######## design 1 ########
design_1/layer_met4.png
Bar = 20 um.
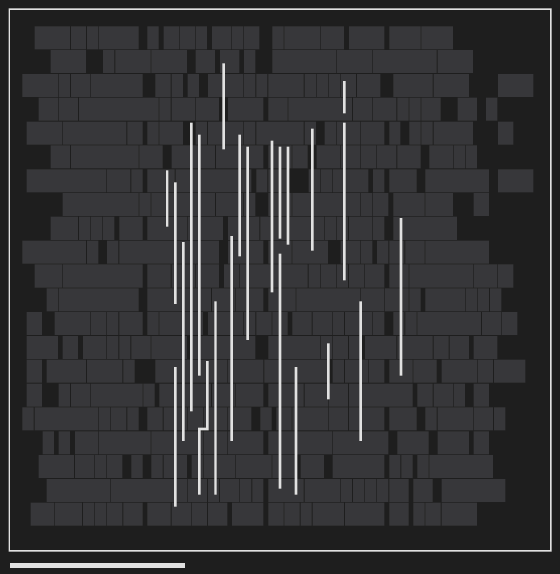
design_1/clocks.png
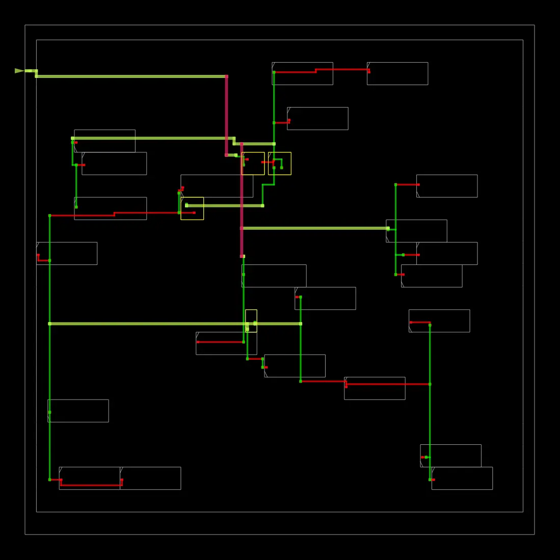
==> config.mk <==
export PLATFORM = sky130hd
export DESIGN_NAME = conv_seq_ctrl
export DESIGN_NICKNAME = d
export VERILOG_FILES = /design/src/rtl/conv_seq_ctrl.sv
export SDC_FILE = /design/constraint.sdc
export NUM_CORES = 1
export LEC_CHECK = 0
export ABC_AREA = 1
export CORE_MARGIN = 1
export CORE_UTILIZATION = 46
export DETAILED_ROUTE_END_ITERATION = 16
export PLACE_DENSITY = 0.76
export SLEW_MARGIN = 20
export SYNTH_ARGS = -nofsm -noshare
export SYNTH_HDL_FRONTEND = slang
export SYNTH_SLANG_ARGS = --single-unit
==> constraint.sdc <==
create_clock -name clk -period 1.4 [get_ports clk]
set_input_delay 0.14 -clock clk [delete_from_list [all_inputs] [get_ports clk]]
set_output_delay 0.14 -clock clk [all_outputs]
set_load 0.005 [all_outputs]
==> src/rtl/conv_seq_ctrl.sv <==
// Sequencer for a 1-D convolution datapath: loads the x vector, steps P MAC lanes through
// G output groups, and hands each group's lane results out over a valid/ready port.
module conv_seq_ctrl #(
  parameter int N = 96,
  parameter int M = 65,
  parameter int P = 16
) (
  input  logic                 clk,
  input  logic                 reset,
  input  logic                 x_valid,
  output logic                 x_ready,
  output logic                 xmem_wr_en,
  output logic [$clog2(N)-1:0] xmem_wr_addr,
  output logic [$clog2(N)-1:0] xmem_rd_addr,
  output logic [$clog2(M)-1:0] fmem_rd_addr,
  output logic                 acc_en,
  output logic                 acc_clr,
  output logic [$clog2(P)-1:0] out_lane,
  output logic                 y_valid,
  input  logic                 y_ready
);

  localparam int AW = $clog2(N);
  localparam int FW = $clog2(M);
  localparam int LW = $clog2(P);
  localparam int G  = (N - M + 1) / P;
  localparam int GW = (G > 1) ? $clog2(G) : 1;

  typedef enum logic [1:0] {LOAD, COMPUTE, DRAIN, OUTPUT} state_t;

  state_t        state_q, state_d;
  logic [AW-1:0] ld_q, ld_d;
  logic [FW-1:0] k_q, k_d;
  logic [GW-1:0] g_q, g_d;
  logic [LW-1:0] lane_q, lane_d;
  logic          en_q, en_d;
  logic          clr_q, clr_d;

  always_comb begin
    state_d = state_q;
    ld_d    = ld_q;
    k_d     = k_q;
    g_d     = g_q;
    lane_d  = lane_q;
    // Memory reads take one cycle, so the MAC enables trail the address by one stage.
    en_d    = (state_q == COMPUTE);
    clr_d   = (state_q == COMPUTE) && (k_q == '0);
    case (state_q)
      LOAD: begin
        if (xmem_wr_en) begin
          ld_d = ld_q + AW'(1);
          if (ld_q == AW'(N - 1)) begin
            state_d = COMPUTE;
            ld_d    = '0;
            k_d     = '0;
            g_d     = '0;
          end
        end
      end
      COMPUTE: begin
        k_d = k_q + FW'(1);
        if (k_q == FW'(M - 1)) begin
          k_d     = '0;
          state_d = DRAIN;
        end
      end
      DRAIN: begin
        state_d = OUTPUT;
        lane_d  = '0;
      end
      OUTPUT: begin
        if (y_ready) begin
          lane_d = lane_q + LW'(1);
          if (lane_q == LW'(P - 1)) begin
            lane_d = '0;
            if (g_q == GW'(G - 1)) begin
              g_d     = '0;
              state_d = LOAD;
            end else begin
              g_d     = g_q + GW'(1);
              k_d     = '0;
              state_d = COMPUTE;
            end
          end
        end
      end
      default: state_d = LOAD;
    endcase
  end

  always_ff @(posedge clk) begin
    if (reset) begin
      state_q <= LOAD;
      ld_q    <= '0;
      k_q     <= '0;
      g_q     <= '0;
      lane_q  <= '0;
      en_q    <= 1'b0;
      clr_q   <= 1'b0;
    end else begin
      state_q <= state_d;
      ld_q    <= ld_d;
      k_q     <= k_d;
      g_q     <= g_d;
      lane_q  <= lane_d;
      en_q    <= en_d;
      clr_q   <= clr_d;
    end
  end

  // Handshake-facing outputs are forced low during reset so nothing is accepted or offered.
  assign x_ready      = (state_q == LOAD) && !reset;
  assign xmem_wr_en   = x_valid && x_ready;
  assign xmem_wr_addr = (state_q == LOAD) ? ld_q : '0;
  assign xmem_rd_addr = (state_q == COMPUTE) ? (AW'(g_q) * AW'(P) + AW'(k_q)) : '0;
  assign fmem_rd_addr = (state_q == COMPUTE) ? k_q : '0;
  assign acc_en       = en_q;
  assign acc_clr      = clr_q;
  assign out_lane     = (state_q == OUTPUT) ? lane_q : '0;
  assign y_valid      = (state_q == OUTPUT) && !reset;

endmodule

==> flow_metrics.py <==
# Metrics from the implementation run
metrics = {
    "status": {
        "outcome": "finished, violations left",
        "violations": "setup timing",
    },
    "sta": {
        "final_max_slew_viol_count": 0,
        "maxSlewHeadroom_pct": 74.02,
        "timing.final.ws_setup_ns": -0.3953,
        "finalSetupViolations": 48,
    },
    "setup_path": {
        "start_kind": "flop",
        "worstSetupEndpointType": "flop",
    },
    "drt": {
        "drtPass1Iterations": 5,
    },
    "yosys": {
        "ys_cells": 254,
        "syn-cell-area_um2": 1637,
        "ys_seq_share_pct": 28.13,
    },
    "final_layout": {
        "biggestRegsByFlops": "k_q (7), ld_q (7), lane_q (4)",
        "fin_area_um2": 2841,
    },
    "floorplanning": {
        "die_x_um": 61.65,
    },
    "global_routing": {
        "grt_use_total_pct": 30.38,
        "use_met3_pct": 3.151,
    },
    "power": {
        "swShare_pct": 26.96,
    },
}
## Picture notes: design_1/layer_met4.png
main direction: vertical
longest straight run: 32.6 um
wire length on this layer: 376 um
share of all routed wire: 6.1%
final WL: 6206 um
Via Count: 2,119

## Picture notes: design_1/clocks.png
flip-flops: 23
clk_buf instances: 4
Clock Skews: 0.005430 ns


######## design 2 ########
[config.mk]
export PLATFORM = sky130hd
export DESIGN_NAME = palette_ctrl_flat
export DESIGN_NICKNAME = d
export VERILOG_FILES = /design/src/rtl/palette_ctrl_if.sv /design/src/rtl/palette_ctrl.sv /design/src/flat_wrapper.sv
export SDC_FILE = /design/constraint.sdc
export NUM_CORES = 1
export LEC_CHECK = 0
export ABC_CLOCK_PERIOD_IN_PS = 3230
export CORE_AREA = 2 2 106 129
export CTS_BUF_LIST = sky130_fd_sc_hd__clkbuf_8 sky130_fd_sc_hd__clkbuf_16
export DETAILED_ROUTE_END_ITERATION = 16
export DIE_AREA = 0 0 108 131
export PLACE_DENSITY_LB_ADDON = 0.08
export SETUP_SLACK_MARGIN = 0.3
export SKIP_CTS_REPAIR_TIMING = 1
export SLEW_MARGIN = 20
export SYNTH_ARGS = -nofsm -noshare
export SYNTH_HDL_FRONTEND = slang
export SYNTH_SLANG_ARGS = --single-unit
[constraint.sdc]
create_clock -name clk -period 3.23 [get_ports clk]
set_clock_uncertainty 0.05 [all_clocks]
set_input_delay 0.969 -clock clk [delete_from_list [all_inputs] [get_ports clk]]
set_output_delay 0.969 -clock clk [all_outputs]
set_load 0.05 [all_outputs]
[src/rtl/palette_ctrl_if.sv]
// ----------------------------------------------------------------------------
// palette_ctrl_if
// Pixel-lookup and CPU-write bus of the palette controller.
//   pix_valid / pix_idx           : lookup request from the pixel pipeline
//   pix_color_valid / pix_color   : lookup result, one cycle later
//   wr_req / wr_addr / wr_data    : CPU write request, held until wr_ack
//   wr_ack                        : one-cycle write-completion pulse
// master = requester side (pixel pipeline + CPU writer), slave = controller.
// ----------------------------------------------------------------------------
interface palette_ctrl_if;
    logic       pix_valid;
    logic [4:0] pix_idx;
    logic       pix_color_valid;
    logic [5:0] pix_color;
    logic       wr_req;
    logic [4:0] wr_addr;
    logic [5:0] wr_data;
    logic       wr_ack;

    modport master (
        output pix_valid, pix_idx, wr_req, wr_addr, wr_data,
        input  pix_color_valid, pix_color, wr_ack
    );

    modport slave (
        input  pix_valid, pix_idx, wr_req, wr_addr, wr_data,
        output pix_color_valid, pix_color, wr_ack
    );
endinterface

[src/rtl/palette_ctrl.sv]
// ----------------------------------------------------------------------------
// palette_ctrl
// Owns the 32 x 6-bit NES palette. After reset or reload it copies the
// combinational palette ROM into its register file (INIT), then serves
// one-cycle lookups and single-port CPU writes (RUN). NES mirroring is applied
// on every write; reads with colour bits 00 return the universal backdrop.
// Ports:
//   clk, rst     : clock, synchronous active-high reset
//   rom_addr_o   : ROM address (copy counter in INIT, 0 in RUN)
//   rom_dout_i   : ROM data, bits [5:0] are stored
//   reload_i     : one-cycle pulse restarting the ROM copy
//   init_done_o  : high while in RUN
//   bus          : lookup/write bus (palette_ctrl_if.slave)
// ----------------------------------------------------------------------------
module palette_ctrl (
    input  logic                 clk,
    input  logic                 rst,
    output logic [4:0]           rom_addr_o,
    input  logic [7:0]           rom_dout_i,
    input  logic                 reload_i,
    output logic                 init_done_o,
    palette_ctrl_if.slave        bus
);
    typedef enum logic {S_INIT, S_RUN} state_e;

    state_e     state_q, state_d;
    logic [4:0] cnt_q, cnt_d;
    logic       wr_ack_q, wr_ack_d;
    logic       pix_color_valid_q, pix_color_valid_d;
    logic [5:0] pix_color_q, pix_color_d;
    logic [5:0] mem_q [32];

    logic       wr_accept;
    logic [4:0] rd_addr;
    logic       unused_rom_hi;

    // Sprite colour 0 of each sprite palette aliases the matching background entry.
    function automatic logic [4:0] mirror(input logic [4:0] a);
        return (a[4] && (a[1:0] == 2'b00)) ? {1'b0, a[3:0]} : a;
    endfunction

    assign unused_rom_hi = ^rom_dout_i[7:6];

    // Colour 0 of any palette shows the universal backdrop in entry 0.
    assign rd_addr = (bus.pix_idx[1:0] == 2'b00) ? 5'd0 : bus.pix_idx;

    // The pixel reader owns the port; !wr_ack_q enforces two-cycle spacing.
    assign wr_accept = (state_q == S_RUN) && bus.wr_req && !bus.pix_valid && !wr_ack_q;

    always_comb begin
        // NOTE: every output of this block gets a default first so no path infers a latch.
        state_d           = state_q;
        cnt_d             = cnt_q;
        wr_ack_d          = wr_accept;
        pix_color_valid_d = bus.pix_valid;
        pix_color_d       = pix_color_q;
        rom_addr_o        = 5'd0;

        case (state_q)
            S_INIT: begin
                rom_addr_o = cnt_q;
                cnt_d      = cnt_q + 5'd1;
                if (cnt_q == 5'd31) begin
                    state_d = S_RUN;
                end
                if (bus.pix_valid) begin
                    pix_color_d = 6'h0F;
                end
            end
            S_RUN: begin
                if (bus.pix_valid) begin
                    pix_color_d = mem_q[rd_addr];
                end
            end
            default: begin
                state_d = S_INIT;
            end
        endcase

        // Reload wins over the INIT->RUN step and restarts the copy.
        if (reload_i) begin
            state_d = S_INIT;
            cnt_d   = 5'd0;
        end
    end

    always_ff @(posedge clk) begin
        // NOTE: state registers use non-blocking assignments so every flop samples pre-edge values.
        if (rst) begin
            state_q           <= S_INIT;
            cnt_q             <= 5'd0;
            wr_ack_q          <= 1'b0;
            pix_color_valid_q <= 1'b0;
            pix_color_q       <= 6'h00;
        end else begin
            state_q           <= state_d;
            cnt_q             <= cnt_d;
            wr_ack_q          <= wr_ack_d;
            pix_color_valid_q <= pix_color_valid_d;
            pix_color_q       <= pix_color_d;
        end
    end

    // NOTE: the palette store has no reset; the ROM copy after reset rewrites every entry.
    always_ff @(posedge clk) begin
        if (!rst) begin
            if (state_q == S_INIT) begin
                mem_q[mirror(cnt_q)] <= rom_dout_i[5:0];
            end else if (wr_accept) begin
                mem_q[mirror(bus.wr_addr)] <= bus.wr_data;
            end
        end
    end

    assign init_done_o         = (state_q == S_RUN);
    assign bus.wr_ack          = wr_ack_q;
    assign bus.pix_color_valid = pix_color_valid_q;
    assign bus.pix_color       = pix_color_q;
endmodule

[src/flat_wrapper.sv]
// flat-port wrapper written by rule: the top's interface ports become plain ports
module palette_ctrl_flat 
  (clk, rst, rom_addr_o, rom_dout_i, reload_i, init_done_o, bus_pix_valid, bus_pix_idx, bus_wr_req, bus_wr_addr, bus_wr_data, bus_pix_color_valid, bus_pix_color, bus_wr_ack);
  palette_ctrl_if bus_i ();
  input  logic clk;
  input  logic rst;
  output logic [4:0] rom_addr_o;
  input  logic [7:0] rom_dout_i;
  input  logic reload_i;
  output logic init_done_o;
  input wire logic [$bits(bus_i.pix_valid)-1:0] bus_pix_valid;
  input wire logic [$bits(bus_i.pix_idx)-1:0] bus_pix_idx;
  input wire logic [$bits(bus_i.wr_req)-1:0] bus_wr_req;
  input wire logic [$bits(bus_i.wr_addr)-1:0] bus_wr_addr;
  input wire logic [$bits(bus_i.wr_data)-1:0] bus_wr_data;
  output wire logic [$bits(bus_i.pix_color_valid)-1:0] bus_pix_color_valid;
  output wire logic [$bits(bus_i.pix_color)-1:0] bus_pix_color;
  output wire logic [$bits(bus_i.wr_ack)-1:0] bus_wr_ack;
  assign bus_i.pix_valid = bus_pix_valid;
  assign bus_i.pix_idx = bus_pix_idx;
  assign bus_i.wr_req = bus_wr_req;
  assign bus_i.wr_addr = bus_wr_addr;
  assign bus_i.wr_data = bus_wr_data;
  assign bus_pix_color_valid = bus_i.pix_color_valid;
  assign bus_pix_color = bus_i.pix_color;
  assign bus_wr_ack = bus_i.wr_ack;
  palette_ctrl u_core (.clk(clk), .rst(rst), .rom_addr_o(rom_addr_o), .rom_dout_i(rom_dout_i), .reload_i(reload_i), .init_done_o(init_done_o), .bus(bus_i));
endmodule
==> flow_metrics.py <==
# Metrics from the implementation run
metrics = {
    "status": {
        "outcome": "finished, final reports clean",
    },
    "final_layout": {
        "lay_top_cells": "edfxtp_1, buf_4, nor2_1, clkdlybuf4s50_1, nand2_1",
        "syn_to_final_growth_pct": 20.58,
        "largest_reg_flops": 159,
        "multiInputCombCellCount": 277,
        "combGateArea_um2": 2185,
        "dominant-cell-class": "sequential cells",
    },
    "clock_network": {
        "clkSlewWorstSetupHoldPaths_ns": 0.07,
        "insertion_delay_ns": 0.43,
        "cts_sinks": 173,
        "clk_path_buf_depth": 2,
    },
    "placed_design": {
        "dpl_cell_area_um2": 8428,
        "dp_hpwl_um": 11880,
    },
    "setup_path": {
        "cp_cell_sequence": "clkdlybuf4s50_1",
        "cp.depth": 1,
        "rr_startpoint": "u_core.init_done_o",
        "worstPathArrival_ns": 1.84,
        "setup.worst_path.start": "u_core.init_done_o",
        "crit_type": "flop to output pin",
    },
    "power": {
        "cellPowerDensity_nw_per_um2": 530.8,
        "combinationalPowerShare_pct": 7.8,
    },
    "yosys": {
        "ys_sh_simple_pct": 8.226,
        "yosysChipArea_um2": 7483,
        "topCellsByArea": "edfxtp_1, mux4_2, dfxtp_1",
        "ys_types": 67,
        "compound_area_share_pct": 11.72,
        "syn-cell-area_um2": 7483,
        "largest_area_cell": "edfxtp_1",
        "synthCells": 489,
        "synth.logic.top_family": "AND-OR/OR-AND gates",
    },
    "floorplanning": {
        "io_pins": 43,
        "taps": 168,
        "core_area_um2": 12950,
    },
    "min_path": {
        "min_from": "u_core.cnt_q[0]",
    },
    "sta": {
        "maxSlewHeadroom_pct": 50.77,
        "rsz0062_at_grt": "no",
    },
}
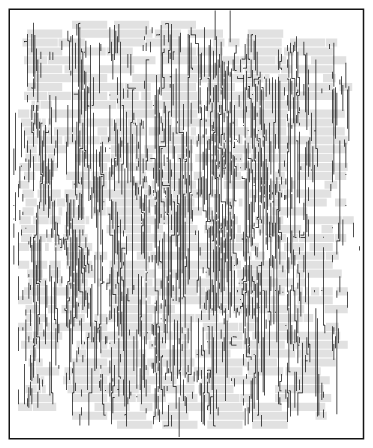
design_2/layer_met2.png
main direction: vertical
wire length on this layer: 8,790 um
longest straight run: 64.8 um
share of all routed wire: 50%
nets with wire on the layer: 528
M2 GR Usage: 43.88%
final WL: 17,440 um

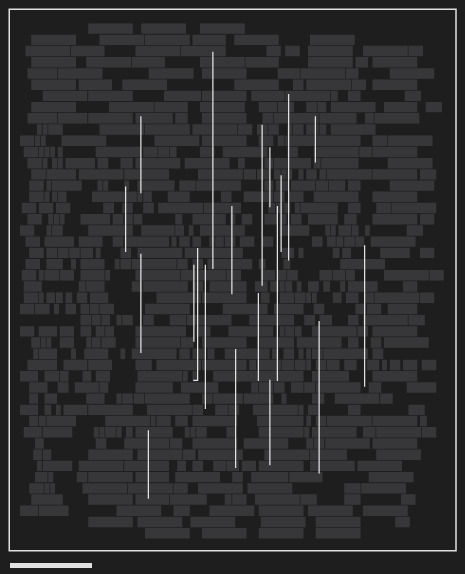
design_2/layer_met4.png
Bar = 20 um.
longest straight run: 52.4 um
main direction: vertical
wire length on this layer: 539 um
nets with wire on the layer: 13
Via Count: 4,740


######## design 3 ########
[src/rtl/alu_pipe.sv]
// Pipelined RV32I execute unit: STAGES-deep compute pipe feeding a credit-guarded result FIFO.
// Ports: clk/rst/rdy/flush control; in_* issue handshake; out_* CDB handshake; buf_count = FIFO occupancy.
module alu_pipe #(
  parameter int XLEN   = 32,
  parameter int ROBBW  = 4,
  parameter int STAGES = 2,
  parameter int QDEPTH = 4
) (
  input  logic                      clk,
  input  logic                      rst,
  input  logic                      rdy,
  input  logic                      flush,
  input  logic                      in_valid,
  output logic                      in_ready,
  input  logic [5:0]                in_code,
  input  logic [XLEN-1:0]           in_v1,
  input  logic [XLEN-1:0]           in_v2,
  input  logic [XLEN-1:0]           in_a,
  input  logic [XLEN-1:0]           in_pc,
  input  logic [ROBBW-1:0]          in_rob_id,
  output logic                      out_valid,
  input  logic                      out_ready,
  output logic [ROBBW-1:0]          out_rob_id,
  output logic [XLEN-1:0]           out_res,
  output logic [XLEN-1:0]           out_rel_pc,
  output logic                      out_taken,
  output logic [$clog2(QDEPTH):0]   buf_count
);

  localparam int SW = $clog2(XLEN);
  localparam int AW = $clog2(QDEPTH);
  localparam int CW = AW + 1;
  localparam int NP = STAGES - 1;

  localparam logic [5:0] OP_ADD   = 6'd0;
  localparam logic [5:0] OP_SUB   = 6'd1;
  localparam logic [5:0] OP_SLL   = 6'd2;
  localparam logic [5:0] OP_SLT   = 6'd3;
  localparam logic [5:0] OP_SLTU  = 6'd4;
  localparam logic [5:0] OP_XOR   = 6'd5;
  localparam logic [5:0] OP_SRL   = 6'd6;
  localparam logic [5:0] OP_SRA   = 6'd7;
  localparam logic [5:0] OP_OR    = 6'd8;
  localparam logic [5:0] OP_AND   = 6'd9;
  localparam logic [5:0] OP_ADDI  = 6'd10;
  localparam logic [5:0] OP_SLTI  = 6'd11;
  localparam logic [5:0] OP_SLTIU = 6'd12;
  localparam logic [5:0] OP_XORI  = 6'd13;
  localparam logic [5:0] OP_ORI   = 6'd14;
  localparam logic [5:0] OP_ANDI  = 6'd15;
  localparam logic [5:0] OP_SLLI  = 6'd16;
  localparam logic [5:0] OP_SRLI  = 6'd17;
  localparam logic [5:0] OP_SRAI  = 6'd18;
  localparam logic [5:0] OP_LUI   = 6'd19;
  localparam logic [5:0] OP_AUIPC = 6'd20;
  localparam logic [5:0] OP_BEQ   = 6'd21;
  localparam logic [5:0] OP_BNE   = 6'd22;
  localparam logic [5:0] OP_BLT   = 6'd23;
  localparam logic [5:0] OP_BGE   = 6'd24;
  localparam logic [5:0] OP_BLTU  = 6'd25;
  localparam logic [5:0] OP_BGEU  = 6'd26;
  localparam logic [5:0] OP_JAL   = 6'd27;
  localparam logic [5:0] OP_JALR  = 6'd28;

  typedef struct packed {
    logic [ROBBW-1:0] rob;
    logic [XLEN-1:0]  res;
    logic [XLEN-1:0]  rel;
    logic             tk;
  } ent_t;

  logic            imm;
  logic [XLEN-1:0] op2;
  logic [SW-1:0]   sh;
  logic [XLEN-1:0] pc4;
  logic [XLEN-1:0] pca;
  logic [XLEN-1:0] jt;
  logic            eq;
  logic            lt;
  logic            ltu;
  ent_t            c;

  always_comb begin
    imm   = (in_code >= OP_ADDI) && (in_code <= OP_SRAI);
    op2   = imm ? in_a : in_v2;
    sh    = op2[SW-1:0];
    pc4   = in_pc + XLEN'(4);
    pca   = in_pc + in_a;
    jt    = in_v1 + in_a;
    eq    = in_v1 == in_v2;
    lt    = $signed(in_v1) < $signed(in_v2);
    ltu   = in_v1 < in_v2;
    c     = '0;
    c.rob = in_rob_id;
    c.rel = pc4;
    case (in_code)
      OP_ADD, OP_ADDI:   c.res = in_v1 + op2;
      OP_SUB:            c.res = in_v1 - in_v2;
      OP_SLL, OP_SLLI:   c.res = in_v1 << sh;
      OP_SLT, OP_SLTI:   c.res = XLEN'($signed(in_v1) < $signed(op2));
      OP_SLTU, OP_SLTIU: c.res = XLEN'(in_v1 < op2);
      OP_XOR, OP_XORI:   c.res = in_v1 ^ op2;
      OP_SRL, OP_SRLI:   c.res = in_v1 >> sh;
      OP_SRA, OP_SRAI:   c.res = $unsigned($signed(in_v1) >>> sh);
      OP_OR, OP_ORI:     c.res = in_v1 | op2;
      OP_AND, OP_ANDI:   c.res = in_v1 & op2;
      OP_LUI:            c.res = in_a;
      OP_AUIPC:          c.res = pca;
      OP_BEQ:            c.tk  = eq;
      OP_BNE:            c.tk  = ~eq;
      OP_BLT:            c.tk  = lt;
      OP_BGE:            c.tk  = ~lt;
      OP_BLTU:           c.tk  = ltu;
      OP_BGEU:           c.tk  = ~ltu;
      OP_JAL: begin
        c.res = pc4;
        c.rel = pca;
        c.tk  = 1'b1;
      end
      OP_JALR: begin
        c.res = pc4;
        c.rel = jt & ~XLEN'(1);
        c.tk  = 1'b1;
      end
      default: ;
    endcase
    // Taken conditional branches redirect to pc+imm
    if (c.tk && in_code >= OP_BEQ && in_code <= OP_BGEU)
      c.rel = pca;
  end

  logic         acc;
  logic         wv;
  ent_t         wd;
  logic [CW:0]  inflight;
  logic [CW-1:0] count;
  logic         clr;

  assign clr = rst | flush;
  assign acc = in_valid & in_ready;

  generate
    if (NP > 0) begin : g_pipe
      logic [NP-1:0] pv;
      ent_t          pd [NP];

      always_ff @(posedge clk) begin
        if (clr) begin
          pv <= '0;
        end else if (rdy) begin
          pv[0] <= acc;
          pd[0] <= c;
          for (int i = 1; i < NP; i++) begin
            pv[i] <= pv[i-1];
            pd[i] <= pd[i-1];
          end
        end
      end

      always_comb begin
        inflight = '0;
        for (int i = 0; i < NP; i++)
          inflight = inflight + (CW+1)'(pv[i]);
      end

      assign wv = pv[NP-1];
      assign wd = pd[NP-1];
    end else begin : g_direct
      assign wv       = acc;
      assign wd       = c;
      assign inflight = '0;
    end
  endgenerate

  // Credit: reserve a FIFO slot for every op still in the pipe
  assign in_ready = rdy & ~rst & ~flush &
    (({1'b0, count} + inflight) < (CW+1)'(QDEPTH));

  logic [AW-1:0] head;
  logic [AW-1:0] tail;
  ent_t          mem [QDEPTH];
  logic          push;
  logic          pop;
  ent_t          hd;

  assign push = wv & rdy & ~clr;
  assign pop  = out_valid & out_ready & rdy & ~clr;

  always_ff @(posedge clk) begin
    if (clr) begin
      head  <= '0;
      tail  <= '0;
      count <= '0;
    end else begin
      if (push) tail <= tail + AW'(1);
      if (pop)  head <= head + AW'(1);
      count <= count + CW'(push) - CW'(pop);
    end
  end

  always_ff @(posedge clk) begin
    if (push) mem[tail] <= wd;
  end

  assign out_valid  = count != '0;
  assign hd         = out_valid ? mem[head] : '0;
  assign out_rob_id = hd.rob;
  assign out_res    = hd.res;
  assign out_rel_pc = hd.rel;
  assign out_taken  = hd.tk;
  assign buf_count  = count;

endmodule

[config.mk]
export PLATFORM = sky130hd
export DESIGN_NAME = alu_pipe
export DESIGN_NICKNAME = d
export VERILOG_FILES = /design/src/rtl/alu_pipe.sv
export SDC_FILE = /design/constraint.sdc
export NUM_CORES = 1
export LEC_CHECK = 0
export ABC_AREA = 1
export CELL_PAD_IN_SITES_DETAIL_PLACEMENT = 0
export CELL_PAD_IN_SITES_GLOBAL_PLACEMENT = 2
export CORE_ASPECT_RATIO = 0.5
export CORE_UTILIZATION = 32
export DETAILED_ROUTE_END_ITERATION = 10
export PLACE_DENSITY_LB_ADDON = 0.1
export SETUP_SLACK_MARGIN = 0.2
export SLEW_MARGIN = 20
export SYNTH_ARGS = -nofsm -noshare
export SYNTH_HDL_FRONTEND = slang
export SYNTH_SLANG_ARGS = --single-unit
[constraint.sdc]
create_clock -name clk -period 10.15 [get_ports clk]
set_clock_uncertainty 0.1 [all_clocks]
set_input_delay 2.5375 -clock clk [delete_from_list [all_inputs] [get_ports clk]]
set_output_delay 2.5375 -clock clk [all_outputs]
set_load 0.005 [all_outputs]
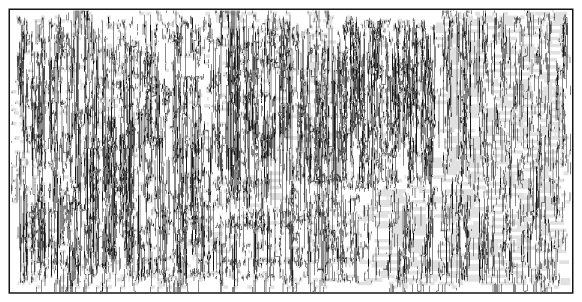
design_3/layer_met2.png
nets with wire on the layer: 3,570
longest straight run: 111 um
main direction: vertical
M2 GR Usage: 45.46%
Via Count: 31,030
final WL: 160,800 um

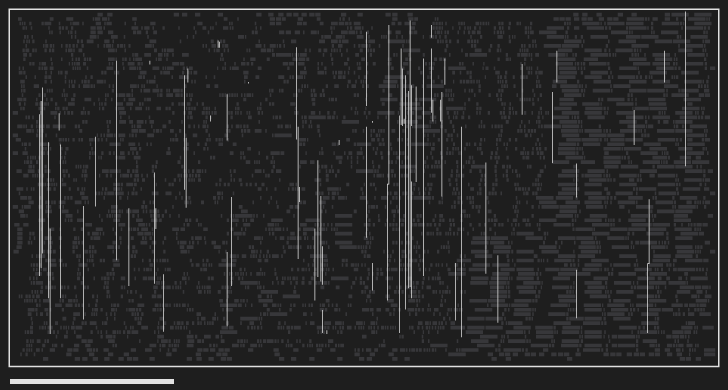
design_3/layer_met4.png
Bar = 100 um.
longest straight run: 162 um
nets with wire on the layer: 56
wire length on this layer: 3,570 um

==> flow_metrics.py <==
# Metrics from the implementation run
metrics = {
    "clock_network": {
        "post_cts_resized": 0,
        "hold_buffers": 0,
        "insertion_delay_ns": 0.57,
        "clkSlewWorstSetupHoldPaths_ns": 0.06,
    },
    "sta": {
        "post-route-min-period_ns": 7.952,
        "setup_tns_ns": 0,
        "clock.fmax_ghz": 0.1258,
        "hold_viol": 0,
        "maxSlewHeadroom_pct": 4.326,
    },
    "power": {
        "combinationalPowerShare_pct": 30.5,
        "p_total_w": 0.004421,
        "leakagePower_nw": 14.09,
        "swShare_pct": 36.75,
        "internal_power_w": 0.002796,
    },
    "placed_design": {
        "placed_cells": 5365,
        "place_congestion": 1.042,
    },
    "status": {
        "outcome": "finished, final reports clean",
    },
    "drt": {
        "wl_met1_um": 79570,
        "drt_iter0_markers": 3658,
        "drtPass1Iterations": 6,
        "post_drt_wl_per_cell_um": 29.56,
    },
    "setup_path": {
        "cp_slowest_cell": "a211oi_1",
        "cp_common_cell": "nand2_4",
        "worstSetupEndpointType": "flop",
        "endpoint": "g_pipe.pd[0][49]",
        "crit_buf_inv": 2,
        "reg2regPathDepth": 5,
        "regToRegEndpoint": "mem[1][53]",
        "setup.worst_path.start": "in_code[2]",
        "rr_startpoint": "g_pipe.pv",
    },
    "floorplanning": {
        "die_area_um2": 93130,
        "fp-row-count": 78,
    },
    "global_routing": {
        "grt_max_degree": 75,
        "busiest_layer": "met1",
        "met1_usage_pct": 52.30,
    },
    "min_path": {
        "whs_path_depth": 2,
        "min_from": "head[1]",
    },
    "final_layout": {
        "post-route-util_pct": 37.53,
        "drive_gt1_share_pct": 4.986,
        "clock_cell_area_share_pct": 3.600,
    },
    "yosys": {
        "largest_area_cell": "edfxtp_1",
        "post_synth.cell_area_avg_um2": 7.249,
        "edf_count": 345,
        "yosysChipArea_um2": 29390,
        "synth.logic.top_family": "simple AND/OR/NAND/NOR gates",
    },
}
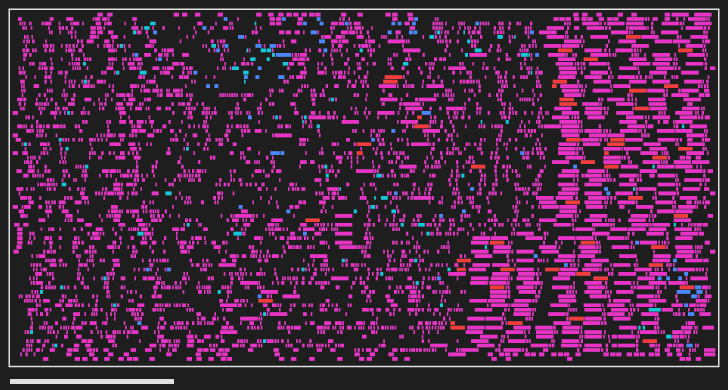
design_3/sizes.png
Bar = 100 um.
legend:
  blue:
    size: _3 and _4 cells
    cells: 74
  magenta:
    size: _0 and _1 cells
    cells: 4,021
  cyan:
    size: _2 cells
    cells: 89
  red:
    size: _6 and larger
    cells: 48
design area: 34,060 um2
Area Growth Syn to Fin: 15.89%
setup ws final: 2.198 ns
Signal buffers: 272


######## design 4 ########
`src/rtl/change_dispenser_pkg.sv`:
```
// Shared definitions for the change dispenser: FSM encoding, coin values
// and the denomination index used between the selector and the stock logic.
package change_dispenser_pkg;

    // Controller states, 3-bit encoding
    typedef enum logic [2:0] {
        IDLE     = 3'd0,
        CALC     = 3'd1,
        DISPENSE = 3'd2,
        DONE     = 3'd3,
        ERR      = 3'd4
    } state_t;

    // Coin values in the order they are tried (largest first)
    localparam logic [5:0] COIN_50 = 6'd50;
    localparam logic [5:0] COIN_10 = 6'd10;
    localparam logic [5:0] COIN_5  = 6'd5;
    localparam logic [5:0] COIN_1  = 6'd1;

    // Denomination index: 0 means "no coin"; stock array slot is index-1
    localparam logic [2:0] DENOM_NONE = 3'd0;
    localparam logic [2:0] DENOM_50   = 3'd1;
    localparam logic [2:0] DENOM_10   = 3'd2;
    localparam logic [2:0] DENOM_5    = 3'd3;
    localparam logic [2:0] DENOM_1    = 3'd4;

    localparam int NUM_DENOM = 4;

    // Map a denomination index to its coin value (0 for "no coin")
    function automatic logic [5:0] denom_value(input logic [2:0] denom);
        case (denom)
            DENOM_50: return COIN_50;
            DENOM_10: return COIN_10;
            DENOM_5:  return COIN_5;
            DENOM_1:  return COIN_1;
            default:  return 6'd0;
        endcase
    endfunction

endpackage

```
`src/rtl/change_dispenser_coin_select.sv`:
```
// Combinational coin chooser: picks the largest coin that still fits into
// the remaining change and is in stock. Reports DENOM_NONE when nothing fits.
module change_dispenser_coin_select
    import change_dispenser_pkg::*;
(
    input  logic [7:0] changeLeft,
    input  logic [3:0] stock50,
    input  logic [3:0] stock10,
    input  logic [3:0] stock5,
    input  logic [3:0] stock1,
    output logic [5:0] coinValue,
    output logic [2:0] denom
);

    // Greedy priority from largest to smallest denomination
    always_comb begin
        denom = DENOM_NONE;
        if (changeLeft >= {2'b00, COIN_50} && stock50 != 4'd0) begin
            denom = DENOM_50;
        end else if (changeLeft >= {2'b00, COIN_10} && stock10 != 4'd0) begin
            denom = DENOM_10;
        end else if (changeLeft >= {2'b00, COIN_5} && stock5 != 4'd0) begin
            denom = DENOM_5;
        end else if (changeLeft >= {2'b00, COIN_1} && stock1 != 4'd0) begin
            denom = DENOM_1;
        end
        coinValue = denom_value(denom);
    end

endmodule

```
`src/rtl/change_dispenser.sv`:
```
// Change dispenser controller. Latches the customer's money and the ticket
// cost, computes the change and ejects it one coin per cycle, largest coin
// first, while tracking a 4-bit stock counter per denomination.
module change_dispenser
    import change_dispenser_pkg::*;
#(
    parameter int unsigned STOCK_INIT = 8
) (
    input  logic       clk,
    input  logic       reset,
    input  logic       start,
    input  logic [7:0] totalMoney,
    input  logic [7:0] costOfTicket,
    input  logic       refill,
    output logic       coinValid,
    output logic [5:0] coinOut,
    output logic       busy,
    output logic       done,
    output logic       error,
    output logic [7:0] changeLeft
);

    localparam logic [3:0] STOCK_FULL = 4'(STOCK_INIT);

    state_t     state_reg;
    logic [7:0] total_reg;
    logic [7:0] cost_reg;

    // Stock slots: [0]=50, [1]=10, [2]=5, [3]=1 (slot = denom index - 1)
    logic [3:0] stock_reg  [NUM_DENOM];
    logic [3:0] stock_next [NUM_DENOM];

    logic [5:0] sel_value;
    logic [2:0] sel_denom;
    logic       take_coin;

    change_dispenser_coin_select u_coin_select (
        .changeLeft (changeLeft),
        .stock50    (stock_reg[0]),
        .stock10    (stock_reg[1]),
        .stock5     (stock_reg[2]),
        .stock1     (stock_reg[3]),
        .coinValue  (sel_value),
        .denom      (sel_denom)
    );

    // A coin leaves this cycle only from DISPENSE with change still owed
    assign take_coin = (state_reg == DISPENSE) && (changeLeft != 8'd0)
                       && (sel_denom != DENOM_NONE);

    // Per-denomination next stock: refill only while idle, otherwise
    // decrement the slot that is paying out, never going below zero
    genvar gi;
    generate
        for (gi = 0; gi < NUM_DENOM; gi++) begin : g_stock
            assign stock_next[gi] =
                (state_reg == IDLE && refill) ? STOCK_FULL :
                (take_coin && sel_denom == 3'(gi + 1) && stock_reg[gi] != 4'd0)
                    ? stock_reg[gi] - 4'd1
                    : stock_reg[gi];
        end
    endgenerate

    // Stock counters, restored to full on reset
    always_ff @(posedge clk or posedge reset) begin
        if (reset) begin
            for (int i = 0; i < NUM_DENOM; i++) begin
                stock_reg[i] <= STOCK_FULL;
            end
        end else begin
            for (int i = 0; i < NUM_DENOM; i++) begin
                stock_reg[i] <= stock_next[i];
            end
        end
    end

    // Controller FSM with registered outputs. done is raised on the move
    // into DONE; error is raised while leaving ERR, so both error causes
    // report one cycle after the decision was made.
    always_ff @(posedge clk or posedge reset) begin
        if (reset) begin
            state_reg  <= IDLE;
            total_reg  <= 8'd0;
            cost_reg   <= 8'd0;
            coinValid  <= 1'b0;
            coinOut    <= 6'd0;
            busy       <= 1'b0;
            done       <= 1'b0;
            error      <= 1'b0;
            changeLeft <= 8'd0;
        end else begin
            coinValid <= 1'b0;
            coinOut   <= 6'd0;
            done      <= 1'b0;
            error     <= 1'b0;
            case (state_reg)
                IDLE: begin
                    if (start) begin
                        total_reg <= totalMoney;
                        cost_reg  <= costOfTicket;
                        busy      <= 1'b1;
                        state_reg <= CALC;
                    end
                end
                CALC: begin
                    if (total_reg < cost_reg) begin
                        changeLeft <= 8'd0;
                        busy       <= 1'b0;
                        state_reg  <= ERR;
                    end else begin
                        changeLeft <= total_reg - cost_reg;
                        state_reg  <= DISPENSE;
                    end
                end
                DISPENSE: begin
                    if (changeLeft == 8'd0) begin
                        done      <= 1'b1;
                        busy      <= 1'b0;
                        state_reg <= DONE;
                    end else if (sel_denom != DENOM_NONE) begin
                        coinValid  <= 1'b1;
                        coinOut    <= sel_value;
                        changeLeft <= changeLeft - {2'b00, sel_value};
                    end else begin
                        // Out of usable coins: keep the remainder visible
                        busy      <= 1'b0;
                        state_reg <= ERR;
                    end
                end
                DONE: begin
                    state_reg <= IDLE;
                end
                ERR: begin
                    error     <= 1'b1;
                    state_reg <= IDLE;
                end
                default: begin
                    busy      <= 1'b0;
                    state_reg <= IDLE;
                end
            endcase
        end
    end

endmodule
```
`config.mk`:
```
export PLATFORM = sky130hd
export DESIGN_NAME = change_dispenser
export DESIGN_NICKNAME = d
export VERILOG_FILES = /design/src/rtl/change_dispenser_pkg.sv /design/src/rtl/change_dispenser_coin_select.sv /design/src/rtl/change_dispenser.sv
export SDC_FILE = /design/constraint.sdc
export NUM_CORES = 1
export LEC_CHECK = 0
export ABC_CLOCK_PERIOD_IN_PS = 3200
export CELL_PAD_IN_SITES_DETAIL_PLACEMENT = 1
export CELL_PAD_IN_SITES_GLOBAL_PLACEMENT = 2
export CORE_MARGIN = 2
export CORE_UTILIZATION = 35
export DETAILED_ROUTE_END_ITERATION = 10
export GPL_ROUTABILITY_DRIVEN = 0
export PLACE_DENSITY_LB_ADDON = 0.1
export RECOVER_POWER = 100
export SLEW_MARGIN = 20
export SYNTH_ARGS = -nofsm -noshare
export SYNTH_HDL_FRONTEND = slang
export SYNTH_SLANG_ARGS = --single-unit
```
`constraint.sdc`:
```
create_clock -name clk -period 3.2 [get_ports clk]
set_input_delay 0.32 -clock clk [delete_from_list [all_inputs] [get_ports clk]]
set_output_delay 0.32 -clock clk [all_outputs]
set_load 0.05 [all_outputs]
```
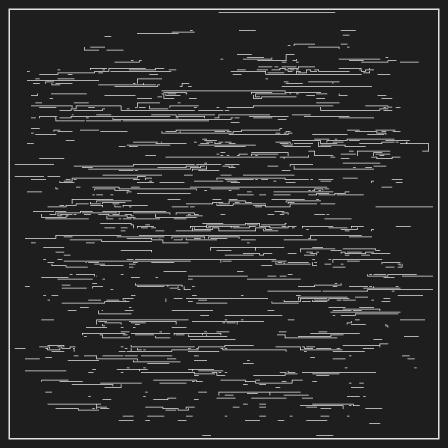
design_4/layer_met1.png
share of all routed wire: 51%
longest straight run: 36.8 um
main direction: horizontal
wire length on this layer: 3,550 um
final WL: 6970 um
GRT met1 Usage: 22.96%

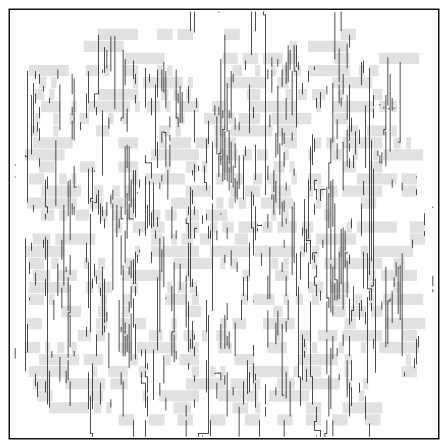
design_4/layer_met2.png
longest straight run: 46.6 um
wire length on this layer: 3,150 um
Via Count: 2,357
M2 GR Usage: 25.05%

==> flow_metrics.py <==
# Metrics from the implementation run
metrics = {
    "clock_network": {
        "insertion_delay_ns": 0.32,
        "cts_sinks": 52,
    },
    "yosys": {
        "syn-cell-area_um2": 3003,
        "ys_seq_share_pct": 43.50,
        "ys_sh_mux_pct": 4.000,
        "syn_nets": 349,
        "synthArstFlopShare_pct": 100.0,
        "post_synth.cell_area_avg_um2": 9.718,
        "common_cells": "dfrtp_1, nor2_1, nand2_1, o21ai_0, inv_1",
        "xor_share_pct": 4.667,
        "ys_types": 53,
    },
    "sta": {
        "maxSlewHeadroom_pct": 25.61,
        "min_period_over_period_pct": 90.30,
        "post-route-min-period_ns": 2.890,
        "setup_tns_ns": 0,
        "timing.final.ws_setup_ns": 0.3104,
        "clock.fmax_ghz": 0.3461,
    },
    "floorplanning": {
        "io_pins": 38,
        "taps": 105,
        "core_area_um2": 8258,
        "die_x_um": 96.63,
    },
    "power": {
        "clock_power_share_pct": 14.4,
        "max-vdd-ir-drop_uv": 396.8,
        "p_total_w": 0.004320,
        "leakagePower_nw": 1.586,
    },
    "final_layout": {
        "fin_area_um2": 3631,
        "combGateArea_um2": 1509,
        "nClkBuffers": 5,
        "largest_reg_flops": 16,
        "comb_area_share_pct": 41.56,
    },
    "placed_design": {
        "dpl_cell_area_um2": 3511,
    },
    "setup_path": {
        "setup.worst_path.start": "changeLeft[5]",
        "regToRegEndpoint": "changeLeft[6]",
        "r2r_setup_slack_ns": 0.31,
        "worstPathArrival_ns": 3.09,
    },
    "drt": {
        "wl_met1_um": 3549,
        "wl_met3_um": 171,
    },
    "global_routing": {
        "use_met3_pct": 2.384,
    },
    "status": {
        "outcome": "finished, final reports clean",
    },
}

######## design 5 ########
**config.mk**
```make
export PLATFORM = sky130hd
export DESIGN_NAME = coherence_bus_ctrl
export DESIGN_NICKNAME = d
export VERILOG_FILES = /design/src/rtl/bus_ctrl_pkg.sv /design/src/rtl/cpu_types_pkg.sv /design/src/rtl/coherence_bus_ctrl_rr_arbiter_2.sv /design/src/rtl/coherence_bus_ctrl.sv
export SDC_FILE = /design/constraint.sdc
export NUM_CORES = 1
export LEC_CHECK = 0
export CAP_MARGIN = 20
export CORE_AREA = 2 2 193 195
export CTS_BUF_LIST = sky130_fd_sc_hd__clkbuf_4 sky130_fd_sc_hd__clkbuf_8
export DETAILED_ROUTE_END_ITERATION = 10
export DIE_AREA = 0 0 195 197
export PLACE_DENSITY = 0.59
export SETUP_SLACK_MARGIN = 0.05
export SLEW_MARGIN = 0
export SYNTH_ARGS = -nofsm -noshare
export SYNTH_HDL_FRONTEND = slang
export SYNTH_SLANG_ARGS = --single-unit
```
**constraint.sdc**
```tcl
create_clock -name CLK -period 2.35 [get_ports CLK]
set_input_delay 0.47 -clock CLK [delete_from_list [all_inputs] [get_ports CLK]]
set_output_delay 0.47 -clock CLK [all_outputs]
set_load 0.1 [all_outputs]
```
**src/rtl/bus_ctrl_pkg.sv**
```systemverilog
// Bus controller state encoding, request classes and block-offset constants.
package bus_ctrl_pkg;
    typedef enum logic [3:0] {
        IDLE, ARB, SNOOP, WB1, WB2, RAMLD1, RAMLD2, INV, WB_ONLY, IFETCH
    } bus_state_t;

    // Bit position in a request vector equals the class; higher wins.
    typedef enum logic [1:0] {
        CLS_IF = 2'd0,
        CLS_RD = 2'd1,
        CLS_WB = 2'd2,
        CLS_CC = 2'd3
    } req_cls_t;

    localparam int NCLS        = 4;
    localparam int BLK_OFF_BIT = 2;
endpackage

```
**src/rtl/cpu_types_pkg.sv**
```systemverilog
// Shared CPU/memory types used across the dual-core system.
package cpu_types_pkg;
    typedef logic [31:0] word_t;
    typedef enum logic [1:0] {FREE = 2'd0, BUSY = 2'd1, ACCESS = 2'd2, ERROR = 2'd3} ramstate_t;
endpackage

```
**src/rtl/coherence_bus_ctrl_rr_arbiter_2.sv**
```systemverilog
// Two-way arbiter: highest request class wins, ties go to the rr pointer.
// Combinational grant; rr pointer registered and moved to ~last_gnt on adv.
// No backpressure: requesters simply hold their request until served.
module rr_arbiter_2
    import bus_ctrl_pkg::*;
(
    input  logic            CLK,
    input  logic            nRST,
    input  logic [NCLS-1:0] req0,
    input  logic [NCLS-1:0] req1,
    input  logic            adv,
    input  logic            last_gnt,
    output logic            gnt_vld,
    output logic            gnt,
    output logic [1:0]      gnt_cls
);
    logic rr_q, rr_d;

    always_comb begin
        gnt_vld = 1'b0;
        gnt     = rr_q;
        gnt_cls = 2'd0;
        // Ascending scan so the highest populated class is the one kept.
        for (int k = 0; k < NCLS; k++) begin
            if (req0[k] || req1[k]) begin
                gnt_vld = 1'b1;
                gnt_cls = 2'(k);
                gnt     = (req0[k] && req1[k]) ? rr_q : req1[k];
            end
        end
    end

    always_comb begin
        rr_d = rr_q;
        if (adv) begin
            rr_d = ~last_gnt;
        end
    end

    always_ff @(posedge CLK or negedge nRST) begin
        if (!nRST) begin
            rr_q <= 1'b0;
        end else begin
            rr_q <= rr_d;
        end
    end
endmodule

```
**src/rtl/coherence_bus_ctrl.sv**
```systemverilog
// MSI coherence/memory controller: arbitrates two cores' I/D caches onto one RAM port.
// Latency: IDLE->ARB->service state; each word completes on ramstate==ACCESS.
// Backpressure: waiting requesters see iwait/dwait high; ERROR is treated as BUSY.
module coherence_bus_ctrl
    import cpu_types_pkg::*;
    import bus_ctrl_pkg::*;
#(
    parameter int CPUS     = 2,
    parameter int BLKWORDS = 2
) (
    input  logic                 CLK,
    input  logic                 nRST,
    input  logic [CPUS-1:0]      iREN,
    input  logic [CPUS-1:0][31:0] iaddr,
    output logic [CPUS-1:0]      iwait,
    output logic [CPUS-1:0][31:0] iload,
    input  logic [CPUS-1:0]      dREN,
    input  logic [CPUS-1:0]      dWEN,
    input  logic [CPUS-1:0][31:0] daddr,
    input  logic [CPUS-1:0][31:0] dstore,
    output logic [CPUS-1:0]      dwait,
    output logic [CPUS-1:0][31:0] dload,
    input  logic [CPUS-1:0]      cctrans,
    input  logic [CPUS-1:0]      ccwrite,
    output logic [CPUS-1:0]      ccwait,
    output logic [CPUS-1:0]      ccinv,
    output logic [CPUS-1:0][31:0] ccsnoopaddr,
    output logic                 ramREN,
    output logic                 ramWEN,
    output logic [31:0]          ramaddr,
    output logic [31:0]          ramstore,
    input  logic [31:0]          ramload,
    input  logic [1:0]           ramstate
);
    localparam word_t BLK_MASK = ~(word_t'(BLKWORDS - 1) << BLK_OFF_BIT);

    bus_state_t state_q, state_d;
    logic       gnt_q, gnt_d;
    logic       req_write_q, req_write_d;
    logic       cc_q, cc_d;
    logic       inv_done_q, inv_done_d;
    word_t      snoop_addr_q, snoop_addr_d;

    logic                  ram_done;
    logic                  other;
    logic                  txn_done;
    logic                  arb_vld, arb_gnt;
    logic [1:0]            arb_cls;
    logic [CPUS-1:0]       inv_mask;
    logic [CPUS-1:0][NCLS-1:0] req_vec;

    assign ram_done = (ramstate == ACCESS);
    assign other    = ~gnt_q;
    assign txn_done = (state_q != IDLE) && (state_q != ARB) && (state_d == IDLE);

    // The upgrade requester drops cctrans a cycle after INV; ignore it meanwhile.
    always_comb begin
        inv_mask        = '0;
        inv_mask[gnt_q] = inv_done_q;
        for (int c = 0; c < CPUS; c++) begin
            req_vec[c]         = '0;
            req_vec[c][CLS_CC] = cctrans[c] && !inv_mask[c];
            req_vec[c][CLS_WB] = dWEN[c] && !cctrans[c];
            req_vec[c][CLS_RD] = dREN[c] && !cctrans[c];
            req_vec[c][CLS_IF] = iREN[c];
        end
    end

    rr_arbiter_2 u_arb (
        .CLK      (CLK),
        .nRST     (nRST),
        .req0     (req_vec[0]),
        .req1     (req_vec[1]),
        .adv      (txn_done),
        .last_gnt (gnt_q),
        .gnt_vld  (arb_vld),
        .gnt      (arb_gnt),
        .gnt_cls  (arb_cls)
    );

    always_comb begin
        state_d      = state_q;
        gnt_d        = gnt_q;
        req_write_d  = req_write_q;
        cc_d         = cc_q;
        snoop_addr_d = snoop_addr_q;
        inv_done_d   = 1'b0;
        iwait        = '1;
        dwait        = '1;
        iload        = '0;
        dload        = '0;
        ccwait       = '0;
        ccinv        = '0;
        ccsnoopaddr  = '0;
        ramREN       = 1'b0;
        ramWEN       = 1'b0;
        ramaddr      = '0;
        ramstore     = '0;

        if (cc_q && (state_q inside {SNOOP, WB1, WB2, RAMLD1, RAMLD2, INV})) begin
            ccwait[other]      = 1'b1;
            ccsnoopaddr[other] = snoop_addr_q;
        end

        case (state_q)
            IDLE: begin
                if (arb_vld) state_d = ARB;
            end
            ARB: begin
                if (!arb_vld) begin
                    state_d = IDLE;
                end else begin
                    gnt_d        = arb_gnt;
                    req_write_d  = ccwrite[arb_gnt];
                    snoop_addr_d = daddr[arb_gnt] & BLK_MASK;
                    cc_d         = 1'b0;
                    case (req_cls_t'(arb_cls))
                        CLS_CC: begin
                            state_d               = SNOOP;
                            cc_d                  = 1'b1;
                            ccwait[~arb_gnt]      = 1'b1;
                            ccsnoopaddr[~arb_gnt] = daddr[arb_gnt] & BLK_MASK;
                        end
                        CLS_WB:  state_d = WB_ONLY;
                        CLS_RD:  state_d = RAMLD1;
                        default: state_d = IFETCH;
                    endcase
                end
            end
            SNOOP: begin
                if (ccwrite[other]) begin
                    state_d      = WB1;
                    ccinv[other] = req_write_q;
                end else if (dREN[gnt_q]) begin
                    state_d      = RAMLD1;
                    ccinv[other] = req_write_q;
                end else begin
                    state_d = INV;
                end
            end
            WB1, WB2: begin
                // Snooped core's write-back goes to RAM and straight to the requester.
                ramWEN       = 1'b1;
                ramaddr      = daddr[other];
                ramstore     = dstore[other];
                dload[gnt_q] = dstore[other];
                if (ram_done) begin
                    dwait[gnt_q] = 1'b0;
                    dwait[other] = 1'b0;
                    state_d      = (state_q == WB1) ? WB2 : IDLE;
                end
            end
            RAMLD1, RAMLD2: begin
                ramREN       = 1'b1;
                ramaddr      = daddr[gnt_q];
                dload[gnt_q] = ramload;
                if (ram_done) begin
                    dwait[gnt_q] = 1'b0;
                    state_d      = (state_q == RAMLD1) ? RAMLD2 : IDLE;
                end
            end
            INV: begin
                ccinv[other] = req_write_q;
                inv_done_d   = 1'b1;
                state_d      = IDLE;
            end
            WB_ONLY: begin
                if (!dWEN[gnt_q]) begin
                    state_d = IDLE;
                end else begin
                    ramWEN   = 1'b1;
                    ramaddr  = daddr[gnt_q];
                    ramstore = dstore[gnt_q];
                    if (ram_done) dwait[gnt_q] = 1'b0;
                end
            end
            IFETCH: begin
                ramREN       = 1'b1;
                ramaddr      = iaddr[gnt_q];
                iload[gnt_q] = ramload;
                if (ram_done) begin
                    iwait[gnt_q] = 1'b0;
                    state_d      = IDLE;
                end
            end
            default: state_d = IDLE;
        endcase
    end

    always_ff @(posedge CLK or negedge nRST) begin
        if (!nRST) begin
            state_q      <= IDLE;
            gnt_q        <= 1'b0;
            req_write_q  <= 1'b0;
            cc_q         <= 1'b0;
            inv_done_q   <= 1'b0;
            snoop_addr_q <= '0;
        end else begin
            state_q      <= state_d;
            gnt_q        <= gnt_d;
            req_write_q  <= req_write_d;
            cc_q         <= cc_d;
            inv_done_q   <= inv_done_d;
            snoop_addr_q <= snoop_addr_d;
        end
    end
endmodule

```
==> flow_metrics.py <==
# Metrics from the implementation run
metrics = {
    "sta": {
        "timing.final.ws_setup_ns": -0.6328,
        "finalSetupViolations": 264,
        "clock.fmax_ghz": 0.3353,
    },
    "final_layout": {
        "lay_top_count": "buf_12",
        "final_nets": 1655,
        "post-route-util_pct": 53.65,
    },
    "yosys": {
        "common_cells": "a22o_1, a221oi_1, nor2_1, clkbuf_1, and3_1",
        "synthArstFlopShare_pct": 100.0,
        "edf_count": 0,
        "ys_sh_mux_pct": 8.946,
    },
    "drt": {
        "drt_iter0_markers": 431,
        "drc": 0,
        "post_drt_wl_per_cell_um": 24.48,
    },
    "setup_path": {
        "path_delay_family": "AND-OR/OR-AND gates",
        "required_ns": 1.88,
        "start_kind": "primary input",
        "crit_type": "primary input to output pin",
    },
    "status": {
        "violations": "setup timing",
        "outcome": "finished, violations left",
    },
    "clock_network": {
        "cts_max_level": 2,
        "clk_path_buf_depth": 2,
        "cts_sinks": 40,
    },
    "floorplanning": {
        "fp-row-count": 70,
        "die_x_um": 195,
        "taps": 468,
    },
    "job": {
        "warnings": 29,
    },
    "global_routing": {
        "overflow": 0,
    },
    "placed_design": {
        "dpl_cell_area_um2": 18030,
    },
}
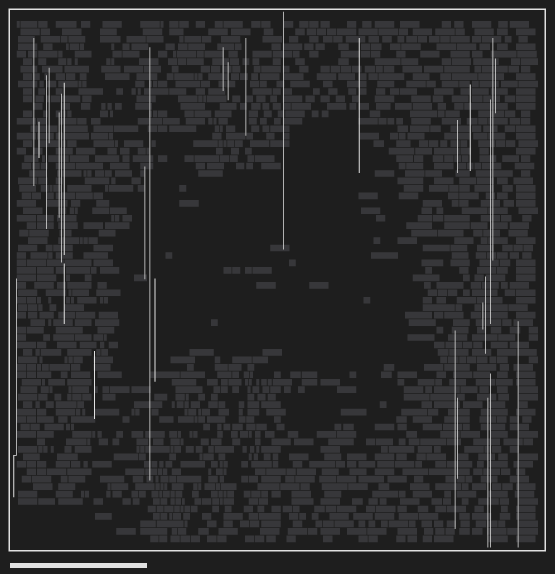
design_5/layer_met4.png
Bar = 50 um.
longest straight run: 158 um
main direction: vertical
wire length on this layer: 1,450 um
nets with wire on the layer: 28
share of all routed wire: 3.1%
Via Count: 9,849
final WL: 46,220 um


######## design 6 ########
design_6/sizes.png
Bar = 10 um.
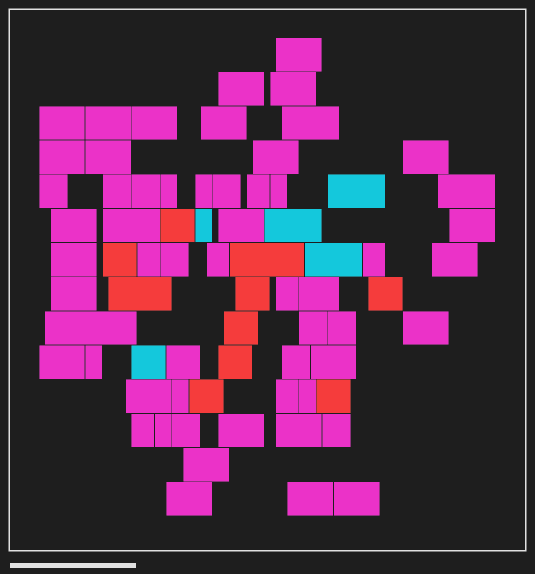
design_6/wires.png
Only two layers are drawn.
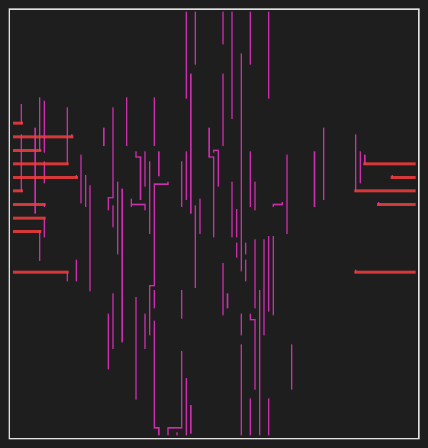
$ cat config.mk
export PLATFORM = sky130hd
export DESIGN_NAME = cpu_controller
export DESIGN_NICKNAME = d
export VERILOG_FILES = /design/src/rtl/cpu_controller.sv
export SDC_FILE = /design/constraint.sdc
export NUM_CORES = 1
export LEC_CHECK = 0
export CORE_AREA = 2 2 39 41
export DETAILED_ROUTE_END_ITERATION = 6
export DIE_AREA = 0 0 41 43
export HOLD_SLACK_MARGIN = 0.12
export PLACE_DENSITY = 0.78
export SYNTH_ARGS = -nofsm -noshare
export SYNTH_HDL_FRONTEND = slang
export SYNTH_SLANG_ARGS = --single-unit
$ cat constraint.sdc
create_clock -name clk -period 2.6 [get_ports clk]
set_clock_uncertainty 0.05 [all_clocks]
set_input_delay 0.39 -clock clk [delete_from_list [all_inputs] [get_ports clk]]
set_output_delay 0.39 -clock clk [all_outputs]
set_load 0.01 [all_outputs]
$ cat src/rtl/cpu_controller.sv
// cpu_controller: single-cycle 19-bit instruction decoder and control unit
module cpu_controller (
  input  logic        clk,
  input  logic        rst,
  input  logic [18:0] allBits,
  input  logic        Zero,
  input  logic        CarryOut,
  output logic [1:0]  selectToWrite,
  output logic        selectR2,
  output logic        selectAluArg,
  output logic [2:0]  ALUfunction,
  output logic [1:0]  sh_roFunction,
  output logic        STM,
  output logic        LDM,
  output logic        enablePC,
  output logic        enableZero,
  output logic        enableCarry,
  output logic        memRead,
  output logic [1:0]  selectAdress,
  output logic        push,
  output logic        pop,
  output logic        RET
);
  logic       armed_q, armed_d, live, taken, unused_bits;
  logic [4:0] op;
  assign op = allBits[18:14];
  assign unused_bits = ^allBits[13:0];
  assign live = armed_q & ~rst;
  assign taken = op[1] ? (CarryOut ^ op[0]) : (Zero ^ op[0]);
  assign armed_d = 1'b1;
  always_ff @(posedge clk)
    if (rst) armed_q <= 1'b0;
    else armed_q <= armed_d;
  always_comb begin
    selectToWrite = 2'b00;
    selectR2 = 1'b0;
    selectAluArg = 1'b0;
    ALUfunction = 3'b000;
    sh_roFunction = 2'b00;
    STM = 1'b0;
    LDM = 1'b0;
    enablePC = live;
    enableZero = 1'b0;
    enableCarry = 1'b0;
    memRead = 1'b0;
    selectAdress = 2'b00;
    push = 1'b0;
    pop = 1'b0;
    RET = 1'b0;
    if (live)
      casez (op)
        5'b0????: begin
          selectToWrite = 2'b01;
          selectAluArg = op[3];
          ALUfunction = op[2:0];
          enableZero = 1'b1;
          enableCarry = 1'b1;
        end
        5'b110??: begin
          selectToWrite = 2'b10;
          sh_roFunction = op[1:0];
          enableZero = 1'b1;
        end
        5'b10000: begin
          LDM = 1'b1;
          memRead = 1'b1;
          selectAluArg = 1'b1;
          selectToWrite = 2'b11;
        end
        5'b10001: begin
          STM = 1'b1;
          selectR2 = 1'b1;
          selectAluArg = 1'b1;
        end
        5'b101??: selectAdress = {1'b0, taken};
        5'b11100: selectAdress = 2'b10;
        5'b11101: begin
          selectAdress = 2'b10;
          push = 1'b1;
        end
        5'b11110: begin
          selectAdress = 2'b11;
          pop = 1'b1;
          RET = 1'b1;
        end
        default: ;
      endcase
  end
endmodule

==> flow_metrics.py <==
# Metrics from the implementation run
metrics = {
    "global_routing": {
        "grt_use_total_pct": 10.41,
        "grt_max_degree": 7,
        "overflow": 0,
        "busiest_layer": "met2",
        "grt_pass1_vias": 352,
    },
    "final_layout": {
        "largest_register": "armed_q",
        "drive_gt1_share_pct": 20.83,
        "inverters": 2,
        "comb_area_share_pct": 37.33,
        "dominant-cell-class": "non-clock buffers",
        "fillCellCount": 138,
        "layout.area.seq_um2": 20.02,
    },
    "sta": {
        "setup_tns_ns": 0,
        "tightest_slew_ns": 0.2671,
        "holdWs_ns": 0.8680,
        "rsz0062_at_grt": "no",
    },
    "power": {
        "max-vdd-ir-drop_uv": 103.0,
        "cellPowerDensity_nw_per_um2": 129.4,
        "internal_power_w": 0.00005415,
        "combinationalPowerShare_pct": 78.7,
        "seq_power_share_pct": 21.3,
        "power_combinational_w": 0.0000638,
    },
    "setup_path": {
        "cp_common_cell": "clkdlybuf4s50_1",
        "setup.worst_path.start": "allBits[15]",
        "worstSetupEndpointType": "output pin",
        "required_ns": 2.16,
    },
    "status": {
        "outcome": "finished, final reports clean",
    },
    "floorplanning": {
        "die_y_um": 43,
        "taps": 16,
        "die_x_um": 41,
        "core_area_um2": 1384,
    },
    "drt": {
        "drtPass1Iterations": 1,
        "wl_met3_um": 57,
    },
    "yosys": {
        "topCellsByArea": "buf_4, nor3b_2, dfxtp_1",
        "syn-cell-area_um2": 307.8,
        "syn_nets": 66,
        "xor_share_pct": 0,
        "synthCells": 43,
        "edf_count": 0,
        "yosysChipArea_um2": 307.8,
    },
    "placed_design": {
        "place_ws_ns": 0.09831,
        "placed_cells": 88,
    },
    "clock_network": {
        "cts_setup_buffers": 0,
    },
    "min_path": {
        "hold_end": "armed_q",
        "hold_class": "primary input to flop",
    },
}
Notes on design_6/sizes.png above:
legend:
  red:
    size: _3 and _4 cells
    cells: 10
  magenta:
    size: _0 and _1 cells
    cells: 57
  cyan:
    size: _2 cells
    cells: 5
setup ws final: 0.1124 ns
Area Growth Syn to Fin: 103.7%
design area: 626.9 um2

Notes on design_6/wires.png above:
legend:
  magenta:
    layer: metal 2
    wire_length: 460 um
  red:
    layer: metal 3
    wire_length: 57.4 um
Via Count: 386
final WL: 867 um


######## design 7 ########
design_7/clocks.png
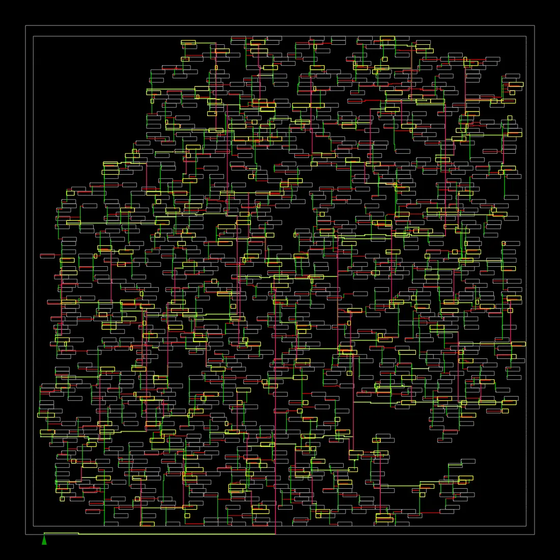
design_7/sizes.png
Bar = 100 um.
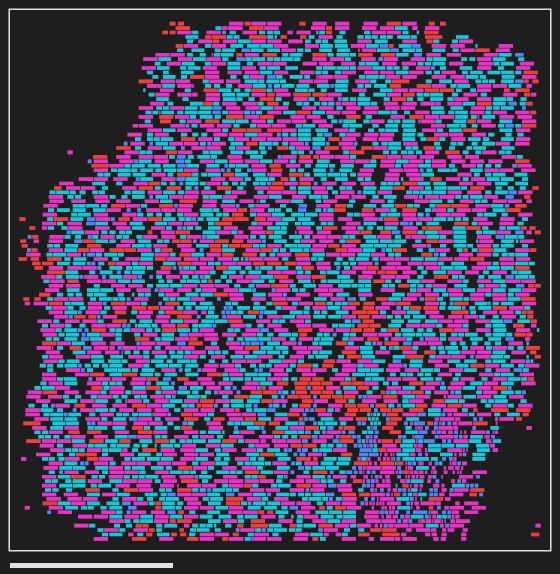
**config.mk**
```make
export PLATFORM = sky130hd
export DESIGN_NAME = regfile_sb
export DESIGN_NICKNAME = d
export VERILOG_FILES = /design/src/rtl/regfile_pkg.sv /design/src/rtl/regfile_scoreboard.sv /design/src/rtl/regfile_sb.sv
export SDC_FILE = /design/constraint.sdc
export NUM_CORES = 2
export LEC_CHECK = 0
export ABC_CLOCK_PERIOD_IN_PS = 2700
export CORE_MARGIN = 5
export CORE_UTILIZATION = 55
export CTS_CLUSTER_DIAMETER = 40
export DETAILED_ROUTE_END_ITERATION = 8
export HOLD_SLACK_MARGIN = 0.1
export PLACE_DENSITY = 0.75
export SYNTH_ARGS = -nofsm -noshare
export SYNTH_HDL_FRONTEND = slang
export SYNTH_SLANG_ARGS = --single-unit
export TNS_END_PERCENT = 20
```
**constraint.sdc**
```tcl
create_clock -name clk -period 2.7 [get_ports clk]
set_input_delay 0.405 -clock clk [delete_from_list [all_inputs] [get_ports clk]]
set_output_delay 0.405 -clock clk [all_outputs]
set_load 0.01 [all_outputs]
```
**src/rtl/regfile_pkg.sv**
```systemverilog
// regfile_pkg: shared constants and helpers for regfile_sb.
// Default widths plus the pend_cnt step function.
package regfile_pkg;

   localparam int NBITS_DEF = 32;
   localparam int AW_DEF    = 5;
   localparam int NRD_DEF   = 2;

   // Signed pend_cnt step from this cycle's events.
   // clr: a busy register is released.
   // set: an idle register is reserved.
   // Result is +1 (2'b01), -1 (2'b11) or 0.
   function automatic logic [1:0] pend_step(
      input logic clr,
      input logic set
   );
      logic [1:0] s;
      s = 2'b00;
      unique case (1'b1)
         (set && !clr): s = 2'b01;
         (clr && !set): s = 2'b11;
         default:       s = 2'b00;
      endcase
      return s;
   endfunction

endpackage

```
**src/rtl/regfile_scoreboard.sv**
```systemverilog
// regfile_scoreboard: busy vector and pend_cnt.
// Ports: clk, rst_n, we/wa (release), rsv_en/rsv_addr
// (reserve), busy_vec (NREGS), pend_cnt (AW+1).
module regfile_scoreboard
   import regfile_pkg::*;
#(
   parameter int AW = AW_DEF
) (
   input  logic              clk,
   input  logic              rst_n,
   input  logic              we,
   input  logic [AW-1:0]     wa,
   input  logic              rsv_en,
   input  logic [AW-1:0]     rsv_addr,
   output logic [2**AW-1:0]  busy_vec,
   output logic [AW:0]       pend_cnt
);

   localparam int NREGS = 2**AW;

   logic              wr_hit;
   logic              rsv_hit;
   logic              clr_ev;
   logic              set_ev;
   logic [1:0]        step;
   logic [NREGS-1:0]  busy_nxt;
   logic [AW:0]       cnt_nxt;

   assign wr_hit  = we && (wa != '0);
   assign rsv_hit = rsv_en && (rsv_addr != '0);

   // A release only counts if the bit was set and a
   // same-address reservation does not keep it busy.
   assign clr_ev = wr_hit && busy_vec[wa]
                 && !(rsv_hit && (rsv_addr == wa));
   // A reservation only counts on an idle register.
   assign set_ev = rsv_hit && !busy_vec[rsv_addr];

   assign step    = pend_step(clr_ev, set_ev);
   assign cnt_nxt = pend_cnt
                  + {{(AW-1){step[1]}}, step};

   // Release first, reserve second: newer producer wins.
   always_comb begin
      busy_nxt = busy_vec;
      if (wr_hit)  busy_nxt[wa]       = 1'b0;
      if (rsv_hit) busy_nxt[rsv_addr] = 1'b1;
   end

   always_ff @(posedge clk or negedge rst_n) begin
      if (!rst_n) begin
         busy_vec <= '0;
         pend_cnt <= '0;
      end else begin
         busy_vec <= busy_nxt;
         pend_cnt <= cnt_nxt;
      end
   end

endmodule

```
**src/rtl/regfile_sb.sv**
```systemverilog
// regfile_sb: NRD-port register file with busy scoreboard.
// Ports: clk, rst_n, ra/rd/busy (reads), we/wa/wd (write),
// rsv_en/rsv_addr (reserve), pend_cnt (busy count).
// Option: REGFILE_BYPASS_EN forwards wd/busy to reads.
module regfile_sb
   import regfile_pkg::*;
#(
   parameter int NBITS = NBITS_DEF,
   parameter int AW    = AW_DEF,
   parameter int NRD   = NRD_DEF
) (
   input  logic                 clk,
   input  logic                 rst_n,
   input  logic [NRD*AW-1:0]    ra,
   output logic [NRD*NBITS-1:0] rd,
   output logic [NRD-1:0]       busy,
   input  logic                 we,
   input  logic [AW-1:0]        wa,
   input  logic [NBITS-1:0]     wd,
   input  logic                 rsv_en,
   input  logic [AW-1:0]        rsv_addr,
   output logic [AW:0]          pend_cnt
);

   localparam int NREGS = 2**AW;

   logic [NBITS-1:0] mem [NREGS];
   logic [NREGS-1:0] busy_vec;
   logic [AW-1:0]    ra_a [NRD];

   regfile_scoreboard #(
      .AW (AW)
   ) u_sb (
      .clk      (clk),
      .rst_n    (rst_n),
      .we       (we),
      .wa       (wa),
      .rsv_en   (rsv_en),
      .rsv_addr (rsv_addr),
      .busy_vec (busy_vec),
      .pend_cnt (pend_cnt)
   );

   // mem[0] is never written, so it stays at zero.
   always_ff @(posedge clk or negedge rst_n) begin
      if (!rst_n) begin
         for (int i = 0; i < NREGS; i++)
            mem[i] <= '0;
      end else if (we && (wa != '0)) begin
         mem[wa] <= wd;
      end
   end

   for (genvar g = 0; g < NRD; g++) begin : g_ra
      assign ra_a[g] = ra[g*AW +: AW];
   end

   always_comb begin
      rd   = '0;
      busy = '0;
      for (int i = 0; i < NRD; i++) begin
         rd[i*NBITS +: NBITS] = mem[ra_a[i]];
         busy[i]              = busy_vec[ra_a[i]];
`ifdef REGFILE_BYPASS_EN
         // In-flight write-back forwarded this cycle;
         // a same-cycle reservation re-marks it busy.
         if (we && (wa != '0) && (ra_a[i] == wa)) begin
            rd[i*NBITS +: NBITS] = wd;
            busy[i] = rsv_en && (rsv_addr == wa);
         end
`endif
      end
   end

endmodule

```
==> flow_metrics.py <==
# Metrics from the implementation run
metrics = {
    "setup_path": {
        "r2r_setup_slack_ns": -0.12,
        "reg2regPathDepth": 14,
        "cp_slowest_cell": "mux4_2",
        "crit_buf_inv": 1,
        "path_delay_family": "multiplexers",
        "required_ns": 2.30,
        "cp_common_cell": "mux4_2",
    },
    "final_layout": {
        "seq-cell-share_pct": 38.45,
        "post-route-util_pct": 67.84,
        "layout.area.seq_um2": 26580,
        "comb_area_share_pct": 41.53,
    },
    "sta": {
        "timing.final.ws_setup_ns": -0.3099,
        "min_period_over_period_pct": 111.5,
        "post-route-min-period_ns": 3.010,
        "hold_viol": 0,
        "finalSetupViolations": 68,
    },
    "placed_design": {
        "placed_cells": 4904,
    },
    "drt": {
        "highest_layer": "met5",
    },
    "yosys": {
        "xor_share_pct": 0.1549,
        "topCellsByArea": "dfrtp_1, mux4_2, mux2_2",
        "synthArstFlopShare_pct": 100.0,
        "yosysChipArea_um2": 56550,
        "largest_area_cell": "dfrtp_1",
    },
    "global_routing": {
        "grt_pass1_vias": 39280,
        "busiest_layer": "met2",
    },
    "power": {
        "leakagePower_nw": 29.87,
    },
    "status": {
        "outcome": "finished, violations left",
        "violations": "setup timing",
    },
    "floorplanning": {
        "io_pins": 128,
    },
}
About design_7/clocks.png:
flip-flops: 1,062
Clock Skews: 0.02204 ns
clock network power: 0.0210 W
CTS Buf Count: 151
clock latency on the worst-skew pair: 0.75 ns

About design_7/sizes.png:
legend:
  red:
    size: _6 and larger
    cells: 454
  cyan:
    size: _2 cells
    cells: 1,718
  blue:
    size: _3 and _4 cells
    cells: 376
  magenta:
    size: _0 and _1 cells
    cells: 1,288
Signal buffers: 560
design area: 69,120 um2
setup ws final: -0.3099 ns
Area Growth Syn to Fin: 22.22%



==> layout pictures side by side <==
Clock wiring as the flow saved it.
(a)
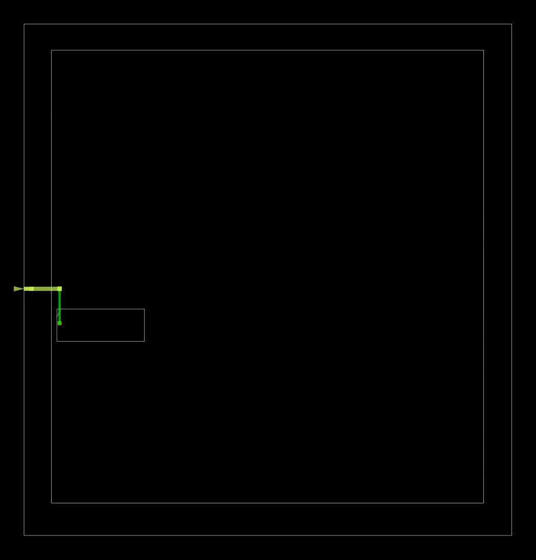
(b)
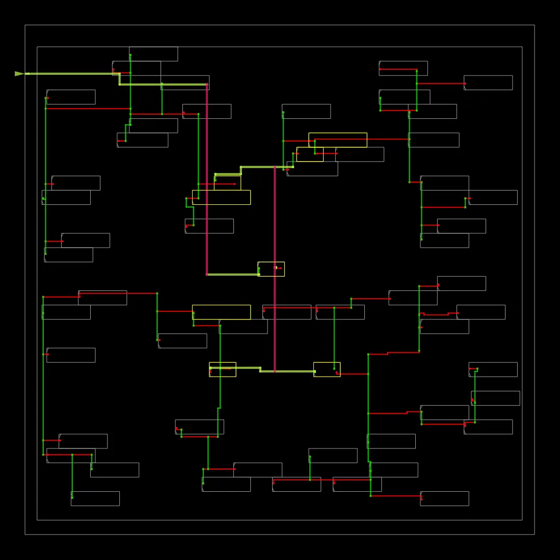
(c)
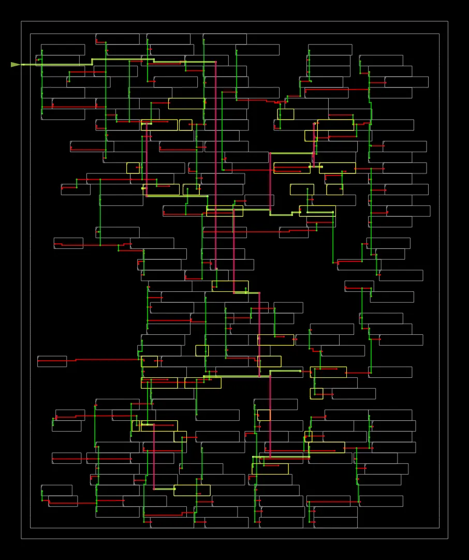
(d)
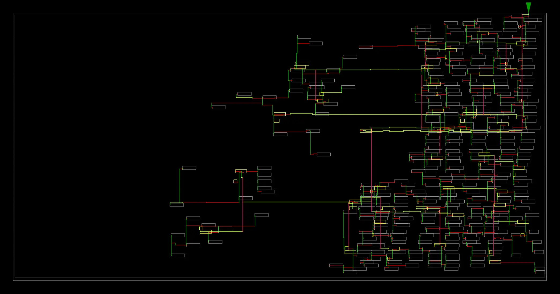
(e)
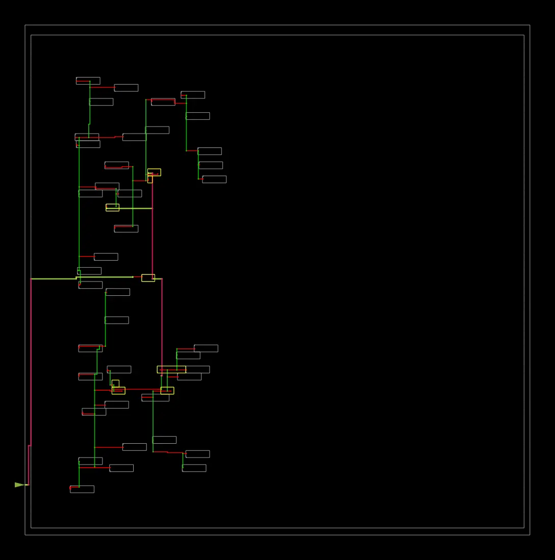
- design 3 = (d)
- design 6 = (a)
- design 5 = (e)
- design 4 = (b)
- design 2 = (c)
The one with the fewest sequential cells is (a).
The one with the most sequential cells is (d).


==> gallery <==
M2 wires.
Plate I
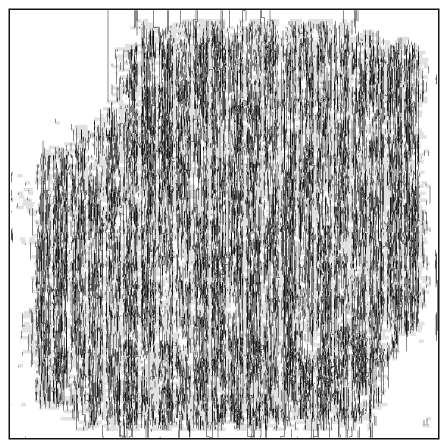
Plate II
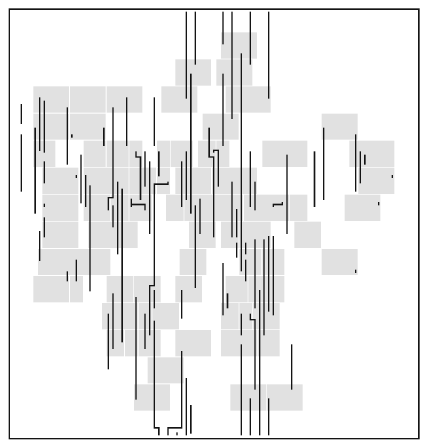
Plate III
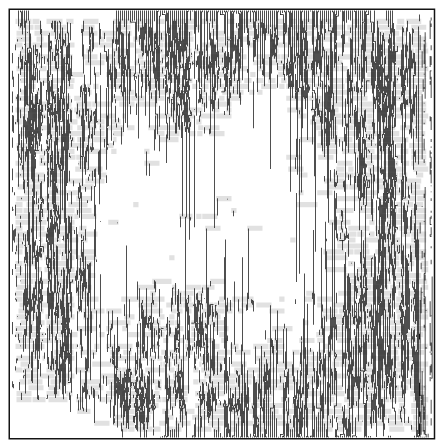
Plate IV
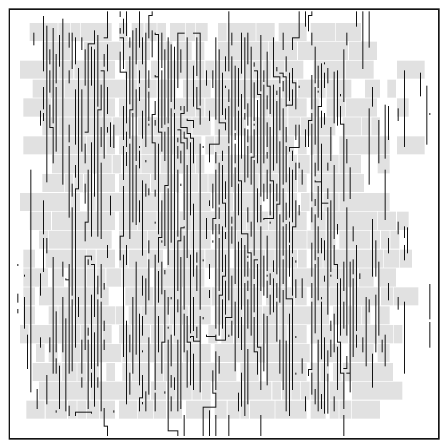
Plate IV -> design 1
Plate III -> design 5
Plate I -> design 7
Plate II -> design 6

Key to Plate I:
nets with wire on the layer: 3,647
main direction: vertical
share of all routed wire: 49%
wire length on this layer: 81.6 mm
longest straight run: 118 um

Power and IR drop assume default switching activity.
